# design 1

design_1/m1.png
The bar under the picture is 50 µm long.
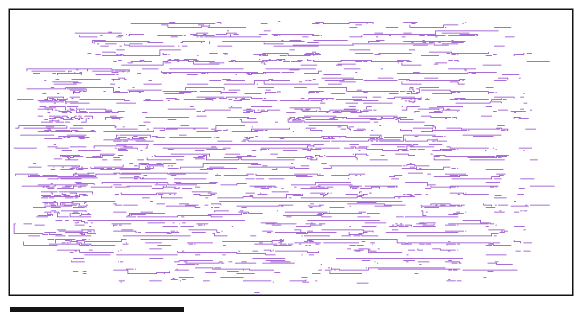

### src/rtl/ncc_pkg.sv
// Shared NCC types: pixel/word widths, descriptor streamer states and the
// packed-word record that travels through the descriptor FIFO.
package ncc_pkg;

  localparam int PIX_W        = 8;
  localparam int WORD_W       = 32;
  localparam int PIX_PER_WORD = 4;

  typedef enum logic [1:0] {
    IDLE,
    PACK,
    FLUSH
  } stream_state_t;

  typedef struct packed {
    logic              last;
    logic [WORD_W-1:0] data;
  } desc_word_t;

endpackage

### src/rtl/desc_word_streamer_if.sv
// Pixel-in / packed-word-out bundle of the descriptor streamer.
// slave is the streamer's view, master is the source/NCC side.
interface desc_word_streamer_if;
  import ncc_pkg::*;

  logic [PIX_W-1:0]  pix_in;
  logic              pix_valid;
  logic              pix_sof;
  logic              pix_ready;
  logic [WORD_W-1:0] desc_data_out;
  logic              desc_data_ready;
  logic              desc_ack;
  logic              desc_last;
  logic              desc_done;
  logic              busy;
  logic              sync_err;

  modport slave (
    input  pix_in, pix_valid, pix_sof, desc_ack,
    output pix_ready, desc_data_out, desc_data_ready, desc_last, desc_done, busy, sync_err
  );

  modport master (
    output pix_in, pix_valid, pix_sof, desc_ack,
    input  pix_ready, desc_data_out, desc_data_ready, desc_last, desc_done, busy, sync_err
  );

endinterface

### src/rtl/desc_word_fifo.sv
// Small synchronous FIFO of packed descriptor words; head is read straight
// from the storage registers and forced to zero while empty.
module desc_word_fifo
  import ncc_pkg::*;
#(
  parameter int DEPTH = 4
) (
  input  logic       clk,
  input  logic       rst,
  input  logic       push,
  input  desc_word_t push_word,
  input  logic       pop,
  output desc_word_t head,
  output logic       full,
  output logic       empty
);

  localparam int AW = $clog2(DEPTH);

  desc_word_t      mem_q [DEPTH];
  logic [AW:0]     wr_ptr_q, wr_ptr_d;
  logic [AW:0]     rd_ptr_q, rd_ptr_d;
  logic            do_push, do_pop;

  assign empty   = (wr_ptr_q == rd_ptr_q);
  assign full    = (wr_ptr_q[AW] != rd_ptr_q[AW]) &&
                   (wr_ptr_q[AW-1:0] == rd_ptr_q[AW-1:0]);
  assign do_pop  = pop && !empty;
  assign do_push = push && (!full || do_pop);
  assign head    = empty ? '0 : mem_q[rd_ptr_q[AW-1:0]];

  // NOTE: every always_comb output gets a default first so no path can infer a latch.
  always_comb begin
    wr_ptr_d = wr_ptr_q;
    rd_ptr_d = rd_ptr_q;
    if (do_push) wr_ptr_d = wr_ptr_q + (AW+1)'(1);
    if (do_pop)  rd_ptr_d = rd_ptr_q + (AW+1)'(1);
  end

  // NOTE: sequential state uses non-blocking assignment so all flops update from pre-edge values.
  always_ff @(posedge clk or posedge rst) begin
    if (rst) begin
      wr_ptr_q <= '0;
      rd_ptr_q <= '0;
    end else begin
      wr_ptr_q <= wr_ptr_d;
      rd_ptr_q <= rd_ptr_d;
    end
  end

  // NOTE: storage is not reset; the pointers alone define validity and head is masked when empty.
  always_ff @(posedge clk) begin
    if (do_push) mem_q[wr_ptr_q[AW-1:0]] <= push_word;
  end

endmodule

### src/rtl/desc_word_streamer.sv
// Packs descriptor pixels four per word (first pixel in the MSB byte), queues
// the words and hands them to the NCC core over a ready/ack handshake.
module desc_word_streamer
  import ncc_pkg::*;
#(
  parameter int PIX_PER_DESC = 256,
  parameter int FIFO_DEPTH   = 4
) (
  input  logic                 clk,
  input  logic                 rst,
  desc_word_streamer_if.slave  io
);

  localparam int              WPD       = PIX_PER_DESC / PIX_PER_WORD;
  localparam int              WC_W      = (WPD > 1) ? $clog2(WPD) : 1;
  localparam logic [WC_W-1:0] LAST_WORD = WC_W'(WPD - 1);

  stream_state_t   state_q, state_d;
  logic [1:0]      lane_q, lane_d;
  logic [WC_W-1:0] word_cnt_q, word_cnt_d;
  logic [23:0]     part_q, part_d;
  logic            sync_err_q, sync_err_d;

  logic            pix_ready, accept, push, pop;
  logic            fifo_full, fifo_empty;
  desc_word_t      push_word, head;

  // Ready depends only on state and start-of-cycle fullness, never on this cycle's pop.
  assign pix_ready = !rst && ((state_q == IDLE) || (state_q == PACK && !fifo_full));
  assign accept    = io.pix_valid && pix_ready;
  assign pop       = io.desc_ack && !fifo_empty;
  assign push_word = '{last: (word_cnt_q == LAST_WORD), data: {part_q, io.pix_in}};

  always_comb begin
    state_d    = state_q;
    lane_d     = lane_q;
    word_cnt_d = word_cnt_q;
    part_d     = part_q;
    sync_err_d = sync_err_q;
    push       = 1'b0;
    case (state_q)
      IDLE: begin
        if (accept && io.pix_sof) begin
          part_d     = {io.pix_in, 16'h0000};
          lane_d     = 2'd1;
          word_cnt_d = '0;
          state_d    = PACK;
        end
      end
      PACK: begin
        if (accept) begin
          if (io.pix_sof && (lane_q != '0 || word_cnt_q != '0)) begin
            // Resynchronise: drop the partial word, keep queued words untouched.
            sync_err_d = 1'b1;
            part_d     = {io.pix_in, 16'h0000};
            lane_d     = 2'd1;
            word_cnt_d = '0;
          end else if (lane_q == 2'd3) begin
            push   = 1'b1;
            lane_d = 2'd0;
            if (word_cnt_q == LAST_WORD) state_d = FLUSH;
            else word_cnt_d = word_cnt_q + WC_W'(1);
          end else begin
            unique case (lane_q)
              2'd0:    part_d[23:16] = io.pix_in;
              2'd1:    part_d[15:8]  = io.pix_in;
              default: part_d[7:0]   = io.pix_in;
            endcase
            lane_d = lane_q + 2'd1;
          end
        end
      end
      FLUSH: begin
        if (pop && head.last) begin
          state_d    = IDLE;
          word_cnt_d = '0;
        end
      end
      default: state_d = IDLE;
    endcase
  end

  always_ff @(posedge clk or posedge rst) begin
    if (rst) begin
      state_q    <= IDLE;
      lane_q     <= '0;
      word_cnt_q <= '0;
      part_q     <= '0;
      sync_err_q <= 1'b0;
    end else begin
      state_q    <= state_d;
      lane_q     <= lane_d;
      word_cnt_q <= word_cnt_d;
      part_q     <= part_d;
      sync_err_q <= sync_err_d;
    end
  end

  desc_word_fifo #(.DEPTH(FIFO_DEPTH)) u_fifo (
    .clk       (clk),
    .rst       (rst),
    .push      (push),
    .push_word (push_word),
    .pop       (pop),
    .head      (head),
    .full      (fifo_full),
    .empty     (fifo_empty)
  );

  assign io.pix_ready       = pix_ready;
  assign io.desc_data_out   = head.data;
  assign io.desc_last       = head.last;
  assign io.desc_data_ready = !fifo_empty;
  assign io.desc_done       = (state_q == FLUSH) && pop && head.last;
  assign io.busy            = (state_q != IDLE);
  assign io.sync_err        = sync_err_q;

endmodule
### src/flat_wrapper.sv
// flat-port wrapper written by rule: the top's interface ports become plain ports
module desc_word_streamer_flat import ncc_pkg::*;
#(
  parameter int PIX_PER_DESC = 256,
  parameter int FIFO_DEPTH   = 4
)
  (clk, rst, io_pix_in, io_pix_valid, io_pix_sof, io_desc_ack, io_pix_ready, io_desc_data_out, io_desc_data_ready, io_desc_last, io_desc_done, io_busy, io_sync_err);
  desc_word_streamer_if io_i ();
  input  logic clk;
  input  logic rst;
  input wire logic [$bits(io_i.pix_in)-1:0] io_pix_in;
  input wire logic [$bits(io_i.pix_valid)-1:0] io_pix_valid;
  input wire logic [$bits(io_i.pix_sof)-1:0] io_pix_sof;
  input wire logic [$bits(io_i.desc_ack)-1:0] io_desc_ack;
  output wire logic [$bits(io_i.pix_ready)-1:0] io_pix_ready;
  output wire logic [$bits(io_i.desc_data_out)-1:0] io_desc_data_out;
  output wire logic [$bits(io_i.desc_data_ready)-1:0] io_desc_data_ready;
  output wire logic [$bits(io_i.desc_last)-1:0] io_desc_last;
  output wire logic [$bits(io_i.desc_done)-1:0] io_desc_done;
  output wire logic [$bits(io_i.busy)-1:0] io_busy;
  output wire logic [$bits(io_i.sync_err)-1:0] io_sync_err;
  assign io_i.pix_in = io_pix_in;
  assign io_i.pix_valid = io_pix_valid;
  assign io_i.pix_sof = io_pix_sof;
  assign io_i.desc_ack = io_desc_ack;
  assign io_pix_ready = io_i.pix_ready;
  assign io_desc_data_out = io_i.desc_data_out;
  assign io_desc_data_ready = io_i.desc_data_ready;
  assign io_desc_last = io_i.desc_last;
  assign io_desc_done = io_i.desc_done;
  assign io_busy = io_i.busy;
  assign io_sync_err = io_i.sync_err;
  desc_word_streamer #(.PIX_PER_DESC(PIX_PER_DESC), .FIFO_DEPTH(FIFO_DEPTH)) u_core (.clk(clk), .rst(rst), .io(io_i));
endmodule
### config.mk
export PLATFORM = sky130hd
export DESIGN_NAME = desc_word_streamer_flat
export DESIGN_NICKNAME = d
export VERILOG_FILES = /design/src/rtl/ncc_pkg.sv /design/src/rtl/desc_word_streamer_if.sv /design/src/rtl/desc_word_fifo.sv /design/src/rtl/desc_word_streamer.sv /design/src/flat_wrapper.sv
export SDC_FILE = /design/constraint.sdc
export NUM_CORES = 1
export LEC_CHECK = 0
export ABC_CLOCK_PERIOD_IN_PS = 3600
export CORE_ASPECT_RATIO = 0.5
export CORE_UTILIZATION = 55
export DETAILED_ROUTE_END_ITERATION = 10
export PLACE_DENSITY = 0.73
export SYNTH_ARGS = -nofsm -noshare
export SYNTH_HDL_FRONTEND = slang
export SYNTH_SLANG_ARGS = --single-unit
### constraint.sdc
create_clock -name clk -period 3.6 [get_ports clk]
set_input_delay 0.54 -clock clk [delete_from_list [all_inputs] [get_ports clk]]
set_output_delay 0.54 -clock clk [all_outputs]
set_load 0.01 [all_outputs]
# design 2

==> src/rtl/tick_scheduler.sv <==
// tick_scheduler: quarter-second prescaler sequenced into sec_tick / inc_pulse strobes and a blink enable.
// Latency: every output is registered; a button press gives inc_pulse one cycle after the first high sample.
// Optional auto-repeat while held: define TICK_SCHED_AUTO_REPEAT_EN (undefined: one pulse per press).
module tick_scheduler #(
   parameter int QTR_DIV      = 2500,
   parameter int REPEAT_DELAY = 4,
   parameter int REPEAT_RATE  = 1
) (
   input  logic clk,
   input  logic reset,
   input  logic set_mode,
   input  logic btn_inc,
   output logic sec_tick,
   output logic inc_pulse,
   output logic blink,
   output logic running
);

   localparam int PW = (QTR_DIV > 1) ? $clog2(QTR_DIV) : 1;
   localparam logic [PW-1:0] PRE_MAX = PW'(QTR_DIV - 1);

   // Reject parameter values the cadence arithmetic cannot honour.
   if (QTR_DIV < 2 || REPEAT_DELAY < 1 || REPEAT_RATE < 1) begin : g_param_err
      $error("tick_scheduler: QTR_DIV must be >= 2, REPEAT_DELAY and REPEAT_RATE >= 1");
   end

   typedef enum logic [1:0] {
      RUN        = 2'd0,
      SET_IDLE   = 2'd1
`ifdef TICK_SCHED_AUTO_REPEAT_EN
      ,
      SET_HOLD   = 2'd2,
      SET_REPEAT = 2'd3
`endif
   } state_t;

   state_t        state, state_nx;
   logic [PW-1:0] pre, pre_nx, pre_inc;
   logic [1:0]    q, q_nx, q_inc;
   logic          btn_prev;
   logic          qtr, rise;
   logic          sec_nx, inc_nx, blink_nx, running_nx;

`ifdef TICK_SCHED_AUTO_REPEAT_EN
   localparam logic [8:0] DELAY_CNT = 9'(REPEAT_DELAY);
   localparam logic [8:0] RATE_CNT  = 9'(REPEAT_RATE);
   logic [7:0] hold, hold_nx, hold_sat;
   logic [8:0] hold_plus;
   assign hold_plus = {1'b0, hold} + 9'd1;
   assign hold_sat  = (hold == 8'hFF) ? hold : hold + 8'd1;
`endif

   // Free-running prescaler steps; the wrap of pre is the quarter-second event.
   assign qtr     = (pre == PRE_MAX);
   assign pre_inc = qtr ? '0 : pre + 1'b1;
   assign q_inc   = qtr ? q + 2'd1 : q;
   assign rise    = btn_inc & ~btn_prev;

   // State register plus prescaler, hold counter, button history and registered outputs.
   always_ff @(posedge clk) begin
      if (reset) begin
         state     <= RUN;
         pre       <= '0;
         q         <= 2'd0;
         btn_prev  <= 1'b0;
         sec_tick  <= 1'b0;
         inc_pulse <= 1'b0;
         blink     <= 1'b1;
         running   <= 1'b1;
`ifdef TICK_SCHED_AUTO_REPEAT_EN
         hold      <= 8'd0;
`endif
      end else begin
         state     <= state_nx;
         pre       <= pre_nx;
         q         <= q_nx;
         btn_prev  <= btn_inc;
         sec_tick  <= sec_nx;
         inc_pulse <= inc_nx;
         blink     <= blink_nx;
         running   <= running_nx;
`ifdef TICK_SCHED_AUTO_REPEAT_EN
         hold      <= hold_nx;
`endif
      end
   end

   // Next state and counter updates; leaving set mode wins over any button activity.
   always_comb begin
      state_nx = state;
      pre_nx   = pre_inc;
      q_nx     = q_inc;
`ifdef TICK_SCHED_AUTO_REPEAT_EN
      hold_nx  = hold;
`endif
      if (state != RUN && !set_mode) begin
         // Restart the prescaler so the first second after setting is full length.
         state_nx = RUN;
         pre_nx   = '0;
         q_nx     = 2'd0;
`ifdef TICK_SCHED_AUTO_REPEAT_EN
         hold_nx  = 8'd0;
`endif
      end else begin
         case (state)
            RUN: begin
               if (set_mode) state_nx = SET_IDLE;
            end
            SET_IDLE: begin
               if (rise) begin
                  // A press restarts the blink phase with digits visible.
                  pre_nx   = '0;
                  q_nx     = 2'd0;
`ifdef TICK_SCHED_AUTO_REPEAT_EN
                  hold_nx  = 8'd0;
                  state_nx = SET_HOLD;
`endif
               end
            end
`ifdef TICK_SCHED_AUTO_REPEAT_EN
            SET_HOLD: begin
               if (!btn_inc) begin
                  state_nx = SET_IDLE;
               end else if (qtr) begin
                  if (hold_plus == DELAY_CNT) begin
                     hold_nx  = 8'd0;
                     state_nx = SET_REPEAT;
                  end else begin
                     hold_nx  = hold_sat;
                  end
               end
            end
            SET_REPEAT: begin
               if (!btn_inc) begin
                  state_nx = SET_IDLE;
               end else if (qtr) begin
                  hold_nx = (hold_plus == RATE_CNT) ? 8'd0 : hold_sat;
               end
            end
`endif
            default: state_nx = RUN;
         endcase
      end
   end

   // Strobe and display decisions, registered by the state process.
   always_comb begin
      sec_nx = (state == RUN) && qtr && (q == 2'd3);
      inc_nx = 1'b0;
      if (set_mode) begin
         case (state)
            SET_IDLE:   inc_nx = rise;
`ifdef TICK_SCHED_AUTO_REPEAT_EN
            SET_HOLD:   inc_nx = btn_inc && qtr && (hold_plus == DELAY_CNT);
            SET_REPEAT: inc_nx = btn_inc && qtr && (hold_plus == RATE_CNT);
`endif
            default:    inc_nx = 1'b0;
         endcase
      end
      running_nx = (state_nx == RUN);
      blink_nx   = (state_nx == RUN) ? 1'b1 : ~q_nx[1];
   end

endmodule

==> config.mk <==
export PLATFORM = sky130hd
export DESIGN_NAME = tick_scheduler
export DESIGN_NICKNAME = d
export VERILOG_FILES = /design/src/rtl/tick_scheduler.sv
export SDC_FILE = /design/constraint.sdc
export NUM_CORES = 1
export LEC_CHECK = 0
export CAP_MARGIN = 30
export CORE_MARGIN = 1.5
export CORE_UTILIZATION = 57
export DETAILED_ROUTE_END_ITERATION = 10
export GPL_TIMING_DRIVEN = 0
export HOLD_SLACK_MARGIN = 0.02
export PLACE_DENSITY_LB_ADDON = 0.12
export SKIP_CTS_REPAIR_TIMING = 1
export SLEW_MARGIN = 25
export SYNTH_ARGS = -nofsm -noshare
export SYNTH_HDL_FRONTEND = slang
export SYNTH_SLANG_ARGS = --single-unit
==> constraint.sdc <==
create_clock -name clk -period 4 [get_ports clk]
set_clock_uncertainty 0.05 [all_clocks]
set_input_delay 0.8 -clock clk [delete_from_list [all_inputs] [get_ports clk]]
set_output_delay 0.8 -clock clk [all_outputs]
set_load 0.005 [all_outputs]

## Gallery

Met2 routing.
panel A
The bar under the picture is 50 µm long.
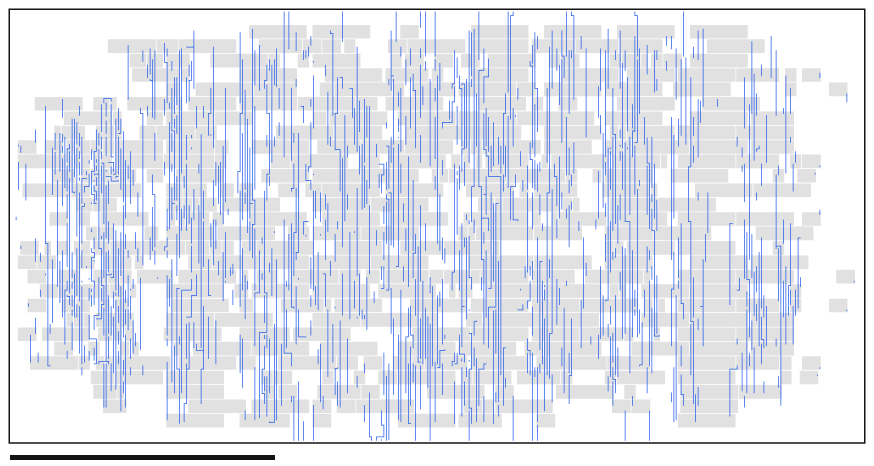
panel B
The bar under the picture is 10 µm long.
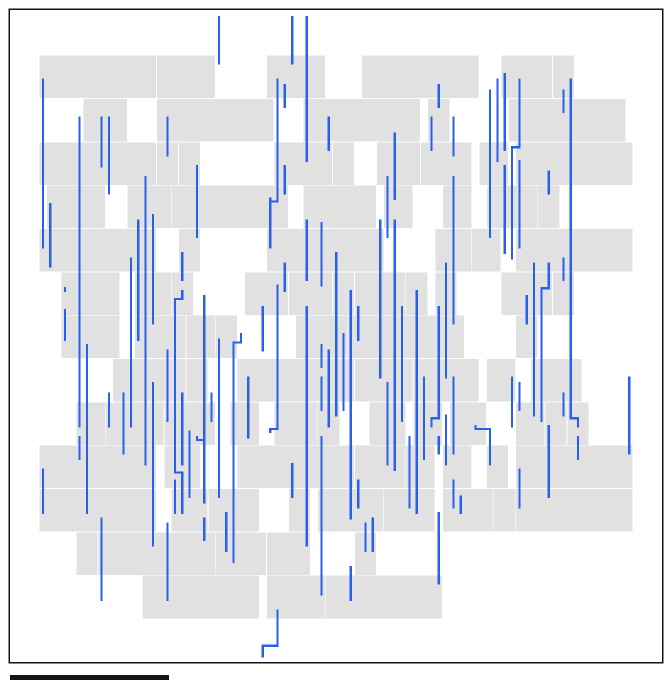
- panel B = design 2
- panel A = design 1
- largest die: panel A

Key to panel A:
longest straight run: 40.3 µm
wire length on this layer: 6680 µm
main direction: vertical
nets with wire on the layer: 430
share of all routed wire: 50%

design_2/m1.png
The bar under the picture is 10 µm long.
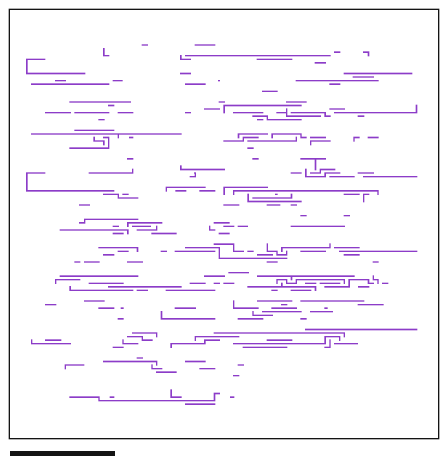
longest straight run: 14.3 µm
wire length on this layer: 556 µm

==> results_slide.txt, design 2 <==
Physical Implementation Snapshot

Power and ir drop
  • Clock network power consumption: a little under 100 µW
  • Power dissipated in combinational cells: roughly 16 µW
  • Total power per unit cell area: approximately 350 nW/µm²
  • P_int: ~260 µW
  • Total power of the final layout: 328 µW
  • Peak supply drop: 0.240 mV

Run status
  • Outcome: completed

Worst setup path
  • Largest fanout on the critical path: 10
  • Cell Chain, Critical Path: clkdlybuf4s50_1, or3b_1, a21oi_2, or3b_1, buf_6, nor2_1
  • Crit path top cell by count: sky130_fd_sc_hd__or3b_1
  • Gate family responsible for the most delay along the worst path: buffers and inverters
  • Largest stage delay on the critical path: approximately 0.49 ns
  • Worst Setup SP: btn_inc
  • Buffers and inverters on the worst path: 2

Global route
  • GR Util All Layers: between 10% and 20%
  • GR Layer Usage met2: ~28%
  • Number of global-route vias before repair: 465
  • Number of antenna violations at the first check in global routing: 0
  • Met1 Track Usage GR: between 10% and 20%

Cells and area
  • Final Non-Filler Cells: about 110
  • Share of the final layout cell area in sequential cells: 44.9%
  • Clock-cell share of area: under 10%
  • Non-clock buffer share: under 10%
  • Fraction of layout cells with a size suffix above 1: roughly a tenth
  • Area of the multi-input gates: around 380 µm²
  • Largest registers: pre (12), q (2), state (2)
  • Footprint of the flip-flops and latches: roughly 420 µm²
  • Mi-comb count: roughly 60

Routing
  • Routed wire length on met2: 569 µm
  • Routed met3 length: 27 µm
  • Number of search-and-repair iterations in the first detailed-routing pass: 2
  • Topmost layer with routed signal wires: met4
  • Sum of routed wire length over all layers: ~1200 µm
  • First DRT Iteration DRCs: 7

Run
  • Number of warnings the tools reported: 26

STA
  • Worst Slack Setup Final: 1.92 ns
  • Highest clock rate: roughly 480 MHz
  • Post-route worst hold slack: approximately 0.42 ns
  • Number of pins with negative max-slew slack in the final report: 0
  • Setup Total Neg Slack: 0 ns
  • Post-layout period usage: a little over half

CTS
  • Insertion delay at the late pin of the worst-skew pair: between 0.2 and 0.3 ns
  • CTS HTree Levels: 1
  • CTS clk-pin slew, worst paths: approximately 0.11 ns
  • TritonCTS clock tree: built
  • Buffer type at the clock tree root: sky130_fd_sc_hd__clkbuf_4

Min path
  • WHS Path Cells: 1
  • Startpoint of the most critical hold path: pre[0]

Synth
  • Distinct cell type count of the synthesized netlist: 22
  • Main area contributors after synthesis: sky130_fd_sc_hd__dfxtp_1 (51%), sky130_fd_sc_hd__xnor2_1 (8.5%), sky130_fd_sc_hd__nor2_1 (7.3%)
  • Basic-gate share of the synthesized area counting and, or, nand and nor cells: 28.4%
  • Area share of fa/ha/maj cells after synthesis: under 10%
  • Library cell with the highest instance count after synthesis: sky130_fd_sc_hd__dfxtp_1

Die
  • Std cell rows: 13

Place
  • Count of port buffers added during placement: 7
design_1/congestion_map.png
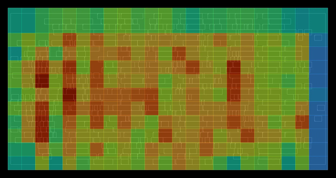
GR Layer Usage met2: 38.0%
utilization of the core after routing: 68.8%
met1 Track Usage GR: 28.6%
global-route layer with the greatest usage: met2

About design_1/m1.png:
longest straight run: 52.4 µm
wire length on this layer: 5640 µm
nets with wire on the layer: 446
share of all routed wire: 43%

==> results_slide.txt, design 1 <==
Physical Implementation Snapshot

Cells and area
  • Post-layout net count: between 400 and 500
  • Count of plain and timing-repair buffers in the layout: around 63
  • Non-clock buffer share: 7.49%
  • Inverter count: 10

Worst setup path
  • R2R cell count: 5
  • Critical path start-end classification: reg2out
  • Required time of the critical path: 3.06 ns

Place
  • HPWL after DPL: roughly 8400 µm

Synth
  • Synth Area in XOR/XNOR: 0.879%
  • Main area contributors after synthesis: sky130_fd_sc_hd__edfxtp_1 (57%), sky130_fd_sc_hd__dfrtp_1 (15%), sky130_fd_sc_hd__mux4_2 (10%)
  • Share of cell area taken by muxes after synthesis: roughly an eighth
  • Distinct cell type count of the synthesized netlist: 42

Global route
  • Pin count of the biggest net entering global routing: 36
  • GR Util All Layers: 22.3%

Die
  • Std cell rows: 28

Min path
  • Worst hold path endpoint: u_core.io.sync_err

Run status
  • Outcome: completed

Routing
  • Sum of routed wire length over all layers: ~13000 µm

Power and ir drop
  • Seq. pwr: about 2.7 mW

STA
  • Slew HR: about 28%

# design 3

design_3/congestion_map.png
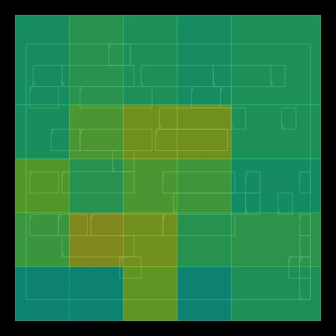

File: src/rtl/sideband_pkg.sv
// Shared limits and parameter checks for the sideband retimer slice.
package sideband_pkg;

    localparam int unsigned STAGES_MAX   = 4;
    localparam int unsigned CHANNELS_MAX = 32;

    function automatic bit params_ok(input int unsigned channels, input int unsigned stages);
        return (channels >= 1) && (channels <= CHANNELS_MAX) && (stages <= STAGES_MAX);
    endfunction

endpackage

File: src/rtl/sideband_edge_latch.sv
// Per-channel edge detector with a pending flag and a sticky lost-event flag.
module sideband_edge_latch (
    input  logic clock,
    input  logic reset,
    input  logic i_d,
    input  logic i_ack,
    output logic o_pending,
    output logic o_overflow
);

    logic r_prev;
    logic r_pending;
    logic r_overflow;
    logic w_rise;

    assign w_rise = i_d & ~r_prev;

    // A new rise always wins over a same-cycle ack.
    always_ff @(posedge clock or posedge reset) begin
        if (reset) begin
            r_prev     <= 1'b0;
            r_pending  <= 1'b0;
            r_overflow <= 1'b0;
        end else begin
            r_prev <= i_d;
            if (w_rise) begin
                r_pending <= 1'b1;
            end else if (i_ack) begin
                r_pending <= 1'b0;
            end
            if (w_rise && r_pending && !i_ack) begin
                r_overflow <= 1'b1;
            end else if (i_ack) begin
                r_overflow <= 1'b0;
            end
        end
    end

    assign o_pending  = r_pending;
    assign o_overflow = r_overflow;

endmodule

File: src/rtl/sideband_retimer.sv
// Multi-channel sideband retimer: fixed-depth delay per channel, then either
// a plain level output or an edge-captured pending flag with overflow.
module sideband_retimer
    import sideband_pkg::*;
#(
    parameter int unsigned          CHANNELS  = 6,
    parameter int unsigned          STAGES    = 2,
    parameter logic [CHANNELS-1:0]  EDGE_MASK = '0
) (
    input  logic                clock,
    input  logic                reset,
    input  logic [CHANNELS-1:0] in_sig,
    input  logic [CHANNELS-1:0] ack,
    output logic [CHANNELS-1:0] out_sig,
    output logic [CHANNELS-1:0] overflow
);

    if (!params_ok(CHANNELS, STAGES)) begin : g_param_check
        $error("sideband_retimer: CHANNELS must be 1..%0d and STAGES 0..%0d",
               CHANNELS_MAX, STAGES_MAX);
    end

    logic [CHANNELS-1:0] w_d;

    if (STAGES == 0) begin : g_bypass
        assign w_d = in_sig;
    end else begin : g_pipe
        logic [CHANNELS-1:0] r_stage [STAGES];

        always_ff @(posedge clock or posedge reset) begin
            if (reset) begin
                for (int k = 0; k < int'(STAGES); k++) begin
                    r_stage[k] <= '0;
                end
            end else begin
                r_stage[0] <= in_sig;
                for (int k = 1; k < int'(STAGES); k++) begin
                    r_stage[k] <= r_stage[k-1];
                end
            end
        end

        assign w_d = r_stage[STAGES-1];
    end

    for (genvar i = 0; i < CHANNELS; i++) begin : g_ch
        if (EDGE_MASK[i]) begin : g_edge
            sideband_edge_latch u_latch (
                .clock      (clock),
                .reset      (reset),
                .i_d        (w_d[i]),
                .i_ack      (ack[i]),
                .o_pending  (out_sig[i]),
                .o_overflow (overflow[i])
            );
        end else begin : g_level
            assign out_sig[i]  = w_d[i];
            assign overflow[i] = 1'b0;
        end
    end

    // Level-only, zero-stage builds never read clock, reset or ack.
    logic w_unused;
    assign w_unused = ^{clock, reset, ack};

endmodule

File: config.mk
export PLATFORM = sky130hd
export DESIGN_NAME = sideband_retimer
export DESIGN_NICKNAME = d
export VERILOG_FILES = /design/src/rtl/sideband_pkg.sv /design/src/rtl/sideband_edge_latch.sv /design/src/rtl/sideband_retimer.sv
export SDC_FILE = /design/constraint.sdc
export NUM_CORES = 1
export LEC_CHECK = 0
export ABC_CLOCK_PERIOD_IN_PS = 800
export CORE_UTILIZATION = 29
export DETAILED_ROUTE_END_ITERATION = 8
export PLACE_DENSITY_LB_ADDON = 0.15
export SYNTH_ARGS = -nofsm -noshare
export SYNTH_HDL_FRONTEND = slang
export SYNTH_SLANG_ARGS = --single-unit
File: constraint.sdc
create_clock -name clock -period 0.8 [get_ports clock]
set_input_delay 0.12 -clock clock [delete_from_list [all_inputs] [get_ports clock]]
set_output_delay 0.12 -clock clock [all_outputs]
set_load 0.01 [all_outputs]
# design 4

<file path="src/rtl/fetch_stage.sv">
// Instruction fetch stage: boot/run/halt FSM that drives the PC and the IF/ID latch.
// Priority in RUN and HALT is redirect > stall > normal fetch.
module fetch_stage #(
  parameter logic [31:0] HALT_WORD = 32'hFFFF_FFFF,
  parameter logic [31:0] NOP_WORD  = 32'h0000_0000
) (
  input  logic        clk,
  input  logic        reset,
  input  logic [31:0] pc_init,
  input  logic        stall,
  input  logic        redirect,
  input  logic [31:0] redirect_pc,
  output logic [31:0] imem_addr,
  input  logic [31:0] imem_rdata,
  output logic [31:0] program_counter,
  output logic [31:0] if_id_instr,
  output logic [31:0] if_id_pc_plus4,
  output logic        if_id_valid,
  output logic        halted,
  output logic [31:0] fetch_count
);

  typedef enum logic [1:0] {
    BOOT = 2'd0,
    RUN  = 2'd1,
    HALT = 2'd2
  } state_t;

  state_t      state;
  logic [31:0] pc;
  logic [31:0] pc_next4;
  logic [31:0] count_inc;

  assign pc_next4        = pc + 32'd4;
  assign count_inc       = (fetch_count == 32'hFFFF_FFFF) ? fetch_count : fetch_count + 32'd1;
  assign imem_addr       = pc;
  assign program_counter = pc;
  assign halted          = (state == HALT);

  always_ff @(posedge clk) begin
    if (reset) begin
      state          <= BOOT;
      pc             <= '0;
      if_id_instr    <= NOP_WORD;
      if_id_pc_plus4 <= '0;
      if_id_valid    <= 1'b0;
      fetch_count    <= '0;
    end else begin
      case (state)
        BOOT: begin
          pc          <= {pc_init[31:2], 2'b00};
          if_id_instr <= NOP_WORD;
          if_id_valid <= 1'b0;
          state       <= RUN;
        end
        RUN: begin
          if (redirect) begin
            pc          <= {redirect_pc[31:2], 2'b00};
            if_id_instr <= NOP_WORD;
            if_id_valid <= 1'b0;
          end else if (!stall) begin
            pc             <= pc_next4;
            if_id_instr    <= imem_rdata;
            if_id_pc_plus4 <= pc_next4;
            if_id_valid    <= 1'b1;
            fetch_count    <= count_inc;
            if (imem_rdata == HALT_WORD) state <= HALT;
          end
        end
        HALT: begin
          // PC stays frozen; only a redirect restarts fetch.
          if (redirect) begin
            pc          <= {redirect_pc[31:2], 2'b00};
            if_id_instr <= NOP_WORD;
            if_id_valid <= 1'b0;
            state       <= RUN;
          end else if (!stall) begin
            if_id_instr <= NOP_WORD;
            if_id_valid <= 1'b0;
          end
        end
        default: state <= BOOT;
      endcase
    end
  end

endmodule

</file>
<file path="config.mk">
export PLATFORM = sky130hd
export DESIGN_NAME = fetch_stage
export DESIGN_NICKNAME = d
export VERILOG_FILES = /design/src/rtl/fetch_stage.sv
export SDC_FILE = /design/constraint.sdc
export NUM_CORES = 1
export LEC_CHECK = 0
export ABC_AREA = 1
export CAP_MARGIN = 40
export CELL_PAD_IN_SITES_DETAIL_PLACEMENT = 0
export CELL_PAD_IN_SITES_GLOBAL_PLACEMENT = 1
export CORE_AREA = 2 2 168 170
export CTS_CLUSTER_DIAMETER = 100
export CTS_CLUSTER_SIZE = 16
export DETAILED_ROUTE_END_ITERATION = 12
export DIE_AREA = 0 0 170 172
export PLACE_DENSITY_LB_ADDON = 0.1
export SYNTH_ARGS = -nofsm -noshare
export SYNTH_HDL_FRONTEND = slang
export SYNTH_SLANG_ARGS = --single-unit
</file>
<file path="constraint.sdc">
create_clock -name clk -period 1.6 [get_ports clk]
set_input_delay 0.32 -clock clk [delete_from_list [all_inputs] [get_ports clk]]
set_output_delay 0.32 -clock clk [all_outputs]
set_load 0.05 [all_outputs]
</file>

==> notes/layouts.md <==
Pictures saved along the way, in no particular order.

Met2 routing.
shot_01.png
The bar under the picture is 10 µm long.
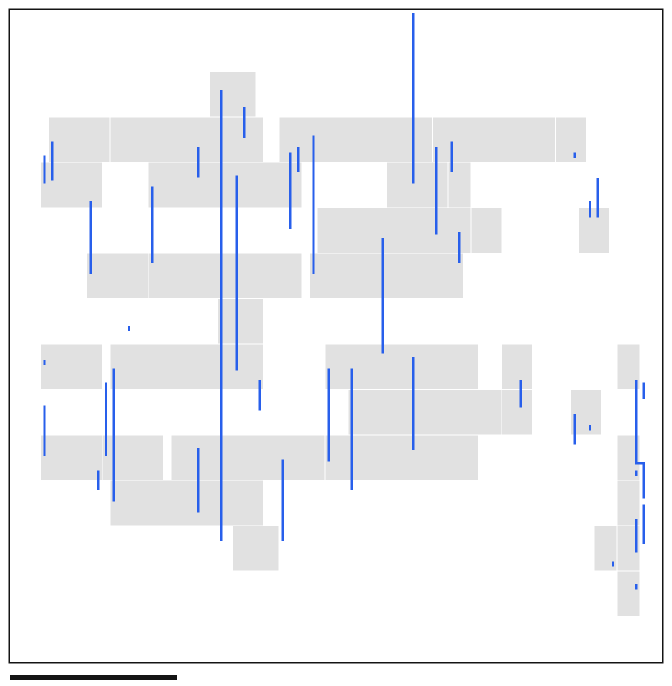
shot_02.png
The bar under the picture is 50 µm long.
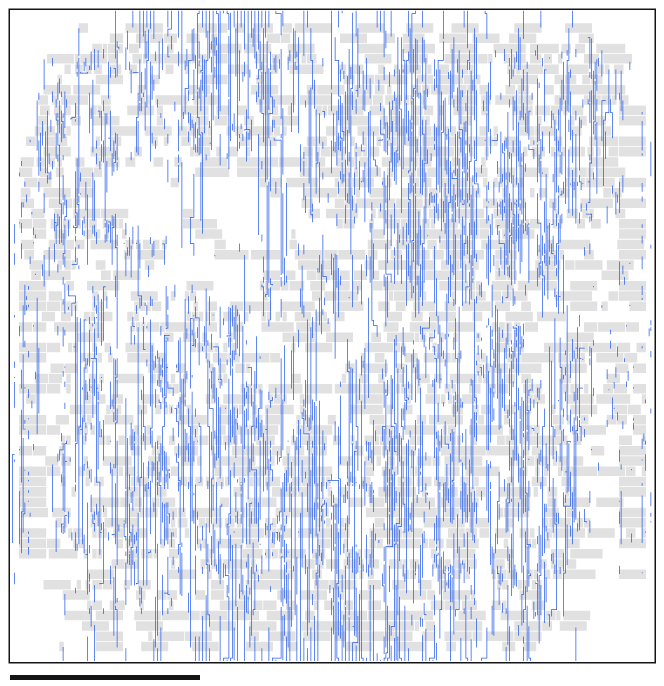
- shot_02.png = design 4
- shot_01.png = design 3

Key to shot_01.png:
share of all routed wire: 42%
main direction: vertical
longest straight run: 26.9 µm

design_4/m1.png
The bar under the picture is 50 µm long.
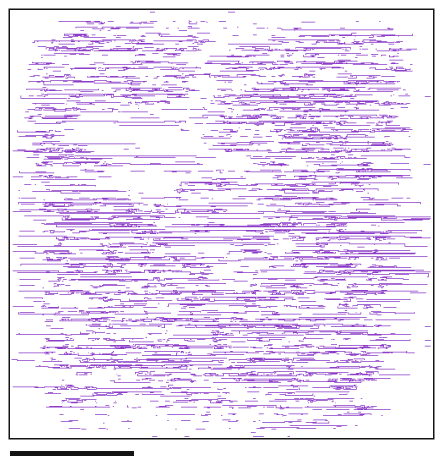
main direction: horizontal
share of all routed wire: 47%
longest straight run: 58.9 µm
wire length on this layer: 15500 µm

==> results_slide.txt, design 4 <==
Physical Implementation Snapshot

Cells and area
  • Flop Count: roughly 130
  • Top cells excl fill/tap: sky130_fd_sc_hd__nand2_1 (260), sky130_fd_sc_hd__buf_4 (236), sky130_fd_sc_hd__nor2_1 (134)
  • Inverter count: 78
  • Cell area after layout: 15000 µm²
  • Most frequent logic cell in the layout: sky130_fd_sc_hd__nand2_1
  • Top class by area: non-clock buffers
  • Fraction of layout cells with a size suffix above 1: between 40% and 50%
  • Clock-cell share of area: between 4 and 5%
  • Non-clock buffer share: 37.0%

CTS
  • TritonCTS clock tree: built
  • Postcts setup bufs: 9
  • TritonCTS buffer count: 17
  • Worst-case clock buffer depth: 2

Power and ir drop
  • Sw power: ~4.4 mW
  • Total power of the final layout: between 10 and 15 mW
  • P_int: 7.62 mW
  • Sequential share of power: between 20 and 30%
  • Clock share of power: around a third

Place
  • Last weighted congestion value of the routability-driven placer: approximately 0.83
  • Count of port buffers added during placement: about 250
  • Pre-CTS setup slack: -0.542 ns

Synth
  • Number of enable flip-flop cells: 0
  • AND-OR/OR-AND Cells, Area Fraction: between 10% and 20%
  • Synthesized flop and latch total: 127
  • Most used flip-flop cell: sky130_fd_sc_hd__dfxtp_1
  • Syn Std Cell Area: around 7600 µm²
  • Number of instances in the synthesized netlist: roughly 1200
  • Avg Inst Size Synth: about 6.3 µm²
  • Area share of the largest cell type after synthesis: 33.4%
  • Share of cell area taken by muxes after synthesis: 0%
  • Yosys Chip Area: around 7600 µm²
  • Basic-gate share of the synthesized area counting and, or, nand and nor cells: a little over a third

STA
  • Clock tree skew after final layout: about 0.013 ns
  • Post-layout period usage: 108%
  • Worst Slack Setup Final: -0.127 ns
  • Finish-stage setup viols: slightly above 60
  • Number of pins with negative max-slew slack in the final report: 0
  • Setup Total Neg Slack: -3.27 ns

Worst setup path
  • Critical path launch point type: register
  • CP Data Arrival Time: about 2.0 ns
  • Critical path start-end classification: reg2reg
  • Required time of the critical path: 1.89 ns
  • Critical-path cell with the highest stage delay: sky130_fd_sc_hd__dfxtp_2
  • Crit path top cell by count: sky130_fd_sc_hd__nand2_2
  • Buffers and inverters on the worst path: 3
  • R2R cell count: 11

Die
  • Core box area: 27500 µm²
  • Die Height: about 170 µm
  • DIE AREA: ~30000 µm²

Routing
  • Total number of vias: 9361
  • Routed Antenna Nets: 0
  • Routed wire length on met2: between 15000 and 20000 µm
  • Number of search-and-repair iterations in the first detailed-routing pass: 4
  • Sum of routed wire length over all layers: 33200 µm
  • Routed vias/inst: between 4 and 5

Global route
  • GR Layer Usage met2: 34.5%
  • Grt total ovfl: 0
  • GR Util All Layers: 21.3%
  • Met3 track demand over resource: roughly 4.0%

Run status
  • Outcome: complete, but fails checks
  • Violations in the final reports: setup timing

Min path
  • Startpoint of the most critical hold path: reset
design_3/m3.png
The bar under the picture is 10 µm long.
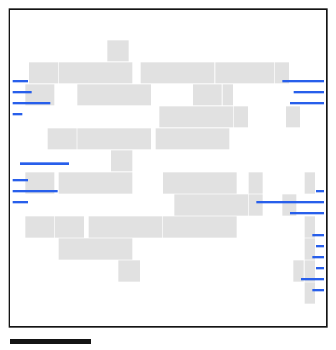
nets with wire on the layer: 19
share of all routed wire: 15%
main direction: horizontal

## Picture notes: design_3/congestion_map.png
Routed WL per cell: 7.42 µm
GR Util All Layers: 6.38%
met3 track demand over resource: 3.47%
utilization of the core after routing: 41.0%

==> results_slide.txt, design 3 <==
Physical Implementation Snapshot

Run status
  • Outcome: complete, but fails checks
  • Violations in the final reports: setup timing

Power and ir drop
  • Combinational cell fraction of total power: approximately 8.6%
  • Max power group: registers
  • Net Sw Frac: 19.5%
  • Leakage dissipation: about 0.24 nW

STA
  • Post-route worst hold slack: 0.152 ns
  • Clock tree skew after final layout: 0.000291 ns
  • Setup Total Neg Slack: -0.381 ns
  • Finish-stage setup viols: 6
  • Worst Slack Setup Final: -0.0674 ns

CTS
  • Buffer type at the clock tree root: sky130_fd_sc_hd__clkbuf_4
  • Postcts setup bufs: 0

Worst setup path
  • Register-to-register setup slack: between 0.3 and 0.4 ns
  • Largest stage delay on the critical path: around 0.36 ns
  • CP Data Arrival Time: approximately 0.75 ns
  • Buffers and inverters on the worst path: 1

Synth
  • Commonest cells in the netlist: sky130_fd_sc_hd__buf_4 (12), sky130_fd_sc_hd__dfrtp_1 (12), sky130_fd_sc_hd__conb_1 (1), sky130_fd_sc_hd__inv_1 (1)
  • Number of cells in the yosys synthesis report: 26

Cells and area
  • Fraction of layout cells with a size suffix above 1: 27.8%
  • Top class by area: registers
  • Inverter count: 1
  • Final Non-Filler Cells: 50

Die
  • Total I/O pin count: 26

# design 5

design_5/m3.png
The bar under the picture is 20 µm long.
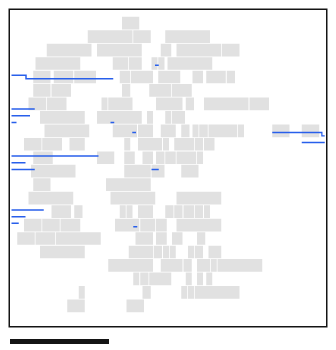

===== src/rtl/usb_rx_rcu.sv =====
// USB full-speed receive control unit: SYNC check, per-byte FIFO write strobe, error flagging.
// Optional first-byte PID check enabled by defining USB_RCU_PID_CHECK_EN.
module usb_rx_rcu #(
    parameter logic [7:0] SYNC_BYTE = 8'h80,
    parameter int         MAX_BYTES = 64
) (
    input  logic       clk,
    input  logic       rst,
    input  logic       d_edge,
    input  logic       eop,
    input  logic       shift_enable,
    input  logic       byte_received,
    input  logic [7:0] rcv_data,
    output logic       rcving,
    output logic       w_enable,
    output logic       r_error
);
    localparam int CW = $clog2(MAX_BYTES + 2);
    localparam logic [CW-1:0] MAX_C = CW'(MAX_BYTES);

    typedef enum logic [3:0] {
        IDLE, WAIT_SYNC, CHK_SYNC, RCV, STORE, CHK_EOP, EOP_DONE, ERR_WAIT, ERR_IDLE
    } state_t;

    state_t        state_q, state_d;
    logic [CW-1:0] cnt_q, cnt_d;
    logic [7:0]    sync_q, sync_d;
    logic          rcving_q, rcving_d;
    logic          w_enable_q, w_enable_d;
    logic          r_error_q, r_error_d;
    logic          eop_tick;

    assign eop_tick = eop & shift_enable;

    always_ff @(posedge clk or posedge rst) begin
        if (rst) begin
            state_q    <= IDLE;
            cnt_q      <= '0;
            sync_q     <= '0;
            rcving_q   <= 1'b0;
            w_enable_q <= 1'b0;
            r_error_q  <= 1'b0;
        end else begin
            state_q    <= state_d;
            cnt_q      <= cnt_d;
            sync_q     <= sync_d;
            rcving_q   <= rcving_d;
            w_enable_q <= w_enable_d;
            r_error_q  <= r_error_d;
        end
    end

    always_comb begin
        state_d = state_q;
        cnt_d   = cnt_q;
        sync_d  = sync_q;
        case (state_q)
            IDLE: begin
                cnt_d = '0;
                if (d_edge) state_d = WAIT_SYNC;
            end
            WAIT_SYNC: begin
                if (byte_received) begin
                    state_d = CHK_SYNC;
                    sync_d  = rcv_data;
                end else if (eop_tick) begin
                    state_d = ERR_IDLE;
                end
            end
            CHK_SYNC: state_d = (sync_q == SYNC_BYTE) ? RCV : ERR_WAIT;
            RCV: begin
                // A completed byte wins over a coincident EOP sample.
                if (byte_received) begin
                    if (cnt_q == MAX_C) state_d = ERR_WAIT;
`ifdef USB_RCU_PID_CHECK_EN
                    else if (cnt_q == '0 && rcv_data[7:4] != ~rcv_data[3:0]) state_d = ERR_WAIT;
`endif
                    else state_d = STORE;
                end else if (eop_tick) begin
                    state_d = ERR_IDLE;
                end
            end
            STORE: begin
                cnt_d   = cnt_q + 1'b1;
                state_d = CHK_EOP;
            end
            CHK_EOP: if (shift_enable) state_d = eop ? EOP_DONE : RCV;
            EOP_DONE: if (d_edge) state_d = IDLE;
            ERR_WAIT: if (eop_tick) state_d = ERR_IDLE;
            ERR_IDLE: if (d_edge) state_d = IDLE;
            default:  state_d = IDLE;
        endcase
    end

    // Outputs are registered from the next state so they align with the state register.
    always_comb begin
        rcving_d   = (state_d != IDLE) && (state_d != ERR_IDLE);
        w_enable_d = (state_d == STORE);
        r_error_d  = r_error_q;
        if (state_q == IDLE && state_d == WAIT_SYNC) r_error_d = 1'b0;
        if (state_d == ERR_WAIT || state_d == ERR_IDLE) r_error_d = 1'b1;
    end

    assign rcving   = rcving_q;
    assign w_enable = w_enable_q;
    assign r_error  = r_error_q;
endmodule

===== config.mk =====
export PLATFORM = sky130hd
export DESIGN_NAME = usb_rx_rcu
export DESIGN_NICKNAME = d
export VERILOG_FILES = /design/src/rtl/usb_rx_rcu.sv
export SDC_FILE = /design/constraint.sdc
export NUM_CORES = 1
export LEC_CHECK = 0
export CORE_UTILIZATION = 31
export DETAILED_ROUTE_END_ITERATION = 10
export GPL_TIMING_DRIVEN = 0
export SYNTH_ARGS = -nofsm -noshare
export SYNTH_HDL_FRONTEND = slang
export SYNTH_SLANG_ARGS = --single-unit

===== constraint.sdc =====
create_clock -name clk -period 1.99 [get_ports clk]
set_input_delay 0.2985 -clock clk [delete_from_list [all_inputs] [get_ports clk]]
set_output_delay 0.2985 -clock clk [all_outputs]
set_load 0.005 [all_outputs]

# design 6

==> src/rtl/mem_pkg.sv <==
// rtl/mem_pkg.sv - shared types and constants for the memory / write-back stage
package mem_pkg;
   localparam int XLEN       = 64;
   localparam int REG_W      = 5;
   localparam int ALIGN_BITS = 3;

   typedef enum logic {
      IDLE = 1'b0,
      WAIT = 1'b1
   } state_t;
endpackage

==> src/rtl/mem_wb_reg.sv <==
// rtl/mem_wb_reg.sv - MEM/WB pipeline register with load enable and bubble insert
module mem_wb_reg
   import mem_pkg::*;
(
   input  logic             clk,
   input  logic             rst,
   input  logic             load,
   input  logic             bubble,
   input  logic             d_valid,
   input  logic [XLEN-1:0]  d_read_data,
   input  logic [XLEN-1:0]  d_alu_data,
   input  logic [REG_W-1:0] d_rd,
   input  logic             d_memtoreg,
   input  logic             d_regwrite,
   output logic             wb_valid,
   output logic [XLEN-1:0]  wb_read_data,
   output logic [XLEN-1:0]  wb_alu_data,
   output logic [REG_W-1:0] wb_rd,
   output logic             wb_MemtoReg,
   output logic             wb_regwrite
);
   always_ff @(posedge clk) begin
      if (rst || (load && bubble)) begin
         wb_valid     <= 1'b0;
         wb_read_data <= '0;
         wb_alu_data  <= '0;
         wb_rd        <= '0;
         wb_MemtoReg  <= 1'b0;
         wb_regwrite  <= 1'b0;
      end else if (load) begin
         wb_valid     <= d_valid;
         wb_read_data <= d_read_data;
         wb_alu_data  <= d_alu_data;
         wb_rd        <= d_rd;
         wb_MemtoReg  <= d_memtoreg;
         wb_regwrite  <= d_regwrite;
      end
   end
endmodule

==> src/rtl/mem_wb_stage.sv <==
// rtl/mem_wb_stage.sv - memory stage: branch resolve, data-memory handshake, MEM/WB register
module mem_wb_stage
   import mem_pkg::*;
#(
   parameter int ADDR_W  = 10,
   parameter int TIMEOUT = 16
) (
   input  logic              clk,
   input  logic              rst,
   input  logic              in_valid,
   input  logic [XLEN-1:0]   ALU_data,
   input  logic [XLEN-1:0]   rd_data,
   input  logic [7:0]        branch_target,
   input  logic              zero,
   input  logic [REG_W-1:0]  Rd,
   input  logic              MemtoReg,
   input  logic              regwrite,
   input  logic              branch,
   input  logic              MemRead,
   input  logic              MemWrite,
   output logic              mem_stall,
   output logic              pc_src,
   output logic [7:0]        pc_branch_target,
   output logic              dmem_req,
   output logic              dmem_we,
   output logic [ADDR_W-1:0] dmem_addr,
   output logic [XLEN-1:0]   dmem_wdata,
   input  logic              dmem_ack,
   input  logic [XLEN-1:0]   dmem_rdata,
   output logic              wb_valid,
   output logic [XLEN-1:0]   wb_read_data,
   output logic [XLEN-1:0]   wb_alu_data,
   output logic [REG_W-1:0]  wb_rd,
   output logic              wb_MemtoReg,
   output logic              wb_regwrite,
   output logic              mem_err
);
   localparam int CNT_W = $clog2(TIMEOUT + 1);

   state_t           state;
   logic [CNT_W-1:0] cnt;
   logic [REG_W-1:0] lat_rd;
   logic             lat_memtoreg, lat_regwrite, lat_load;

   logic mem_op, illegal, start, timeout, done, abandon;
   logic load_en, bubble, d_valid, d_memtoreg, d_regwrite;
   logic [XLEN-1:0]  d_read_data, d_alu_data;
   logic [REG_W-1:0] d_rd;

   assign mem_op  = in_valid & (MemRead | MemWrite);
   assign illegal = (MemRead & MemWrite) | (ALU_data[ALIGN_BITS-1:0] != '0);
   assign start   = (state == IDLE) & mem_op & ~illegal;
   assign timeout = (cnt == CNT_W'(TIMEOUT - 1));
   assign done    = (state == WAIT) & dmem_ack;
   // ack in the final cycle beats the timeout
   assign abandon = (state == WAIT) & ~dmem_ack & timeout;

   assign mem_stall        = start | ((state == WAIT) & ~dmem_ack & ~timeout);
   assign pc_src           = (state == IDLE) & in_valid & branch & zero;
   assign pc_branch_target = branch_target;

   always_comb begin
      load_en     = (state == IDLE) | done | abandon;
      bubble      = ((state == IDLE) & mem_op) | abandon;
      d_valid     = in_valid;
      d_read_data = '0;
      d_alu_data  = ALU_data;
      d_rd        = Rd;
      d_memtoreg  = MemtoReg;
      d_regwrite  = in_valid & regwrite & (Rd != '0);
      if (state == WAIT) begin
         d_valid     = 1'b1;
         d_read_data = lat_load ? dmem_rdata : '0;
         d_alu_data  = XLEN'(dmem_addr);
         d_rd        = lat_rd;
         d_memtoreg  = lat_memtoreg;
         d_regwrite  = lat_regwrite;
      end
   end

   always_ff @(posedge clk) begin
      if (rst) begin
         state        <= IDLE;
         cnt          <= '0;
         dmem_req     <= 1'b0;
         dmem_we      <= 1'b0;
         dmem_addr    <= '0;
         dmem_wdata   <= '0;
         mem_err      <= 1'b0;
         lat_rd       <= '0;
         lat_memtoreg <= 1'b0;
         lat_regwrite <= 1'b0;
         lat_load     <= 1'b0;
      end else begin
         case (state)
            IDLE: begin
               if (mem_op && illegal) begin
                  mem_err <= 1'b1;
               end else if (start) begin
                  dmem_addr    <= ALU_data[ADDR_W-1:0];
                  dmem_wdata   <= rd_data;
                  dmem_we      <= MemWrite;
                  dmem_req     <= 1'b1;
                  cnt          <= '0;
                  lat_rd       <= Rd;
                  lat_memtoreg <= MemtoReg;
                  lat_regwrite <= regwrite & (Rd != '0);
                  lat_load     <= MemRead;
                  state        <= WAIT;
               end
            end
            WAIT: begin
               if (dmem_ack) begin
                  dmem_req <= 1'b0;
                  state    <= IDLE;
               end else if (timeout) begin
                  dmem_req <= 1'b0;
                  mem_err  <= 1'b1;
                  state    <= IDLE;
               end else begin
                  cnt <= cnt + 1'b1;
               end
            end
            default: state <= IDLE;
         endcase
      end
   end

   mem_wb_reg u_mem_wb_reg (
      .clk          (clk),
      .rst          (rst),
      .load         (load_en),
      .bubble       (bubble),
      .d_valid      (d_valid),
      .d_read_data  (d_read_data),
      .d_alu_data   (d_alu_data),
      .d_rd         (d_rd),
      .d_memtoreg   (d_memtoreg),
      .d_regwrite   (d_regwrite),
      .wb_valid     (wb_valid),
      .wb_read_data (wb_read_data),
      .wb_alu_data  (wb_alu_data),
      .wb_rd        (wb_rd),
      .wb_MemtoReg  (wb_MemtoReg),
      .wb_regwrite  (wb_regwrite)
   );
endmodule

==> config.mk <==
export PLATFORM = sky130hd
export DESIGN_NAME = mem_wb_stage
export DESIGN_NICKNAME = d
export VERILOG_FILES = /design/src/rtl/mem_pkg.sv /design/src/rtl/mem_wb_reg.sv /design/src/rtl/mem_wb_stage.sv
export SDC_FILE = /design/constraint.sdc
export NUM_CORES = 1
export LEC_CHECK = 0
export ABC_AREA = 1
export CORE_ASPECT_RATIO = 0.7
export CORE_MARGIN = 4
export CORE_UTILIZATION = 35
export CTS_CLUSTER_SIZE = 16
export DETAILED_ROUTE_END_ITERATION = 6
export PLACE_DENSITY = 0.71
export SKIP_LAST_GASP = 1
export SYNTH_ARGS = -nofsm -noshare
export SYNTH_HDL_FRONTEND = slang
export SYNTH_SLANG_ARGS = --single-unit
export TNS_END_PERCENT = 1
==> constraint.sdc <==
create_clock -name clk -period 2.4 [get_ports clk]
set_clock_uncertainty 0.05 [all_clocks]
set_input_delay 0.72 -clock clk [delete_from_list [all_inputs] [get_ports clk]]
set_output_delay 0.72 -clock clk [all_outputs]
set_load 0.05 [all_outputs]
# design 7

<file path="config.mk">
export PLATFORM = sky130hd
export DESIGN_NAME = lpf_coeff_sequencer
export DESIGN_NICKNAME = d
export VERILOG_FILES = /design/src/rtl/lpf_ctrl_pkg.sv /design/src/rtl/sat_event_counter.sv /design/src/rtl/lpf_coeff_sequencer.sv
export SDC_FILE = /design/constraint.sdc
export NUM_CORES = 1
export LEC_CHECK = 0
export ABC_AREA = 0
export CAP_MARGIN = 20
export CORE_UTILIZATION = 40
export CTS_BUF_LIST = sky130_fd_sc_hd__clkbuf_16
export DETAILED_ROUTE_END_ITERATION = 12
export PLACE_DENSITY = 0.69
export SKIP_CTS_REPAIR_TIMING = 1
export SLEW_MARGIN = 20
export SYNTH_ARGS = -nofsm -noshare
export SYNTH_HDL_FRONTEND = slang
export SYNTH_SLANG_ARGS = --single-unit
</file>
<file path="constraint.sdc">
create_clock -name clk_i -period 11.6 [get_ports clk_i]
set_clock_uncertainty 0.05 [all_clocks]
set_input_delay 2.9 -clock clk_i [delete_from_list [all_inputs] [get_ports clk_i]]
set_output_delay 2.9 -clock clk_i [all_outputs]
set_load 0.01 [all_outputs]
</file>
<file path="src/rtl/lpf_ctrl_pkg.sv">
// rtl/lpf_ctrl_pkg.sv - shared types, defaults and helpers for the LPF coefficient sequencer
package lpf_ctrl_pkg;

   localparam int LPF_NTAPS      = 8;
   localparam int LPF_COEFF_BITS = 18;

   // Slot 7 occupies the MSBs, slot 0 the LSBs.
   localparam logic [LPF_NTAPS*LPF_COEFF_BITS-1:0] LPF_DEFAULT_COEFFS = {
      18'sd10342, -18'sd3216, 18'sd1672, -18'sd949,
      18'sd526,   -18'sd263,  18'sd105,  -18'sd23
   };

   typedef enum logic [1:0] {
      ST_RUN    = 2'd0,
      ST_COPY   = 2'd1,
      ST_STROBE = 2'd2,
      ST_FLUSH  = 2'd3
   } lpf_state_t;

   function automatic logic [3:0] popcount8(input logic [7:0] v);
      logic [3:0] c;
      c = 4'd0;
      for (int i = 0; i < 8; i++) begin
         c = c + 4'(v[i]);
      end
      return c;
   endfunction

endpackage

</file>
<file path="src/rtl/sat_event_counter.sv">
// rtl/sat_event_counter.sv - saturating counter of saturated lane-samples, clear has priority
module sat_event_counter
   import lpf_ctrl_pkg::*;
(
   input  logic        clk_i,
   input  logic        rst_i,
   input  logic        en_i,
   input  logic        clr_i,
   input  logic [7:0]  flags_i,
   output logic [15:0] count_o
);

   logic [15:0] r_count;
   logic [3:0]  w_inc;
   logic [16:0] w_sum;

   assign w_inc   = popcount8(flags_i);
   assign w_sum   = {1'b0, r_count} + 17'(w_inc);
   assign count_o = r_count;

   always_ff @(posedge clk_i) begin
      if (rst_i || clr_i) begin
         r_count <= 16'd0;
      end else if (en_i) begin
         r_count <= w_sum[16] ? 16'hFFFF : w_sum[15:0];
      end
   end

endmodule

</file>
<file path="src/rtl/lpf_coeff_sequencer.sv">
// rtl/lpf_coeff_sequencer.sv - double-banked coefficient loader with flush masking and saturation stats
module lpf_coeff_sequencer
   import lpf_ctrl_pkg::*;
#(
   parameter int NTAPS        = LPF_NTAPS,
   parameter int COEFF_BITS   = LPF_COEFF_BITS,
   parameter int FLUSH_CYCLES = 12,
   parameter logic [NTAPS*COEFF_BITS-1:0] DEFAULT_COEFFS = LPF_DEFAULT_COEFFS
)
(
   input  logic                          clk_i,
   input  logic                          rst_i,
   input  logic                          coeff_wr_i,
   input  logic [2:0]                    coeff_addr_i,
   input  logic [COEFF_BITS-1:0]         coeff_dat_i,
   input  logic                          commit_i,
   input  logic [7:0]                    sat_i,
   input  logic                          sat_clr_i,
   output logic [NTAPS*COEFF_BITS-1:0]   coeff_o,
   output logic                          coeff_ce_o,
   output logic                          filt_rst_o,
   output logic                          busy_o,
   output logic                          dat_valid_o,
   output logic [15:0]                   sat_count_o
);

   localparam logic [7:0] FLUSH_LOAD = 8'(FLUSH_CYCLES - 1);

   lpf_state_t                    r_state;
   lpf_state_t                    w_next_state;
   logic [7:0]                    r_flush_cnt;
   logic                          r_pending;
   logic [NTAPS*COEFF_BITS-1:0]   r_shadow;
   logic [NTAPS*COEFF_BITS-1:0]   r_active;
   logic                          r_coeff_ce;
   logic                          r_filt_rst;
   logic                          r_busy;
   logic                          r_dat_valid;
   logic                          w_coeff_ce_nxt;
   logic                          w_filt_rst_nxt;
   logic                          w_dat_valid_nxt;

   always_ff @(posedge clk_i) begin
      if (rst_i) begin
         r_state <= ST_COPY;
      end else begin
         r_state <= w_next_state;
      end
   end

   always_comb begin
      w_next_state = r_state;
      case (r_state)
         ST_RUN:    if (commit_i || r_pending) w_next_state = ST_COPY;
         ST_COPY:   w_next_state = ST_STROBE;
         ST_STROBE: w_next_state = ST_FLUSH;
         ST_FLUSH:  if (r_flush_cnt == 8'd0) w_next_state = ST_RUN;
         default:   w_next_state = ST_COPY;
      endcase
   end

   // Outputs are decoded from the next state so they are registered yet aligned with r_state.
   always_comb begin
      w_filt_rst_nxt  = (w_next_state == ST_COPY);
      w_coeff_ce_nxt  = (w_next_state == ST_STROBE);
      w_dat_valid_nxt = (w_next_state == ST_RUN);
   end

   always_ff @(posedge clk_i) begin
      if (rst_i) begin
         r_filt_rst  <= 1'b1;
         r_coeff_ce  <= 1'b0;
         r_dat_valid <= 1'b0;
         r_busy      <= 1'b1;
      end else begin
         r_filt_rst  <= w_filt_rst_nxt;
         r_coeff_ce  <= w_coeff_ce_nxt;
         r_dat_valid <= w_dat_valid_nxt;
         r_busy      <= !w_dat_valid_nxt;
      end
   end

   always_ff @(posedge clk_i) begin
      if (rst_i) begin
         r_flush_cnt <= 8'd0;
      end else if (r_state == ST_STROBE) begin
         r_flush_cnt <= FLUSH_LOAD;
      end else if (r_state == ST_FLUSH && r_flush_cnt != 8'd0) begin
         r_flush_cnt <= r_flush_cnt - 8'd1;
      end
   end

   // A RUN cycle always consumes the pending request, so commits while busy collapse to one.
   always_ff @(posedge clk_i) begin
      if (rst_i) begin
         r_pending <= 1'b0;
      end else if (r_state == ST_RUN) begin
         r_pending <= 1'b0;
      end else if (commit_i) begin
         r_pending <= 1'b1;
      end
   end

   // Active copies the pre-write shadow in COPY; a same-cycle write lands for the next commit.
   always_ff @(posedge clk_i) begin
      if (rst_i) begin
         r_shadow <= DEFAULT_COEFFS;
         r_active <= DEFAULT_COEFFS;
      end else begin
         if (coeff_wr_i) begin
            r_shadow[int'(coeff_addr_i)*COEFF_BITS +: COEFF_BITS] <= coeff_dat_i;
         end
         if (r_state == ST_COPY) begin
            r_active <= r_shadow;
         end
      end
   end

   sat_event_counter u_sat_cnt (
      .clk_i   (clk_i),
      .rst_i   (rst_i),
      .en_i    (r_dat_valid),
      .clr_i   (sat_clr_i),
      .flags_i (sat_i),
      .count_o (sat_count_o)
   );

   assign coeff_o     = r_active;
   assign coeff_ce_o  = r_coeff_ce;
   assign filt_rst_o  = r_filt_rst;
   assign busy_o      = r_busy;
   assign dat_valid_o = r_dat_valid;

endmodule

</file>
design_5/m2.png
The bar under the picture is 20 µm long.
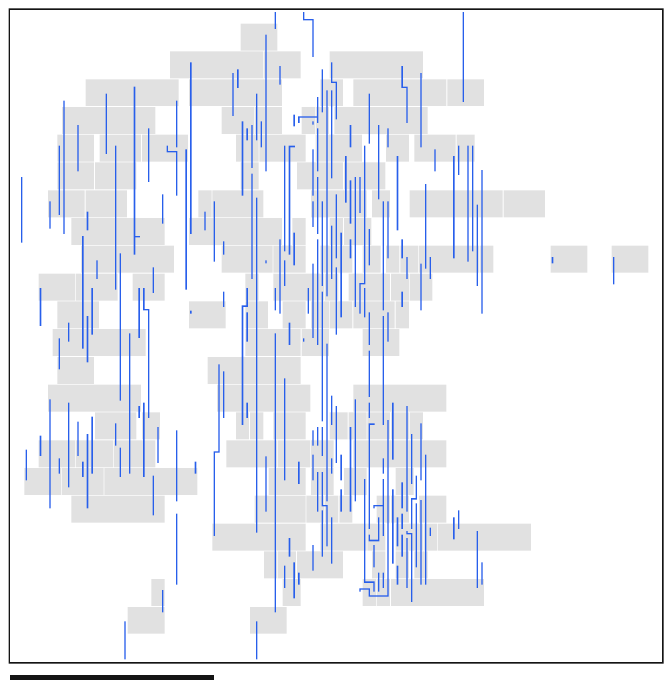
share of all routed wire: 50%
longest straight run: 32.6 µm
nets with wire on the layer: 126

About design_5/m3.png:
main direction: horizontal
nets with wire on the layer: 14

==> results_slide.txt, design 5 <==
Physical Implementation Snapshot

Die
  • Std cell rows: 22
  • Floorplan Utilization: between 30% and 40%

Worst setup path
  • Largest stage delay on the critical path: 0.39 ns
  • Buffers and inverters on the worst path: 1
  • Critical path start-end classification: reg2reg
  • Register-to-register setup slack: about 0.35 ns
  • Nature of the critical path endpoint: register

Run status
  • Outcome: completed

Place
  • Pre-CTS setup slack: 0.137 ns
  • HPWL after DPL: 1710 µm

Synth
  • Fraction of synthesis flops using an asynchronous set or reset pin: 100%
  • Basic-gate share of the synthesized area counting and, or, nand and nor cells: a little over a quarter
  • Library cell with the highest instance count after synthesis: sky130_fd_sc_hd__dfrtp_1
  • Net count of the mapped netlist: approximately 130
  • Yosys top cell by area: sky130_fd_sc_hd__dfrtp_1
  • Share of cell area taken by muxes after synthesis: under 10%

Cells and area
  • Max FFs per register: 8
  • ANT cells: 0
  • Most frequent logic cell in the layout: sky130_fd_sc_hd__dfrtp_1
  • Mi-comb count: 79
  • Largest registers: sync_q (8), cnt_q (7), state_q (4)
  • Footprint of the flip-flops and latches: between 500 and 600 µm²
  • Top class by area: multi-input combinational cells
  • Non-clock buffer share: 13.2%
  • Area of the multi-input gates: between 500 and 600 µm²
  • Count of plain and timing-repair buffers in the layout: 20
  • Multi-input gate share of total cell area: around 40%

Power and ir drop
  • Total power of the final layout: between 1.5 and 2 mW
  • Seq. pwr: between 700 and 800 µW
  • Leakage dissipation: 0.610 nW
  • Sw power: 699 µW

CTS
  • Postcts setup bufs: 0
  • Insertion delay at the late pin of the worst-skew pair: 0.26 ns
  • TritonCTS clock tree: built

Global route
  • Global-route wire length before repair: 4020 µm
  • GR Util All Layers: between 10% and 20%
  • Met1 Track Usage GR: roughly 14%

Routing
  • Topmost layer with routed signal wires: met4
  • Met1 wire length: approximately 960 µm

Min path
  • Class of the tightest hold or removal check: in2async

STA
  • Post-route worst hold slack: between 0.5 and 0.6 ns
  • Shortest period the worst path allows: between 1.5 and 2 ns
  • Finish-stage setup viols: 0
  • Number of pins with negative max-slew slack in the final report: 0
  • Clock tree skew after final layout: 0.00164 ns
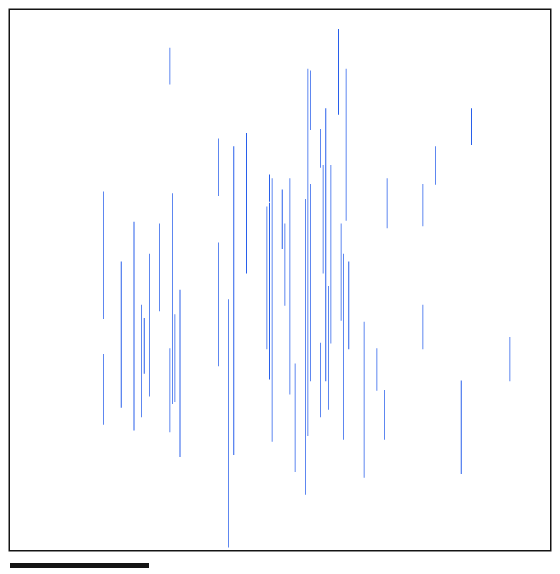
design_7/m4.png
The bar under the picture is 50 µm long.
longest straight run: 132 µm
main direction: vertical
share of all routed wire: 4.4%
wire length on this layer: 2290 µm
nets with wire on the layer: 39

==> results_slide.txt, design 7 <==
Physical Implementation Snapshot

Run status
  • Outcome: completed

Cells and area
  • Top class by area: multi-input combinational cells
  • Most frequent logic cell in the layout: sky130_fd_sc_hd__nand2_1
  • Mi-comb count: around 1300

Synth
  • Fraction of synthesis flops using an asynchronous set or reset pin: 0%
  • Seq share, synth: a little over two fifths
  • Number of enable flip-flop cells: 0
  • AND-OR/OR-AND Cells, Area Fraction: between 10% and 20%

Worst setup path
  • Worst reg2reg startpoint: u_sat_cnt.count_o[0]
  • Crit path top cell by count: sky130_fd_sc_hd__fa_1
  • Critical path launch point type: primary input

Power and ir drop
  • Leakage dissipation: between 6 and 7 nW
  • Power dissipated in combinational cells: 1.13 mW

CTS
  • CTS clk-pin slew, worst paths: 0.06 ns

Die
  • Tap Cells: 468
design_6/m2.png
The bar under the picture is 50 µm long.
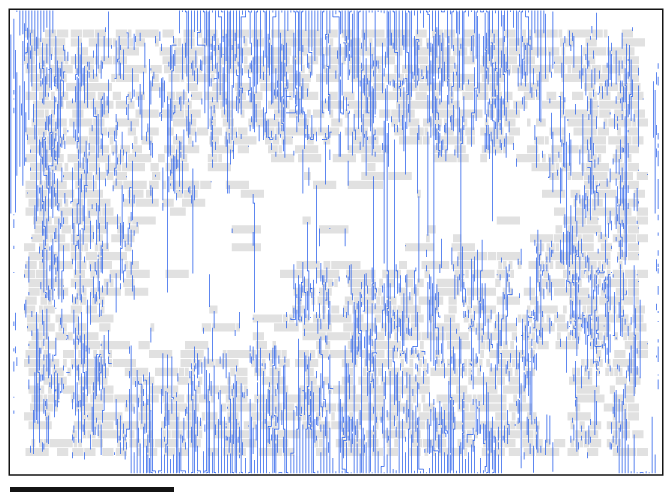
main direction: vertical
wire length on this layer: 14500 µm
longest straight run: 87.7 µm
nets with wire on the layer: 1409

==> results_slide.txt, design 6 <==
Physical Implementation Snapshot

Run status
  • Outcome: complete, but fails checks
  • Violations in the final reports: setup timing

Power and ir drop
  • Clock network power consumption: about 3.8 mW
  • Seq. pwr: between 3 and 4 mW
  • Net Sw Frac: 26.3%
  • Total power of the final layout: ~9 mW
  • Combinational cell fraction of total power: 15.0%

Global route
  • Global-route layer with the greatest usage: met2
  • GR Util All Layers: around a fifth

STA
  • Worst Slack Setup Final: -0.110 ns
  • Finish-stage setup viols: 200

Cells and area
  • Top cells excl fill/tap: sky130_fd_sc_hd__clkdlybuf4s50_1 (404), sky130_fd_sc_hd__nand2_1 (280), sky130_fd_sc_hd__dfxtp_1 (223)
  • Clk_buf instances: 33
  • Utilization of the core after routing: between 50% and 60%

Synth
  • Yosys Chip Area: 8950 µm²
  • Yosys top cell by area: sky130_fd_sc_hd__dfxtp_1
  • Fraction of synthesis flops using an asynchronous set or reset pin: 0%
  • Net count of the mapped netlist: 1327
  • Distinct cell type count of the synthesized netlist: 25
  • Most used flip-flop cell: sky130_fd_sc_hd__dfxtp_1
  • Synth Area in XOR/XNOR: 0%
  • Basic-gate share of the synthesized area counting and, or, nand and nor cells: roughly a quarter

Worst setup path
  • Worst Setup SP: cnt[1]

Run
  • Number of maximum-capacitance violations: 0

## Gallery

Routing congestion map.
picture 1
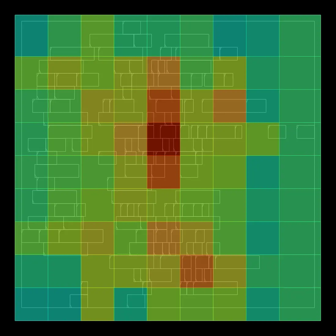
picture 2
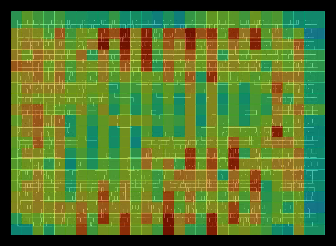
picture 3
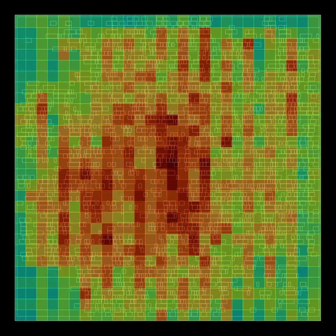
- picture 3 = design 7
- picture 1 = design 5
- picture 2 = design 6


# design 8

design_8/m3.png
The bar under the picture is 20 µm long.
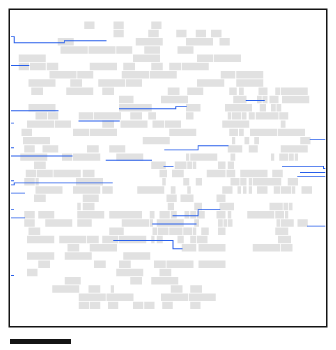

### src/rtl/spi_rdid_master_if.sv
// spi_rdid_master_if: handshake, flash pins and ID outputs of the Read-ID master
// Signals: start/busy/done (request handshake), sclk/cs_n/mosi/miso (flash pins),
//          manufacture_id/memory_type/memory_capacity (captured ID bytes)
// Modports: master (the SPI initiator), slave (requester, flash and display side)
interface spi_rdid_master_if;
    logic       start;
    logic       miso;
    logic       sclk;
    logic       cs_n;
    logic       mosi;
    logic       busy;
    logic       done;
    logic [7:0] manufacture_id;
    logic [7:0] memory_type;
    logic [7:0] memory_capacity;
    modport master (
        input  start, miso,
        output sclk, cs_n, mosi, busy, done, manufacture_id, memory_type, memory_capacity
    );
    modport slave (
        output start, miso,
        input  sclk, cs_n, mosi, busy, done, manufacture_id, memory_type, memory_capacity
    );
endinterface

### src/rtl/spi_rdid_master.sv
// spi_rdid_master: SPI mode-0 initiator that runs one JEDEC Read-ID and holds the 3 ID bytes
// Ports: clk (rising edge), reset (asynchronous, active high),
//        bus (master modport: start/busy/done handshake, sclk/cs_n/mosi/miso flash pins,
//             manufacture_id/memory_type/memory_capacity held ID bytes)
// Parameters: CLK_DIV (system clocks per SCLK half-period, 2..255), CMD (command byte, MSB first)
module spi_rdid_master #(
    parameter int         CLK_DIV = 4,
    parameter logic [7:0] CMD     = 8'h9F
) (
    input logic               clk,
    input logic               reset,
    spi_rdid_master_if.master bus
);
    typedef enum logic [1:0] {IDLE, SETUP, SHIFT, HOLD} state_t;
    state_t      state, state_d;
    logic [7:0]  cnt, cnt_d;
    logic [4:0]  bitc, bitc_d;
    logic [23:0] shift, shift_d;
    logic [23:0] ids, ids_d;
    logic        sclk, sclk_d, cs_n, cs_n_d, mosi, mosi_d, busy, busy_d, done, done_d;
    logic        last;

    assign last = cnt == 8'(CLK_DIV - 1);

    always_ff @(posedge clk or posedge reset)
        if (reset) begin
            state <= IDLE;
            cnt   <= '0;
            bitc  <= '0;
            shift <= '0;
            ids   <= '0;
            sclk  <= 1'b0;
            cs_n  <= 1'b1;
            mosi  <= 1'b0;
            busy  <= 1'b0;
            done  <= 1'b0;
        end else begin
            state <= state_d;
            cnt   <= cnt_d;
            bitc  <= bitc_d;
            shift <= shift_d;
            ids   <= ids_d;
            sclk  <= sclk_d;
            cs_n  <= cs_n_d;
            mosi  <= mosi_d;
            busy  <= busy_d;
            done  <= done_d;
        end

    // Only the last 24 samples matter; the command-phase samples fall off the top of shift.
    always_comb begin
        state_d = state;
        cnt_d   = last ? '0 : cnt + 8'd1;
        bitc_d  = bitc;
        shift_d = shift;
        ids_d   = ids;
        sclk_d  = sclk;
        cs_n_d  = cs_n;
        mosi_d  = mosi;
        busy_d  = busy;
        done_d  = 1'b0;
        case (state)
            IDLE: begin
                cnt_d = '0;
                if (bus.start) begin
                    state_d = SETUP;
                    cs_n_d  = 1'b0;
                    busy_d  = 1'b1;
                    mosi_d  = CMD[7];
                    bitc_d  = '0;
                end
            end
            SETUP:
                if (last) begin
                    state_d = SHIFT;
                    sclk_d  = 1'b1;
                    shift_d = {shift[22:0], bus.miso};
                end
            SHIFT:
                if (last) begin
                    if (sclk) begin
                        sclk_d = 1'b0;
                        mosi_d = (bitc < 5'd7) ? CMD[3'd6 - bitc[2:0]] : 1'b0;
                    end else if (bitc == 5'd31) begin
                        state_d = HOLD;
                        cs_n_d  = 1'b1;
                        mosi_d  = 1'b0;
                        done_d  = 1'b1;
                        ids_d   = shift;
                    end else begin
                        sclk_d  = 1'b1;
                        bitc_d  = bitc + 5'd1;
                        shift_d = {shift[22:0], bus.miso};
                    end
                end
            HOLD:
                if (last) begin
                    state_d = IDLE;
                    busy_d  = 1'b0;
                end
            default: state_d = IDLE;
        endcase
    end

    assign bus.sclk            = sclk;
    assign bus.cs_n            = cs_n;
    assign bus.mosi            = mosi;
    assign bus.busy            = busy;
    assign bus.done            = done;
    assign bus.manufacture_id  = ids[23:16];
    assign bus.memory_type     = ids[15:8];
    assign bus.memory_capacity = ids[7:0];
endmodule

### src/flat_wrapper.sv
// flat-port wrapper written by rule: the top's interface ports become plain ports
module spi_rdid_master_flat 
#(
    parameter int         CLK_DIV = 4,
    parameter logic [7:0] CMD     = 8'h9F
)
  (clk, reset, bus_start, bus_miso, bus_sclk, bus_cs_n, bus_mosi, bus_busy, bus_done, bus_manufacture_id, bus_memory_type, bus_memory_capacity);
  spi_rdid_master_if bus_i ();
  input logic clk;
  input logic reset;
  input wire logic [$bits(bus_i.start)-1:0] bus_start;
  input wire logic [$bits(bus_i.miso)-1:0] bus_miso;
  output wire logic [$bits(bus_i.sclk)-1:0] bus_sclk;
  output wire logic [$bits(bus_i.cs_n)-1:0] bus_cs_n;
  output wire logic [$bits(bus_i.mosi)-1:0] bus_mosi;
  output wire logic [$bits(bus_i.busy)-1:0] bus_busy;
  output wire logic [$bits(bus_i.done)-1:0] bus_done;
  output wire logic [$bits(bus_i.manufacture_id)-1:0] bus_manufacture_id;
  output wire logic [$bits(bus_i.memory_type)-1:0] bus_memory_type;
  output wire logic [$bits(bus_i.memory_capacity)-1:0] bus_memory_capacity;
  assign bus_i.start = bus_start;
  assign bus_i.miso = bus_miso;
  assign bus_sclk = bus_i.sclk;
  assign bus_cs_n = bus_i.cs_n;
  assign bus_mosi = bus_i.mosi;
  assign bus_busy = bus_i.busy;
  assign bus_done = bus_i.done;
  assign bus_manufacture_id = bus_i.manufacture_id;
  assign bus_memory_type = bus_i.memory_type;
  assign bus_memory_capacity = bus_i.memory_capacity;
  spi_rdid_master #(.CLK_DIV(CLK_DIV), .CMD(CMD)) u_core (.clk(clk), .reset(reset), .bus(bus_i));
endmodule
### config.mk
export PLATFORM = sky130hd
export DESIGN_NAME = spi_rdid_master_flat
export DESIGN_NICKNAME = d
export VERILOG_FILES = /design/src/rtl/spi_rdid_master_if.sv /design/src/rtl/spi_rdid_master.sv /design/src/flat_wrapper.sv
export SDC_FILE = /design/constraint.sdc
export NUM_CORES = 1
export LEC_CHECK = 0
export CORE_MARGIN = 2
export CORE_UTILIZATION = 30
export CTS_BUF_LIST = sky130_fd_sc_hd__clkbuf_8
export CTS_CLUSTER_SIZE = 30
export DETAILED_ROUTE_END_ITERATION = 6
export GPL_ROUTABILITY_DRIVEN = 0
export GPL_TIMING_DRIVEN = 1
export MAX_ROUTING_LAYER = met4
export PLACE_DENSITY_LB_ADDON = 0.08
export REMOVE_ABC_BUFFERS = 1
export SLEW_MARGIN = 20
export SYNTH_ARGS = -nofsm -noshare
export SYNTH_HDL_FRONTEND = slang
export SYNTH_SLANG_ARGS = --single-unit
### constraint.sdc
create_clock -name clk -period 3.5 [get_ports clk]
set_clock_uncertainty 0.15 [all_clocks]
set_input_delay 0.35 -clock clk [delete_from_list [all_inputs] [get_ports clk]]
set_output_delay 0.35 -clock clk [all_outputs]
set_load 0.02 [all_outputs]
# design 9

===== config.mk =====
export PLATFORM = sky130hd
export DESIGN_NAME = apb_slave_regfile_flat
export DESIGN_NICKNAME = d
export VERILOG_FILES = /design/src/rtl/apb_pkg.sv /design/src/rtl/apb_slave_regfile_if.sv /design/src/rtl/apb_regbank.sv /design/src/rtl/apb_slave_regfile.sv /design/src/flat_wrapper.sv
export SDC_FILE = /design/constraint.sdc
export NUM_CORES = 1
export LEC_CHECK = 0
export CAP_MARGIN = 20
export CORE_MARGIN = 2
export CORE_UTILIZATION = 35
export DETAILED_ROUTE_END_ITERATION = 8
export SLEW_MARGIN = 20
export SYNTH_ARGS = -nofsm -noshare
export SYNTH_HDL_FRONTEND = slang
export SYNTH_HIERARCHICAL = 1
export SYNTH_SLANG_ARGS = --single-unit

===== constraint.sdc =====
create_clock -name clk -period 2.8 [get_ports clk]
set_clock_uncertainty 0.05 [all_clocks]
set_input_delay 0.56 -clock clk [delete_from_list [all_inputs] [get_ports clk]]
set_output_delay 0.56 -clock clk [all_outputs]
set_load 0.01 [all_outputs]

===== src/rtl/apb_pkg.sv =====
// Shared APB types and constants for the register-file responder.
// Latency: n/a (types, constants and a pure decode helper only).
// Backpressure: n/a.
package apb_pkg;

  localparam int APB_AW       = 32;
  localparam int APB_DW       = 32;
  localparam int APB_WAIT_MAX = 15;

  typedef enum logic [1:0] {
    ST_IDLE,
    ST_SETUP,
    ST_WAIT,
    ST_ACCESS
  } apb_state_e;

  // Transfer error: misaligned, beyond the register file, or a write to a read-only slot.
  // Only registers 0..31 can be read-only; the mask has one bit per register.
  function automatic logic apb_decode_err(input logic [APB_AW-1:0] addr,
                                          input logic              write,
                                          input int unsigned       num_regs,
                                          input logic [31:0]       ro_mask);
    logic misaligned;
    logic out_of_range;
    logic read_only;
    misaligned   = (addr[1:0] != 2'b00);
    out_of_range = (addr >= 32'(num_regs * 4));
    read_only    = write && (addr[APB_AW-1:7] == '0) && ro_mask[addr[6:2]];
    return misaligned || out_of_range || read_only;
  endfunction

endpackage


===== src/rtl/apb_slave_regfile_if.sv =====
// APB bus bundle between a requester and the register-file responder.
// Latency: n/a (wires only).
// Backpressure: the responder stretches transfers by holding PREADY low.
interface apb_slave_regfile_if;
  import apb_pkg::*;

  logic              PSEL;
  logic              PENABLE;
  logic              PWRITE;
  logic [APB_AW-1:0] PADDR;
  logic [APB_DW-1:0] PWDATA;
  logic [APB_DW-1:0] PRDATA;
  logic              PREADY;
  logic              PSLVERR;

  modport master (
    output PSEL, PENABLE, PWRITE, PADDR, PWDATA,
    input  PRDATA, PREADY, PSLVERR
  );

  modport slave (
    input  PSEL, PENABLE, PWRITE, PADDR, PWDATA,
    output PRDATA, PREADY, PSLVERR
  );

endinterface


===== src/rtl/apb_regbank.sv =====
// Register array: one write port with read-only filtering, one combinational read port.
// Latency: write lands on the next edge; read is combinational.
// Backpressure: none, every write request is accepted (read-only slots silently keep their value).
module apb_regbank
  import apb_pkg::*;
#(
  parameter int          NUM_REGS = 16,
  parameter logic [31:0] RO_MASK  = 32'h0
) (
  input  logic                        clk,
  input  logic                        rst,
  input  logic                        i_we,
  input  logic [$clog2(NUM_REGS)-1:0] i_widx,
  input  logic [APB_DW-1:0]           i_wdata,
  input  logic [$clog2(NUM_REGS)-1:0] i_ridx,
  output logic [APB_DW-1:0]           o_rdata,
  output logic [APB_DW-1:0]           o_reg0_q
);

  logic [NUM_REGS-1:0][APB_DW-1:0] r_regs;
  logic                            w_ro;

  // Only indices below 32 have a mask bit; higher registers are always writable.
  assign w_ro = (32'(i_widx) < 32'd32) && RO_MASK[5'(i_widx)];

  // Register storage: cleared on reset, written when enabled and not read-only.
  always_ff @(posedge clk) begin
    if (rst) begin
      r_regs <= '0;
    end else if (i_we && !w_ro) begin
      r_regs[i_widx] <= i_wdata;
    end
  end

  assign o_rdata  = r_regs[i_ridx];
  assign o_reg0_q = r_regs[0];

endmodule


===== src/rtl/apb_slave_regfile.sv =====
// APB responder with built-in register file, WAIT_CYCLES wait states and PSLVERR reporting.
// Latency: PREADY rises WAIT_CYCLES+1 cycles after the setup cycle; a transfer takes WAIT_CYCLES+2 cycles.
// Backpressure: PREADY held low for WAIT_CYCLES access cycles; dropping PSEL/PENABLE mid-wait aborts the transfer.
module apb_slave_regfile
  import apb_pkg::*;
#(
  parameter int          NUM_REGS    = 16,
  parameter int          WAIT_CYCLES = 1,
  parameter logic [31:0] RO_MASK     = 32'h0
) (
  input  logic                clk,
  input  logic                rst,
  apb_slave_regfile_if.slave  apb,
  output logic [APB_DW-1:0]   reg0_q
);

  localparam int IW = $clog2(NUM_REGS);

  apb_state_e        r_state;
  apb_state_e        w_next;
  logic [APB_AW-1:0] r_addr;
  logic [APB_DW-1:0] r_wdata;
  logic              r_write;
  logic [3:0]        r_cnt;
  logic              r_pready;
  logic              r_pslverr;
  logic [APB_DW-1:0] r_prdata;

  logic              w_start;
  logic              w_can_start;
  logic              w_cont;
  logic              w_wait_done;
  logic [APB_AW-1:0] w_addr;
  logic              w_write;
  logic              w_err;
  logic              w_complete;
  logic              w_we;
  logic [IW-1:0]     w_widx;
  logic [IW-1:0]     w_ridx;
  logic [APB_DW-1:0] w_rdata;
  logic [APB_DW-1:0] w_rdata_fwd;

  assign w_start     = apb.PSEL && !apb.PENABLE;
  assign w_can_start = ((r_state == ST_IDLE) || (r_state == ST_ACCESS)) && w_start;
  assign w_cont      = apb.PSEL && apb.PENABLE;
  // The wait that ends this cycle is the last one once count+1 reaches WAIT_CYCLES.
  assign w_wait_done = ({1'b0, r_cnt} + 5'd1) >= 5'(WAIT_CYCLES);

  // Next-state decode; SETUP/WAIT abort to IDLE when the requester lets go of the bus.
  always_comb begin
    w_next = r_state;
    case (r_state)
      ST_IDLE: begin
        if (w_start) w_next = (WAIT_CYCLES == 0) ? ST_ACCESS : ST_SETUP;
      end
      ST_SETUP, ST_WAIT: begin
        if (!w_cont)          w_next = ST_IDLE;
        else if (w_wait_done) w_next = ST_ACCESS;
        else                  w_next = ST_WAIT;
      end
      ST_ACCESS: begin
        if (w_start) w_next = (WAIT_CYCLES == 0) ? ST_ACCESS : ST_SETUP;
        else         w_next = ST_IDLE;
      end
      default: w_next = ST_IDLE;
    endcase
  end

  // With zero wait states the response is decided in the setup cycle itself, so decode
  // straight from the bus then; otherwise always from the latched copy.
  assign w_addr     = w_can_start ? apb.PADDR  : r_addr;
  assign w_write    = w_can_start ? apb.PWRITE : r_write;
  assign w_err      = apb_decode_err(w_addr, w_write, NUM_REGS, RO_MASK);
  assign w_ridx     = w_addr[IW+1:2];
  assign w_complete = (w_next == ST_ACCESS);

  // The write commits at the edge that closes the PREADY cycle.
  assign w_we   = (r_state == ST_ACCESS) && r_write &&
                  !apb_decode_err(r_addr, 1'b1, NUM_REGS, RO_MASK);
  assign w_widx = r_addr[IW+1:2];

  // A read decided in the same cycle as a committing write must see the new value.
  assign w_rdata_fwd = (w_we && (w_widx == w_ridx)) ? r_wdata : w_rdata;

  // State register and request latch; the wait counter restarts on every new transfer.
  always_ff @(posedge clk) begin
    if (rst) begin
      r_state <= ST_IDLE;
      r_addr  <= '0;
      r_wdata <= '0;
      r_write <= 1'b0;
      r_cnt   <= '0;
    end else begin
      r_state <= w_next;
      if (w_can_start) begin
        r_addr  <= apb.PADDR;
        r_wdata <= apb.PWDATA;
        r_write <= apb.PWRITE;
        r_cnt   <= '0;
      end else if (((r_state == ST_SETUP) || (r_state == ST_WAIT)) &&
                   (r_cnt != 4'(WAIT_CYCLES))) begin
        r_cnt <= r_cnt + 4'd1;
      end
    end
  end

  // Registered response; data and error are non-zero only in the PREADY cycle.
  always_ff @(posedge clk) begin
    if (rst) begin
      r_pready  <= 1'b0;
      r_pslverr <= 1'b0;
      r_prdata  <= '0;
    end else begin
      r_pready  <= w_complete;
      r_pslverr <= w_complete && w_err;
      r_prdata  <= (w_complete && !w_write && !w_err) ? w_rdata_fwd : '0;
    end
  end

  assign apb.PREADY  = r_pready;
  assign apb.PSLVERR = r_pslverr;
  assign apb.PRDATA  = r_prdata;

  apb_regbank #(
    .NUM_REGS (NUM_REGS),
    .RO_MASK  (RO_MASK)
  ) u_regbank (
    .clk      (clk),
    .rst      (rst),
    .i_we     (w_we),
    .i_widx   (w_widx),
    .i_wdata  (r_wdata),
    .i_ridx   (w_ridx),
    .o_rdata  (w_rdata),
    .o_reg0_q (reg0_q)
  );

endmodule


===== src/flat_wrapper.sv =====
// flat-port wrapper written by rule: the top's interface ports become plain ports
module apb_slave_regfile_flat import apb_pkg::*;
#(
  parameter int          NUM_REGS    = 16,
  parameter int          WAIT_CYCLES = 1,
  parameter logic [31:0] RO_MASK     = 32'h0
)
  (clk, rst, reg0_q, apb_PSEL, apb_PENABLE, apb_PWRITE, apb_PADDR, apb_PWDATA, apb_PRDATA, apb_PREADY, apb_PSLVERR);
  apb_slave_regfile_if apb_i ();
  input  logic clk;
  input  logic rst;
  output logic [APB_DW-1:0] reg0_q;
  input wire logic [$bits(apb_i.PSEL)-1:0] apb_PSEL;
  input wire logic [$bits(apb_i.PENABLE)-1:0] apb_PENABLE;
  input wire logic [$bits(apb_i.PWRITE)-1:0] apb_PWRITE;
  input wire logic [$bits(apb_i.PADDR)-1:0] apb_PADDR;
  input wire logic [$bits(apb_i.PWDATA)-1:0] apb_PWDATA;
  output wire logic [$bits(apb_i.PRDATA)-1:0] apb_PRDATA;
  output wire logic [$bits(apb_i.PREADY)-1:0] apb_PREADY;
  output wire logic [$bits(apb_i.PSLVERR)-1:0] apb_PSLVERR;
  assign apb_i.PSEL = apb_PSEL;
  assign apb_i.PENABLE = apb_PENABLE;
  assign apb_i.PWRITE = apb_PWRITE;
  assign apb_i.PADDR = apb_PADDR;
  assign apb_i.PWDATA = apb_PWDATA;
  assign apb_PRDATA = apb_i.PRDATA;
  assign apb_PREADY = apb_i.PREADY;
  assign apb_PSLVERR = apb_i.PSLVERR;
  apb_slave_regfile #(.NUM_REGS(NUM_REGS), .WAIT_CYCLES(WAIT_CYCLES), .RO_MASK(RO_MASK)) u_core (.clk(clk), .rst(rst), .apb(apb_i), .reg0_q(reg0_q));
endmodule

# design 10

### src/rtl/shm_pkg.sv
// shm_pkg: shared constants and helpers for the setup/hold monitor.
//   - DEF_* : default parameter values for setuphold_monitor
//   - cnt_width() : bits needed to hold 0..max_val (never less than 1)
//   - sat_inc() : saturating increment on a 32-bit carrier; callers
//     cast to and from their own widths (counter widths up to 32 bits)
package shm_pkg;

  localparam int DEF_CH    = 4;
  localparam int DEF_SETUP = 3;
  localparam int DEF_HOLD  = 2;
  localparam int DEF_CNT_W = 8;

  // A zero-width counter is not legal, so HOLD=0 still gets one bit.
  function automatic int cnt_width(input int max_val);
    return (max_val < 1) ? 1 : $clog2(max_val + 1);
  endfunction

  function automatic logic [31:0] sat_inc(input logic [31:0] val,
                                          input logic [31:0] max_val);
    return (val >= max_val) ? val : val + 32'd1;
  endfunction

endpackage

### src/rtl/shm_channel.sv
// shm_channel: setup/hold checking for one data channel.
//
// Ports:
//   clk, rst    : clock, synchronous active-high reset
//   ref_edge    : reference rising edge detected this cycle (from top)
//   data        : monitored data bit
//   cond        : check enable, latched at each reference edge
//                 (only honoured when SHM_COND_EN is defined)
//   clr         : synchronous clear of the violation counter
//   setup_viol  : one-cycle registered setup-violation pulse
//   hold_viol   : one-cycle registered hold-violation pulse
//   ntfr        : toggles on every violation
//   viol_cnt    : saturating violation count
//
// Optional feature macro: SHM_COND_EN (per-edge conditional checking).
module shm_channel
  import shm_pkg::*;
#(
  parameter int SETUP = DEF_SETUP,
  parameter int HOLD  = DEF_HOLD,
  parameter int CNT_W = DEF_CNT_W
) (
  input  logic             clk,
  input  logic             rst,
  input  logic             ref_edge,
  input  logic             data,
  input  logic             cond,
  input  logic             clr,
  output logic             setup_viol,
  output logic             hold_viol,
  output logic             ntfr,
  output logic [CNT_W-1:0] viol_cnt
);

  localparam int              SW      = cnt_width(SETUP);
  localparam int              HW      = cnt_width(HOLD);
  localparam logic [SW-1:0]   SETUP_V = SW'(SETUP);
  localparam logic [HW-1:0]   HOLD_V  = HW'(HOLD);
  localparam logic [31:0]     CNT_MAX = 32'({CNT_W{1'b1}});

  logic             data_q;
  logic [SW-1:0]    stab_q, stab_d;
  logic [HW-1:0]    win_q, win_d;   // remaining hold-window cycles; 0 = closed
  logic             cond_q, cond_d;
  logic             change;
  logic             check_en;
  logic             setup_d, hold_d, viol_d;
  logic [CNT_W-1:0] cnt_d;

`ifdef SHM_COND_EN
  assign check_en = cond;
`else
  logic unused_cond;
  assign check_en    = 1'b1;
  assign unused_cond = cond;
`endif

  always_comb begin
    change  = data ^ data_q;
    // stab_d counts stable cycles including the current one, so a change
    // in the edge cycle itself yields 0 and fails the setup check.
    stab_d  = change ? '0 : SW'(sat_inc(32'(stab_q), 32'(SETUP)));
    setup_d = ref_edge && check_en && (stab_d < SETUP_V);
    hold_d  = 1'b0;
    win_d   = win_q;
    cond_d  = cond_q;
    if (ref_edge) begin
      // A new edge always restarts (or closes) the window; a change in
      // this cycle belongs to the setup check of the new edge.
      cond_d = check_en;
      win_d  = check_en ? HOLD_V : '0;
    end else if (win_q != '0) begin
      if (change && cond_q) begin
        hold_d = 1'b1;
        win_d  = '0;
      end else begin
        win_d = win_q - HW'(1);
      end
    end
    viol_d = setup_d | hold_d;
    if (clr) begin
      cnt_d = '0;
    end else if (viol_d) begin
      cnt_d = CNT_W'(sat_inc(32'(viol_cnt), CNT_MAX));
    end else begin
      cnt_d = viol_cnt;
    end
  end

  always_ff @(posedge clk) begin
    if (rst) begin
      data_q     <= data;
      stab_q     <= SETUP_V;
      win_q      <= '0;
      cond_q     <= 1'b0;
      setup_viol <= 1'b0;
      hold_viol  <= 1'b0;
      ntfr       <= 1'b0;
      viol_cnt   <= '0;
    end else begin
      data_q     <= data;
      stab_q     <= stab_d;
      win_q      <= win_d;
      cond_q     <= cond_d;
      setup_viol <= setup_d;
      hold_viol  <= hold_d;
      ntfr       <= ntfr ^ viol_d;
      viol_cnt   <= cnt_d;
    end
  end

endmodule

### src/rtl/setuphold_monitor.sv
// setuphold_monitor: multi-channel synthesizable setup/hold monitor.
// Detects rising edges of a reference strobe and checks every data
// channel for stability SETUP cycles before and HOLD cycles after it.
//
// Ports:
//   clk, rst     : sampling clock, synchronous active-high reset
//   ref_i        : reference strobe
//   data_i       : CH monitored data bits
//   cond_i       : CH per-channel check enables (SHM_COND_EN only)
//   clr_i        : synchronous clear of all violation counters
//   setup_viol_o : CH one-cycle setup-violation pulses
//   hold_viol_o  : CH one-cycle hold-violation pulses
//   ntfr_o       : CH notifiers, toggling per violation
//   viol_cnt_o   : CH saturating counters, channel c at [c*CNT_W +: CNT_W]
//
// Optional feature macro: SHM_COND_EN (per-edge conditional checking).
module setuphold_monitor
  import shm_pkg::*;
#(
  parameter int CH    = DEF_CH,
  parameter int SETUP = DEF_SETUP,
  parameter int HOLD  = DEF_HOLD,
  parameter int CNT_W = DEF_CNT_W
) (
  input  logic                clk,
  input  logic                rst,
  input  logic                ref_i,
  input  logic [CH-1:0]       data_i,
  input  logic [CH-1:0]       cond_i,
  input  logic                clr_i,
  output logic [CH-1:0]       setup_viol_o,
  output logic [CH-1:0]       hold_viol_o,
  output logic [CH-1:0]       ntfr_o,
  output logic [CH*CNT_W-1:0] viol_cnt_o
);

  logic ref_q;
  logic ref_edge;

  // Reset loads the live strobe so the first cycle out of reset never
  // reports a spurious edge.
  always_ff @(posedge clk) begin
    if (rst) begin
      ref_q <= ref_i;
    end else begin
      ref_q <= ref_i;
    end
  end

  assign ref_edge = ref_i & ~ref_q;

  for (genvar c = 0; c < CH; c++) begin : g_ch
    shm_channel #(
      .SETUP (SETUP),
      .HOLD  (HOLD),
      .CNT_W (CNT_W)
    ) u_ch (
      .clk        (clk),
      .rst        (rst),
      .ref_edge   (ref_edge),
      .data       (data_i[c]),
      .cond       (cond_i[c]),
      .clr        (clr_i),
      .setup_viol (setup_viol_o[c]),
      .hold_viol  (hold_viol_o[c]),
      .ntfr       (ntfr_o[c]),
      .viol_cnt   (viol_cnt_o[c*CNT_W +: CNT_W])
    );
  end

endmodule

### config.mk
export PLATFORM = sky130hd
export DESIGN_NAME = setuphold_monitor
export DESIGN_NICKNAME = d
export VERILOG_FILES = /design/src/rtl/shm_pkg.sv /design/src/rtl/shm_channel.sv /design/src/rtl/setuphold_monitor.sv
export SDC_FILE = /design/constraint.sdc
export NUM_CORES = 1
export LEC_CHECK = 0
export ABC_CLOCK_PERIOD_IN_PS = 3100
export CORE_MARGIN = 1.5
export CORE_UTILIZATION = 68
export DETAILED_ROUTE_END_ITERATION = 8
export DONT_BUFFER_PORTS = 1
export PLACE_DENSITY = 0.84
export SETUP_SLACK_MARGIN = 0.3
export SYNTH_ARGS = -nofsm -noshare
export SYNTH_HDL_FRONTEND = slang
export SYNTH_HIERARCHICAL = 1
export SYNTH_SLANG_ARGS = --single-unit
### constraint.sdc
create_clock -name clk -period 3.1 [get_ports clk]
set_input_delay 0.465 -clock clk [delete_from_list [all_inputs] [get_ports clk]]
set_output_delay 0.465 -clock clk [all_outputs]
set_load 0.02 [all_outputs]
# design 11

<file path="config.mk">
export PLATFORM = sky130hd
export DESIGN_NAME = div64x32
export DESIGN_NICKNAME = d
export VERILOG_FILES = /design/src/rtl/div64x32.sv
export SDC_FILE = /design/constraint.sdc
export NUM_CORES = 1
export LEC_CHECK = 0
export ABC_AREA = 1
export ABC_CLOCK_PERIOD_IN_PS = 5100
export CORE_ASPECT_RATIO = 0.7
export CORE_MARGIN = 5
export CORE_UTILIZATION = 35
export CTS_CLUSTER_DIAMETER = 120
export DETAILED_ROUTE_END_ITERATION = 16
export PLACE_DENSITY_LB_ADDON = 0.15
export RECOVER_POWER = 50
export SKIP_CTS_REPAIR_TIMING = 1
export SLEW_MARGIN = 30
export SYNTH_ARGS = -nofsm -noshare
export SYNTH_HDL_FRONTEND = slang
export SYNTH_SLANG_ARGS = --single-unit
</file>
<file path="constraint.sdc">
create_clock -name clk_i -period 5.1 [get_ports clk_i]
set_input_delay 1.275 -clock clk_i [delete_from_list [all_inputs] [get_ports clk_i]]
set_output_delay 1.275 -clock clk_i [all_outputs]
set_load 0.05 [all_outputs]
</file>
<file path="src/rtl/div64x32.sv">
// Sequential unsigned 64/32 restoring divider: one quotient bit per clock,
// with divide-by-zero and quotient-overflow detection up front.
module div64x32 (
    input  logic        clk_i,
    input  logic        reset_i,
    input  logic        start_i,
    input  logic [63:0] dividend_i,
    input  logic [31:0] divisor_i,
    output logic        busy_o,
    output logic [31:0] quotient_o,
    output logic [31:0] remainder_o,
    output logic        div_by_zero_o,
    output logic        overflow_o
);

    typedef enum logic [1:0] {IDLE, RUN, DONE} state_t;
    typedef enum logic [1:0] {EXC_NONE, EXC_DBZ, EXC_OVF} exc_t;

    state_t      state_q;
    exc_t        exc_q;
    logic [32:0] rem_q;
    logic [31:0] quo_q;
    logic [31:0] div_q;
    logic [4:0]  cnt_q;
    logic        busy_q;
    logic [31:0] quotient_q;
    logic [31:0] remainder_q;
    logic        dbz_q;
    logic        ovf_q;

    logic [33:0] shifted;
    logic [32:0] diff;
    logic        fits;
    logic [32:0] rem_d;
    logic [31:0] quo_d;

    // One restoring step: shift {R,Q} left, try subtracting D, keep it if it fits.
    always_comb begin
        shifted = {rem_q, quo_q[31]};
        fits    = (shifted >= {2'b00, div_q});
        diff    = shifted[32:0] - {1'b0, div_q};
        rem_d   = fits ? diff : shifted[32:0];
        quo_d   = {quo_q[30:0], fits};
    end

    always_ff @(posedge clk_i) begin
        if (reset_i) begin
            state_q     <= IDLE;
            exc_q       <= EXC_NONE;
            rem_q       <= '0;
            quo_q       <= '0;
            div_q       <= '0;
            cnt_q       <= '0;
            busy_q      <= 1'b0;
            quotient_q  <= '0;
            remainder_q <= '0;
            dbz_q       <= 1'b0;
            ovf_q       <= 1'b0;
        end else begin
            case (state_q)
                IDLE: begin
                    if (start_i) begin
                        div_q  <= divisor_i;
                        rem_q  <= {1'b0, dividend_i[63:32]};
                        quo_q  <= dividend_i[31:0];
                        cnt_q  <= '0;
                        busy_q <= 1'b1;
                        // A high half >= divisor means the quotient cannot fit in 32 bits.
                        if (divisor_i == 32'd0) begin
                            exc_q   <= EXC_DBZ;
                            state_q <= DONE;
                        end else if (dividend_i[63:32] >= divisor_i) begin
                            exc_q   <= EXC_OVF;
                            state_q <= DONE;
                        end else begin
                            exc_q   <= EXC_NONE;
                            state_q <= RUN;
                        end
                    end
                end
                RUN: begin
                    rem_q <= rem_d;
                    quo_q <= quo_d;
                    cnt_q <= cnt_q + 5'd1;
                    if (cnt_q == 5'd31) begin
                        state_q <= DONE;
                    end
                end
                DONE: begin
                    busy_q  <= 1'b0;
                    state_q <= IDLE;
                    case (exc_q)
                        EXC_DBZ: begin
                            quotient_q  <= 32'hFFFF_FFFF;
                            remainder_q <= quo_q;
                            dbz_q       <= 1'b1;
                            ovf_q       <= 1'b0;
                        end
                        EXC_OVF: begin
                            quotient_q  <= 32'hFFFF_FFFF;
                            remainder_q <= 32'h0;
                            dbz_q       <= 1'b0;
                            ovf_q       <= 1'b1;
                        end
                        default: begin
                            quotient_q  <= quo_q;
                            remainder_q <= rem_q[31:0];
                            dbz_q       <= 1'b0;
                            ovf_q       <= 1'b0;
                        end
                    endcase
                end
                default: begin
                    state_q <= IDLE;
                    busy_q  <= 1'b0;
                end
            endcase
        end
    end

    assign busy_o        = busy_q;
    assign quotient_o    = quotient_q;
    assign remainder_o   = remainder_q;
    assign div_by_zero_o = dbz_q;
    assign overflow_o    = ovf_q;

endmodule

</file>

## Gallery

Routing congestion map.
Plate I
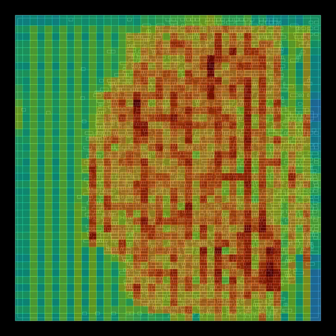
Plate II
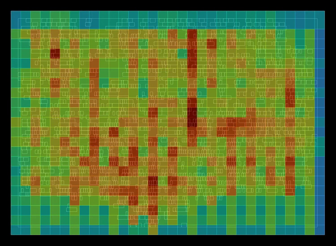
Plate III
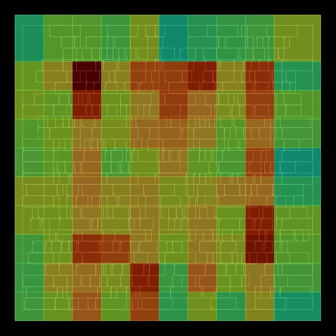
Plate IV
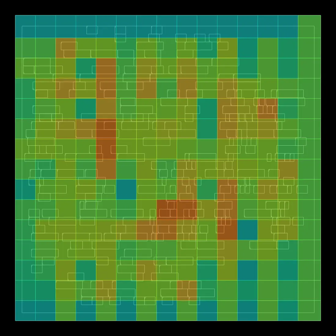
Plate IV: design 8
Plate II: design 11
Plate I: design 9
Plate III: design 10
The one with the lowest track usage is Plate IV.
The one with the highest utilization is Plate III.

design_10/m2.png
The bar under the picture is 20 µm long.
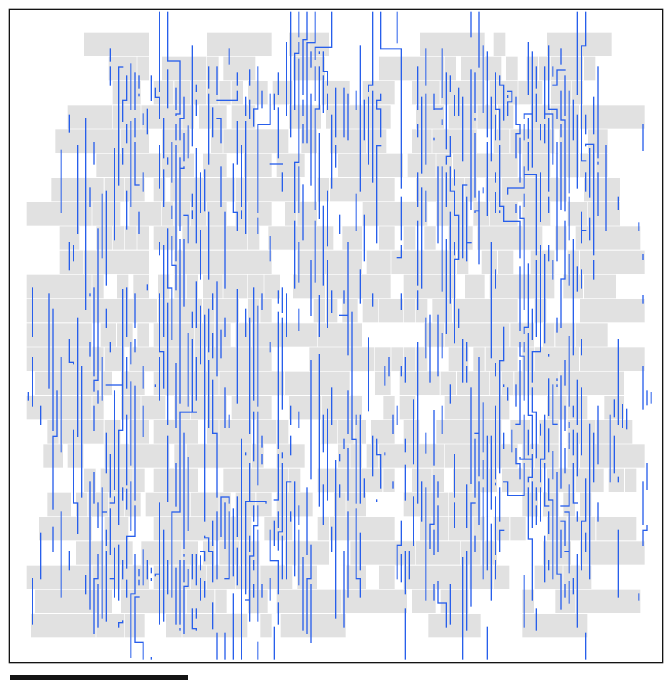
longest straight run: 24.6 µm
wire length on this layer: 3420 µm
share of all routed wire: 49%

==> results_slide.txt, design 10 <==
Physical Implementation Snapshot

Global route
  • GR Util All Layers: roughly 28%

Die
  • Core box area: 4720 µm²
  • DIE AREA: between 5000 and 6000 µm²
  • Die Height: 73.2 µm

Worst setup path
  • Terminus of the critical flop-to-flop path: g_ch[0].u_ch/viol_cnt[4]
  • Worst Setup EP: g_ch[0].u_ch/viol_cnt[4]
  • Critical path start-end classification: reg2reg
  • R2R cell count: 6
  • Worst Setup SP: g_ch[0].u_ch/win_q[0]
  • Worst reg2reg startpoint: g_ch[0].u_ch/win_q[0]
  • Largest fanout on the critical path: 9

Synth
  • Synthesized flop and latch total: between 60 and 70
  • Syn Std Cell Area: approximately 3400 µm²
  • Most used flip-flop cell: sky130_fd_sc_hd__dfxtp_1
  • Fraction of synthesis flops using an asynchronous set or reset pin: 0%
  • Library cell with the highest instance count after synthesis: sky130_fd_sc_hd__dfxtp_1
  • Seq share, synth: between 40% and 50%
  • Avg Inst Size Synth: roughly 8.9 µm²
  • Basic-gate share of the synthesized area counting and, or, nand and nor cells: approximately a quarter
  • Yosys Chip Area: 3350 µm²
  • AND-OR/OR-AND Cells, Area Fraction: around a fifth
  • Synth Area in XOR/XNOR: roughly 3%
  • Synth warnings: 6
  • Net count of the mapped netlist: 398

STA
  • Finish-stage setup viols: 0
  • Post-route worst hold slack: ~0.14 ns
  • Highest clock rate: around 520 MHz

Cells and area
  • Multi-input gate share of total cell area: about 50%
  • Clk_buf instances: 13
  • Fillers: between 300 and 400
  • Utilization of the core after routing: between 70% and 80%
  • Flop Count: 69
  • Share of the final layout cell area in sequential cells: a little under two fifths
  • Largest registers: g_ch.u_ch/viol_cnt (32), g_ch.u_ch/stab_q (8), g_ch.u_ch/win_q (8)
  • Synth-to-layout area growth: 7.99%

Routing
  • Routed met3 length: between 500 and 600 µm
  • Routed wire length on met2: around 3400 µm
  • Routed vias/inst: 6.43
  • Number of search-and-repair iterations in the first detailed-routing pass: 5

CTS
  • Insertion delay at the late pin of the worst-skew pair: around 0.34 ns
  • CTS clk-pin slew, worst paths: around 0.07 ns
  • Worst-case clock buffer depth: 2
  • Buffer type at the clock tree root: sky130_fd_sc_hd__clkbuf_8
  • Number of buffers added to fix hold violations after cts: 0

Run status
  • Outcome: completed

Power and ir drop
  • P_int: between 1.5 and 2 mW
  • Clock share of power: approximately two fifths

Run
  • Number of warnings the tools reported: 30

Place
  • Total instance count after detailed placement: about 440
  • HPWL after DPL: 4560 µm
  • Count of port buffers added during placement: 0

Min path
  • Startpoint of the most critical hold path: data_i[2]
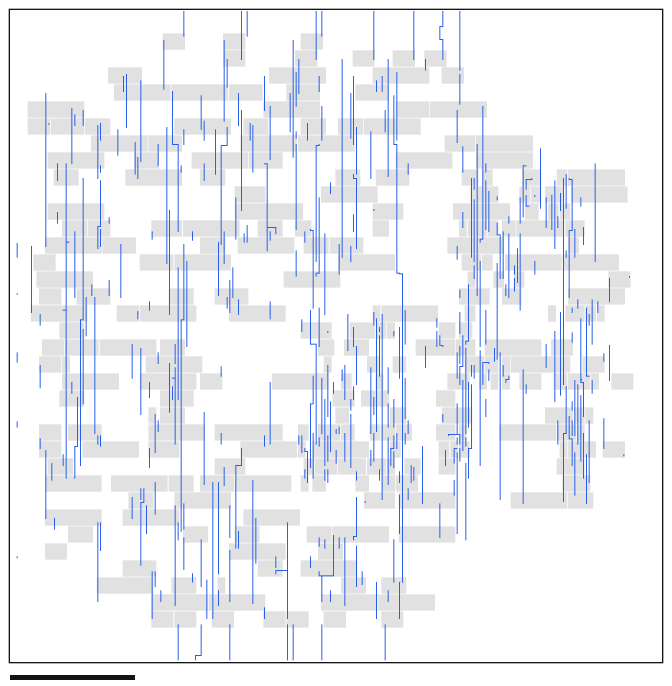
design_8/m2.png
The bar under the picture is 20 µm long.
share of all routed wire: 45%
wire length on this layer: 2500 µm
nets with wire on the layer: 226

## Picture notes: design_8/m3.png
share of all routed wire: 5.4%
main direction: horizontal
wire length on this layer: 303 µm
longest straight run: 32.4 µm
nets with wire on the layer: 20

==> results_slide.txt, design 8 <==
Physical Implementation Snapshot

Cells and area
  • Cell area after layout: 3690 µm²
  • Count of plain and timing-repair buffers in the layout: 35
  • Inverter count: 7
  • Mi-comb count: around 130
  • Clock-cell share of area: between 6 and 7%
  • Top cells excl fill/tap: sky130_fd_sc_hd__dfrtp_1 (67), sky130_fd_sc_hd__clkdlybuf4s50_1 (32), sky130_fd_sc_hd__mux2_2 (31)

Worst setup path
  • Required time of the critical path: approximately 3.6 ns
  • Number of stages on the worst setup path: 5
  • R2R cell count: 5
  • CP Data Arrival Time: between 2 and 3 ns
  • Critical path launch point type: register
  • Gate family responsible for the most delay along the worst path: multiplexers
  • Terminus of the critical flop-to-flop path: u_core.bitc[1]
  • Register-to-register setup slack: around 1.0 ns
  • Largest stage delay on the critical path: ~0.69 ns
  • Worst Setup EP: u_core.bitc[1]

Synth
  • Library cell with the highest instance count after synthesis: sky130_fd_sc_hd__dfrtp_1
  • Avg Inst Size Synth: 13.8 µm²
  • Share of cell area taken by muxes after synthesis: 21.3%

Die
  • Die Height: around 100 µm
  • Tap Cells: ~130

Global route
  • GR Layer Usage met2: 16.3%
  • Met1 Track Usage GR: 15.9%
  • Global-route wire length before repair: ~10000 µm

Power and ir drop
  • Net Sw Frac: about a fifth
  • Sw power: roughly 330 µW
  • Peak supply drop: a little over 0.2 mV
  • Combinational cell fraction of total power: 1.6%
  • P_int: 1.22 mW

Routing
  • Routed Antenna Nets: 0
  • First DRT Iteration DRCs: 59
  • Sum of routed wire length over all layers: approximately 5600 µm

Place
  • HPWL after DPL: 3540 µm

STA
  • Post-route worst hold slack: between 0.2 and 0.3 ns
  • Actual slew at the worst max-slew pin: between 0.7 and 0.8 ns
  • Slew HR: between 50% and 60%
  • Setup Total Neg Slack: 0 ns

CTS
  • Buffer type at the clock tree root: sky130_fd_sc_hd__clkbuf_8
  • Post-cts sizing count: 0
  • Postcts setup bufs: 0
  • CTS HTree Levels: 3

Run status
  • Outcome: completed
design_9/m3.png
The bar under the picture is 100 µm long.
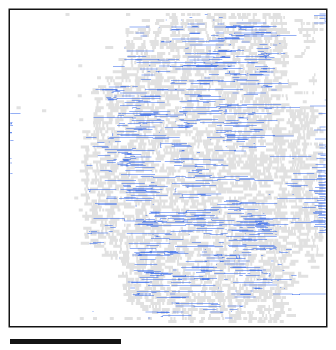
share of all routed wire: 8.9%
nets with wire on the layer: 312
main direction: horizontal

design_9/m2.png
The bar under the picture is 100 µm long.
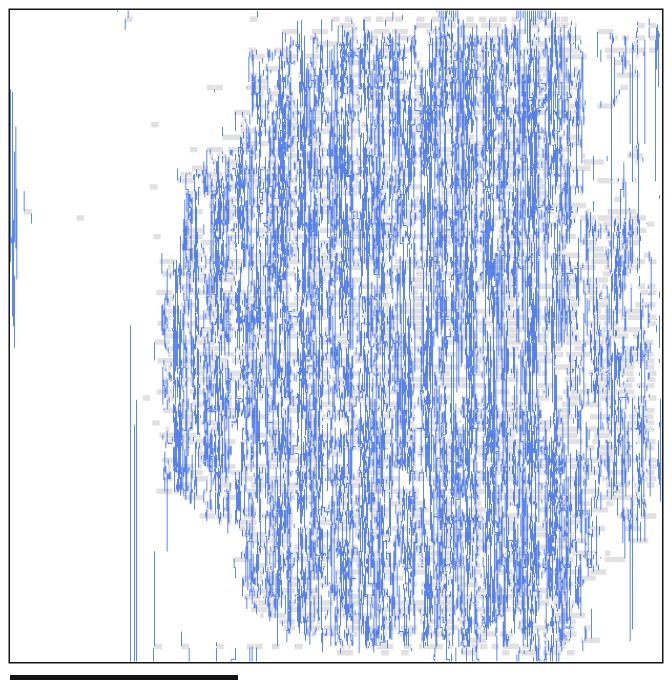
nets with wire on the layer: 2402
wire length on this layer: 47.3 mm
share of all routed wire: 45%
main direction: vertical

==> results_slide.txt, design 9 <==
Physical Implementation Snapshot

Die
  • Die Height: approximately 290 µm
  • Total I/O pin count: 135
  • DIE AREA: 81500 µm²
  • Std cell rows: a little over 100
  • Core box area: 78700 µm²
  • Tap Cells: roughly 1100

Run
  • Number of warnings the tools reported: 38

Power and ir drop
  • Leakage dissipation: just over 10 nW
  • Sw power: approximately 4.9 mW
  • Combinational cell fraction of total power: roughly 8.9%
  • Net Sw Frac: between 20% and 30%

Routing
  • Number of remaining DRC errors: 0
  • Routed wire length on met2: roughly 47000 µm
  • Met1 wire length: ~44000 µm

STA
  • Highest clock rate: between 300 and 400 MHz
  • Finish-stage setup viols: 3
  • Worst Slack Setup Final: -0.0118 ns
  • Actual slew at the worst max-slew pin: 1.00 ns
  • Slew HR: about a third

CTS
  • TritonCTS clock tree: built
  • Postcts setup bufs: 3
  • TritonCTS buffer count: 67

Cells and area
  • ANT cells: 0
  • Inverter count: 4
  • Mi-comb count: between 2000 and 2500
  • Clk_buf instances: slightly below 100
  • Clock-cell share of area: ~6.5%

Synth
  • Largest logic family: AND-OR/OR-AND gates
  • Area share of fa/ha/maj cells after synthesis: 0.225%
  • Number of enable flip-flop cells: 0
  • Seq share, synth: between 40% and 50%
  • Library cell with the highest instance count after synthesis: sky130_fd_sc_hd__dfxtp_1
  • Synth Area in XOR/XNOR: 0.189%
  • Commonest cells in the netlist: sky130_fd_sc_hd__dfxtp_1 (617), sky130_fd_sc_hd__a21oi_1 (578), sky130_fd_sc_hd__nand3_1 (515)
  • Basic-gate share of the synthesized area counting and, or, nand and nor cells: between 10% and 20%

Worst setup path
  • Buffers and inverters on the worst path: 4
  • Worst reg2reg startpoint: u_core/r_state[1]
  • R2R cell count: 13
  • Largest fanout on the critical path: 7

Run status
  • Violations in the final reports: setup timing
  • Outcome: complete, but fails checks

Global route
  • Met3 track demand over resource: between 3 and 4%
  • Grt total ovfl: 0
  • Number of global-route vias before repair: roughly 24000
  • Global-route layer with the greatest usage: met2

Place
  • Total instance count after detailed placement: ~4100
design_11/m2.png
The bar under the picture is 50 µm long.
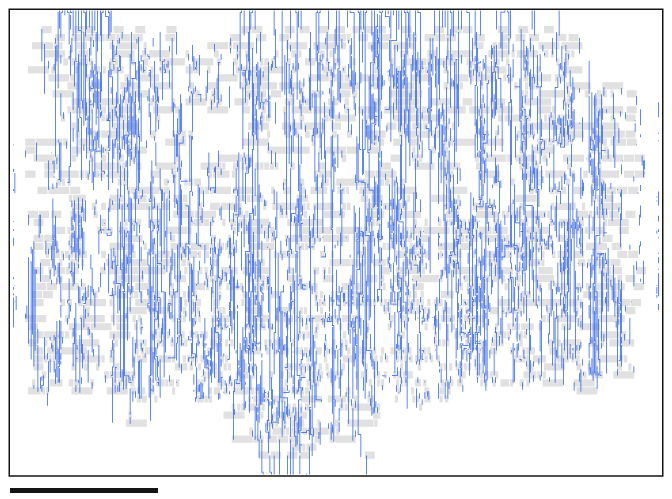
share of all routed wire: 43%
main direction: vertical

design_11/m1.png
The bar under the picture is 50 µm long.
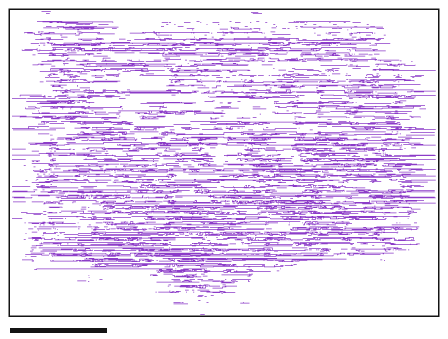
wire length on this layer: 19100 µm
longest straight run: 70.1 µm
nets with wire on the layer: 1865
main direction: horizontal

==> results_slide.txt, design 11 <==
Physical Implementation Snapshot

Run status
  • Violations in the final reports: capacitance limit, slew limit
  • Outcome: complete, but fails checks

Cells and area
  • Post-layout net count: slightly below 2000
  • Largest reg by FF count: rem_q
  • Count of plain and timing-repair buffers in the layout: approximately 180
  • Share of the final layout cell area in sequential cells: 25.9%

Worst setup path
  • CP Data Arrival Time: between 4 and 5 ns
  • Nature of the critical path endpoint: register
  • Critical-path cell with the highest stage delay: sky130_fd_sc_hd__clkbuf_1

STA
  • Finish-stage setup viols: 0
  • Number of pins with negative max-slew slack in the final report: 218
  • Clock tree skew after final layout: between 0.009 and 0.01 ns

CTS
  • Clk sinks: ~170
  • Worst-case clock buffer depth: 2
  • Buffer type at the clock tree root: sky130_fd_sc_hd__clkbuf_16

Die
  • Core box area: 30900 µm²

Routing
  • Topmost layer with routed signal wires: met4
  • Routed WL per cell: around 17 µm

Synth
  • Yosys top cell by area: sky130_fd_sc_hd__dfxtp_1
  • Yosys Chip Area: between 10000 and 15000 µm²
  • Commonest cells in the netlist: sky130_fd_sc_hd__nand2_1 (497), sky130_fd_sc_hd__inv_1 (240), sky130_fd_sc_hd__a21oi_1 (180)

Run
  • Number of maximum-capacitance violations: 3


==> layout pictures side by side <==
Signal wires on met1.
(a)
The bar under the picture is 100 µm long.
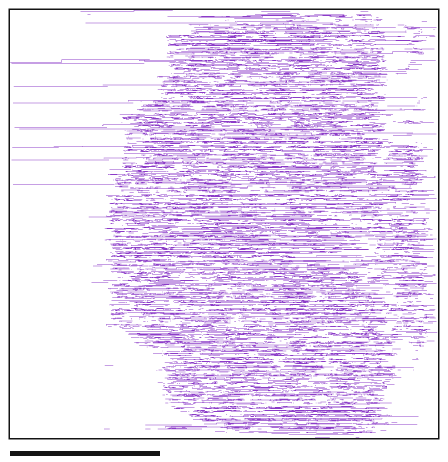
(b)
The bar under the picture is 20 µm long.
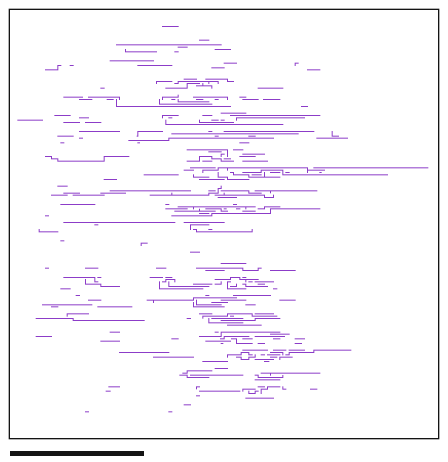
(c)
The bar under the picture is 50 µm long.
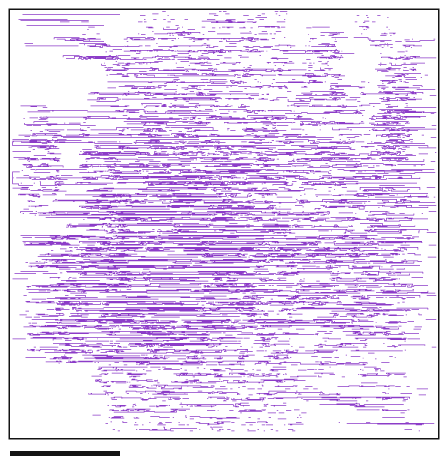
(d)
The bar under the picture is 10 µm long.
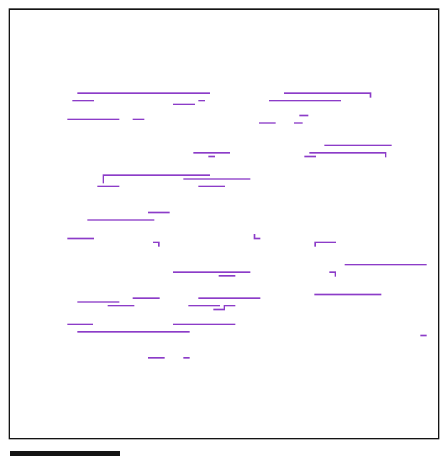
(e)
The bar under the picture is 20 µm long.
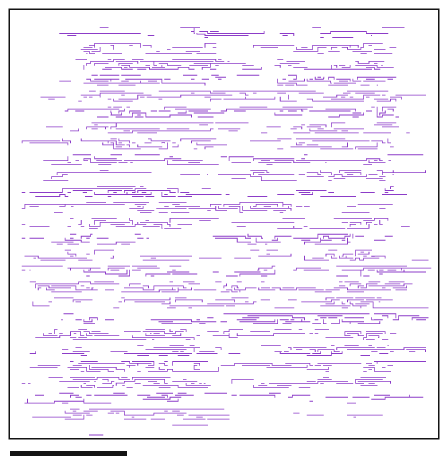
(f)
The bar under the picture is 50 µm long.
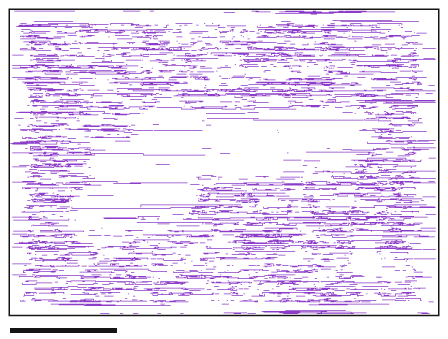
Of these, smallest die: (d)
Of these, largest die: (a)
(c) -> design 7
(d) -> design 3
(a) -> design 9
(f) -> design 6
(e) -> design 10
(b) -> design 5

Key to (a):
main direction: horizontal
share of all routed wire: 42%
nets with wire on the layer: 2989


==> gallery <==
The metal 4 layer.
image #1
The bar under the picture is 50 µm long.
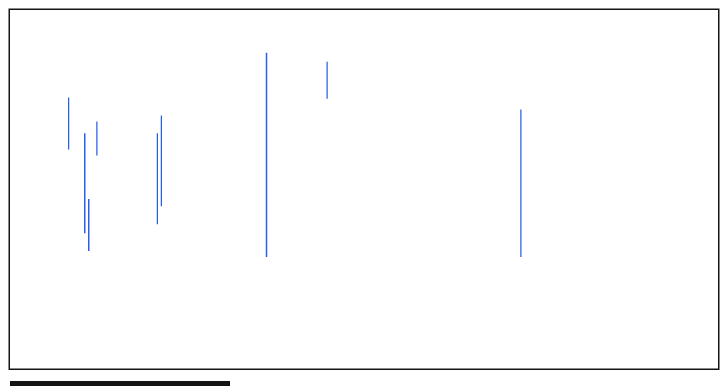
image #2
The bar under the picture is 50 µm long.
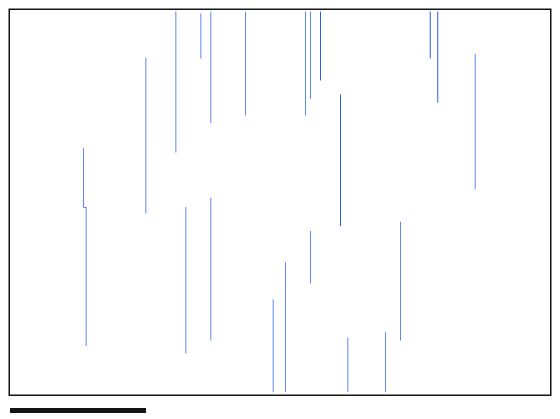
image #3
The bar under the picture is 100 µm long.
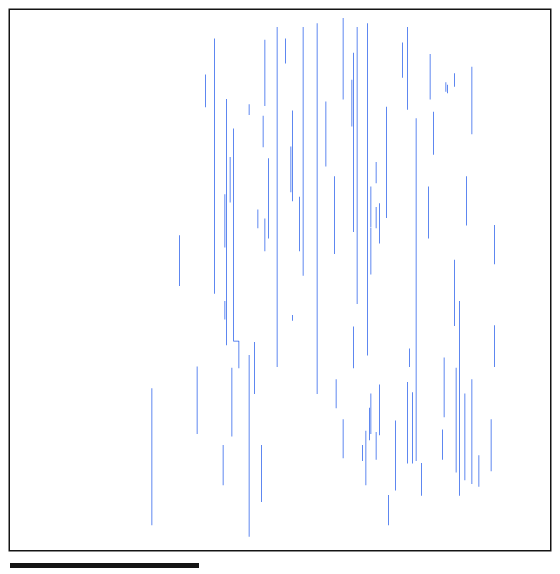
image #4
The bar under the picture is 50 µm long.
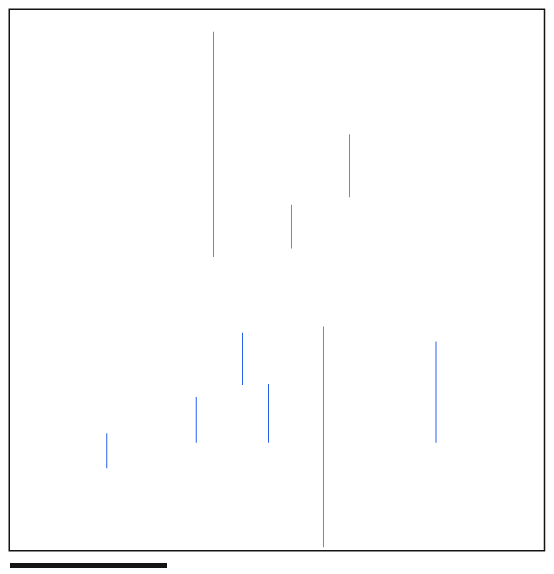
- image #2 = design 6
- image #4 = design 4
- image #3 = design 9
- image #1 = design 1
Of these, smallest die: image #1
Of these, largest die: image #3

Power and IR drop assume default switching activity.
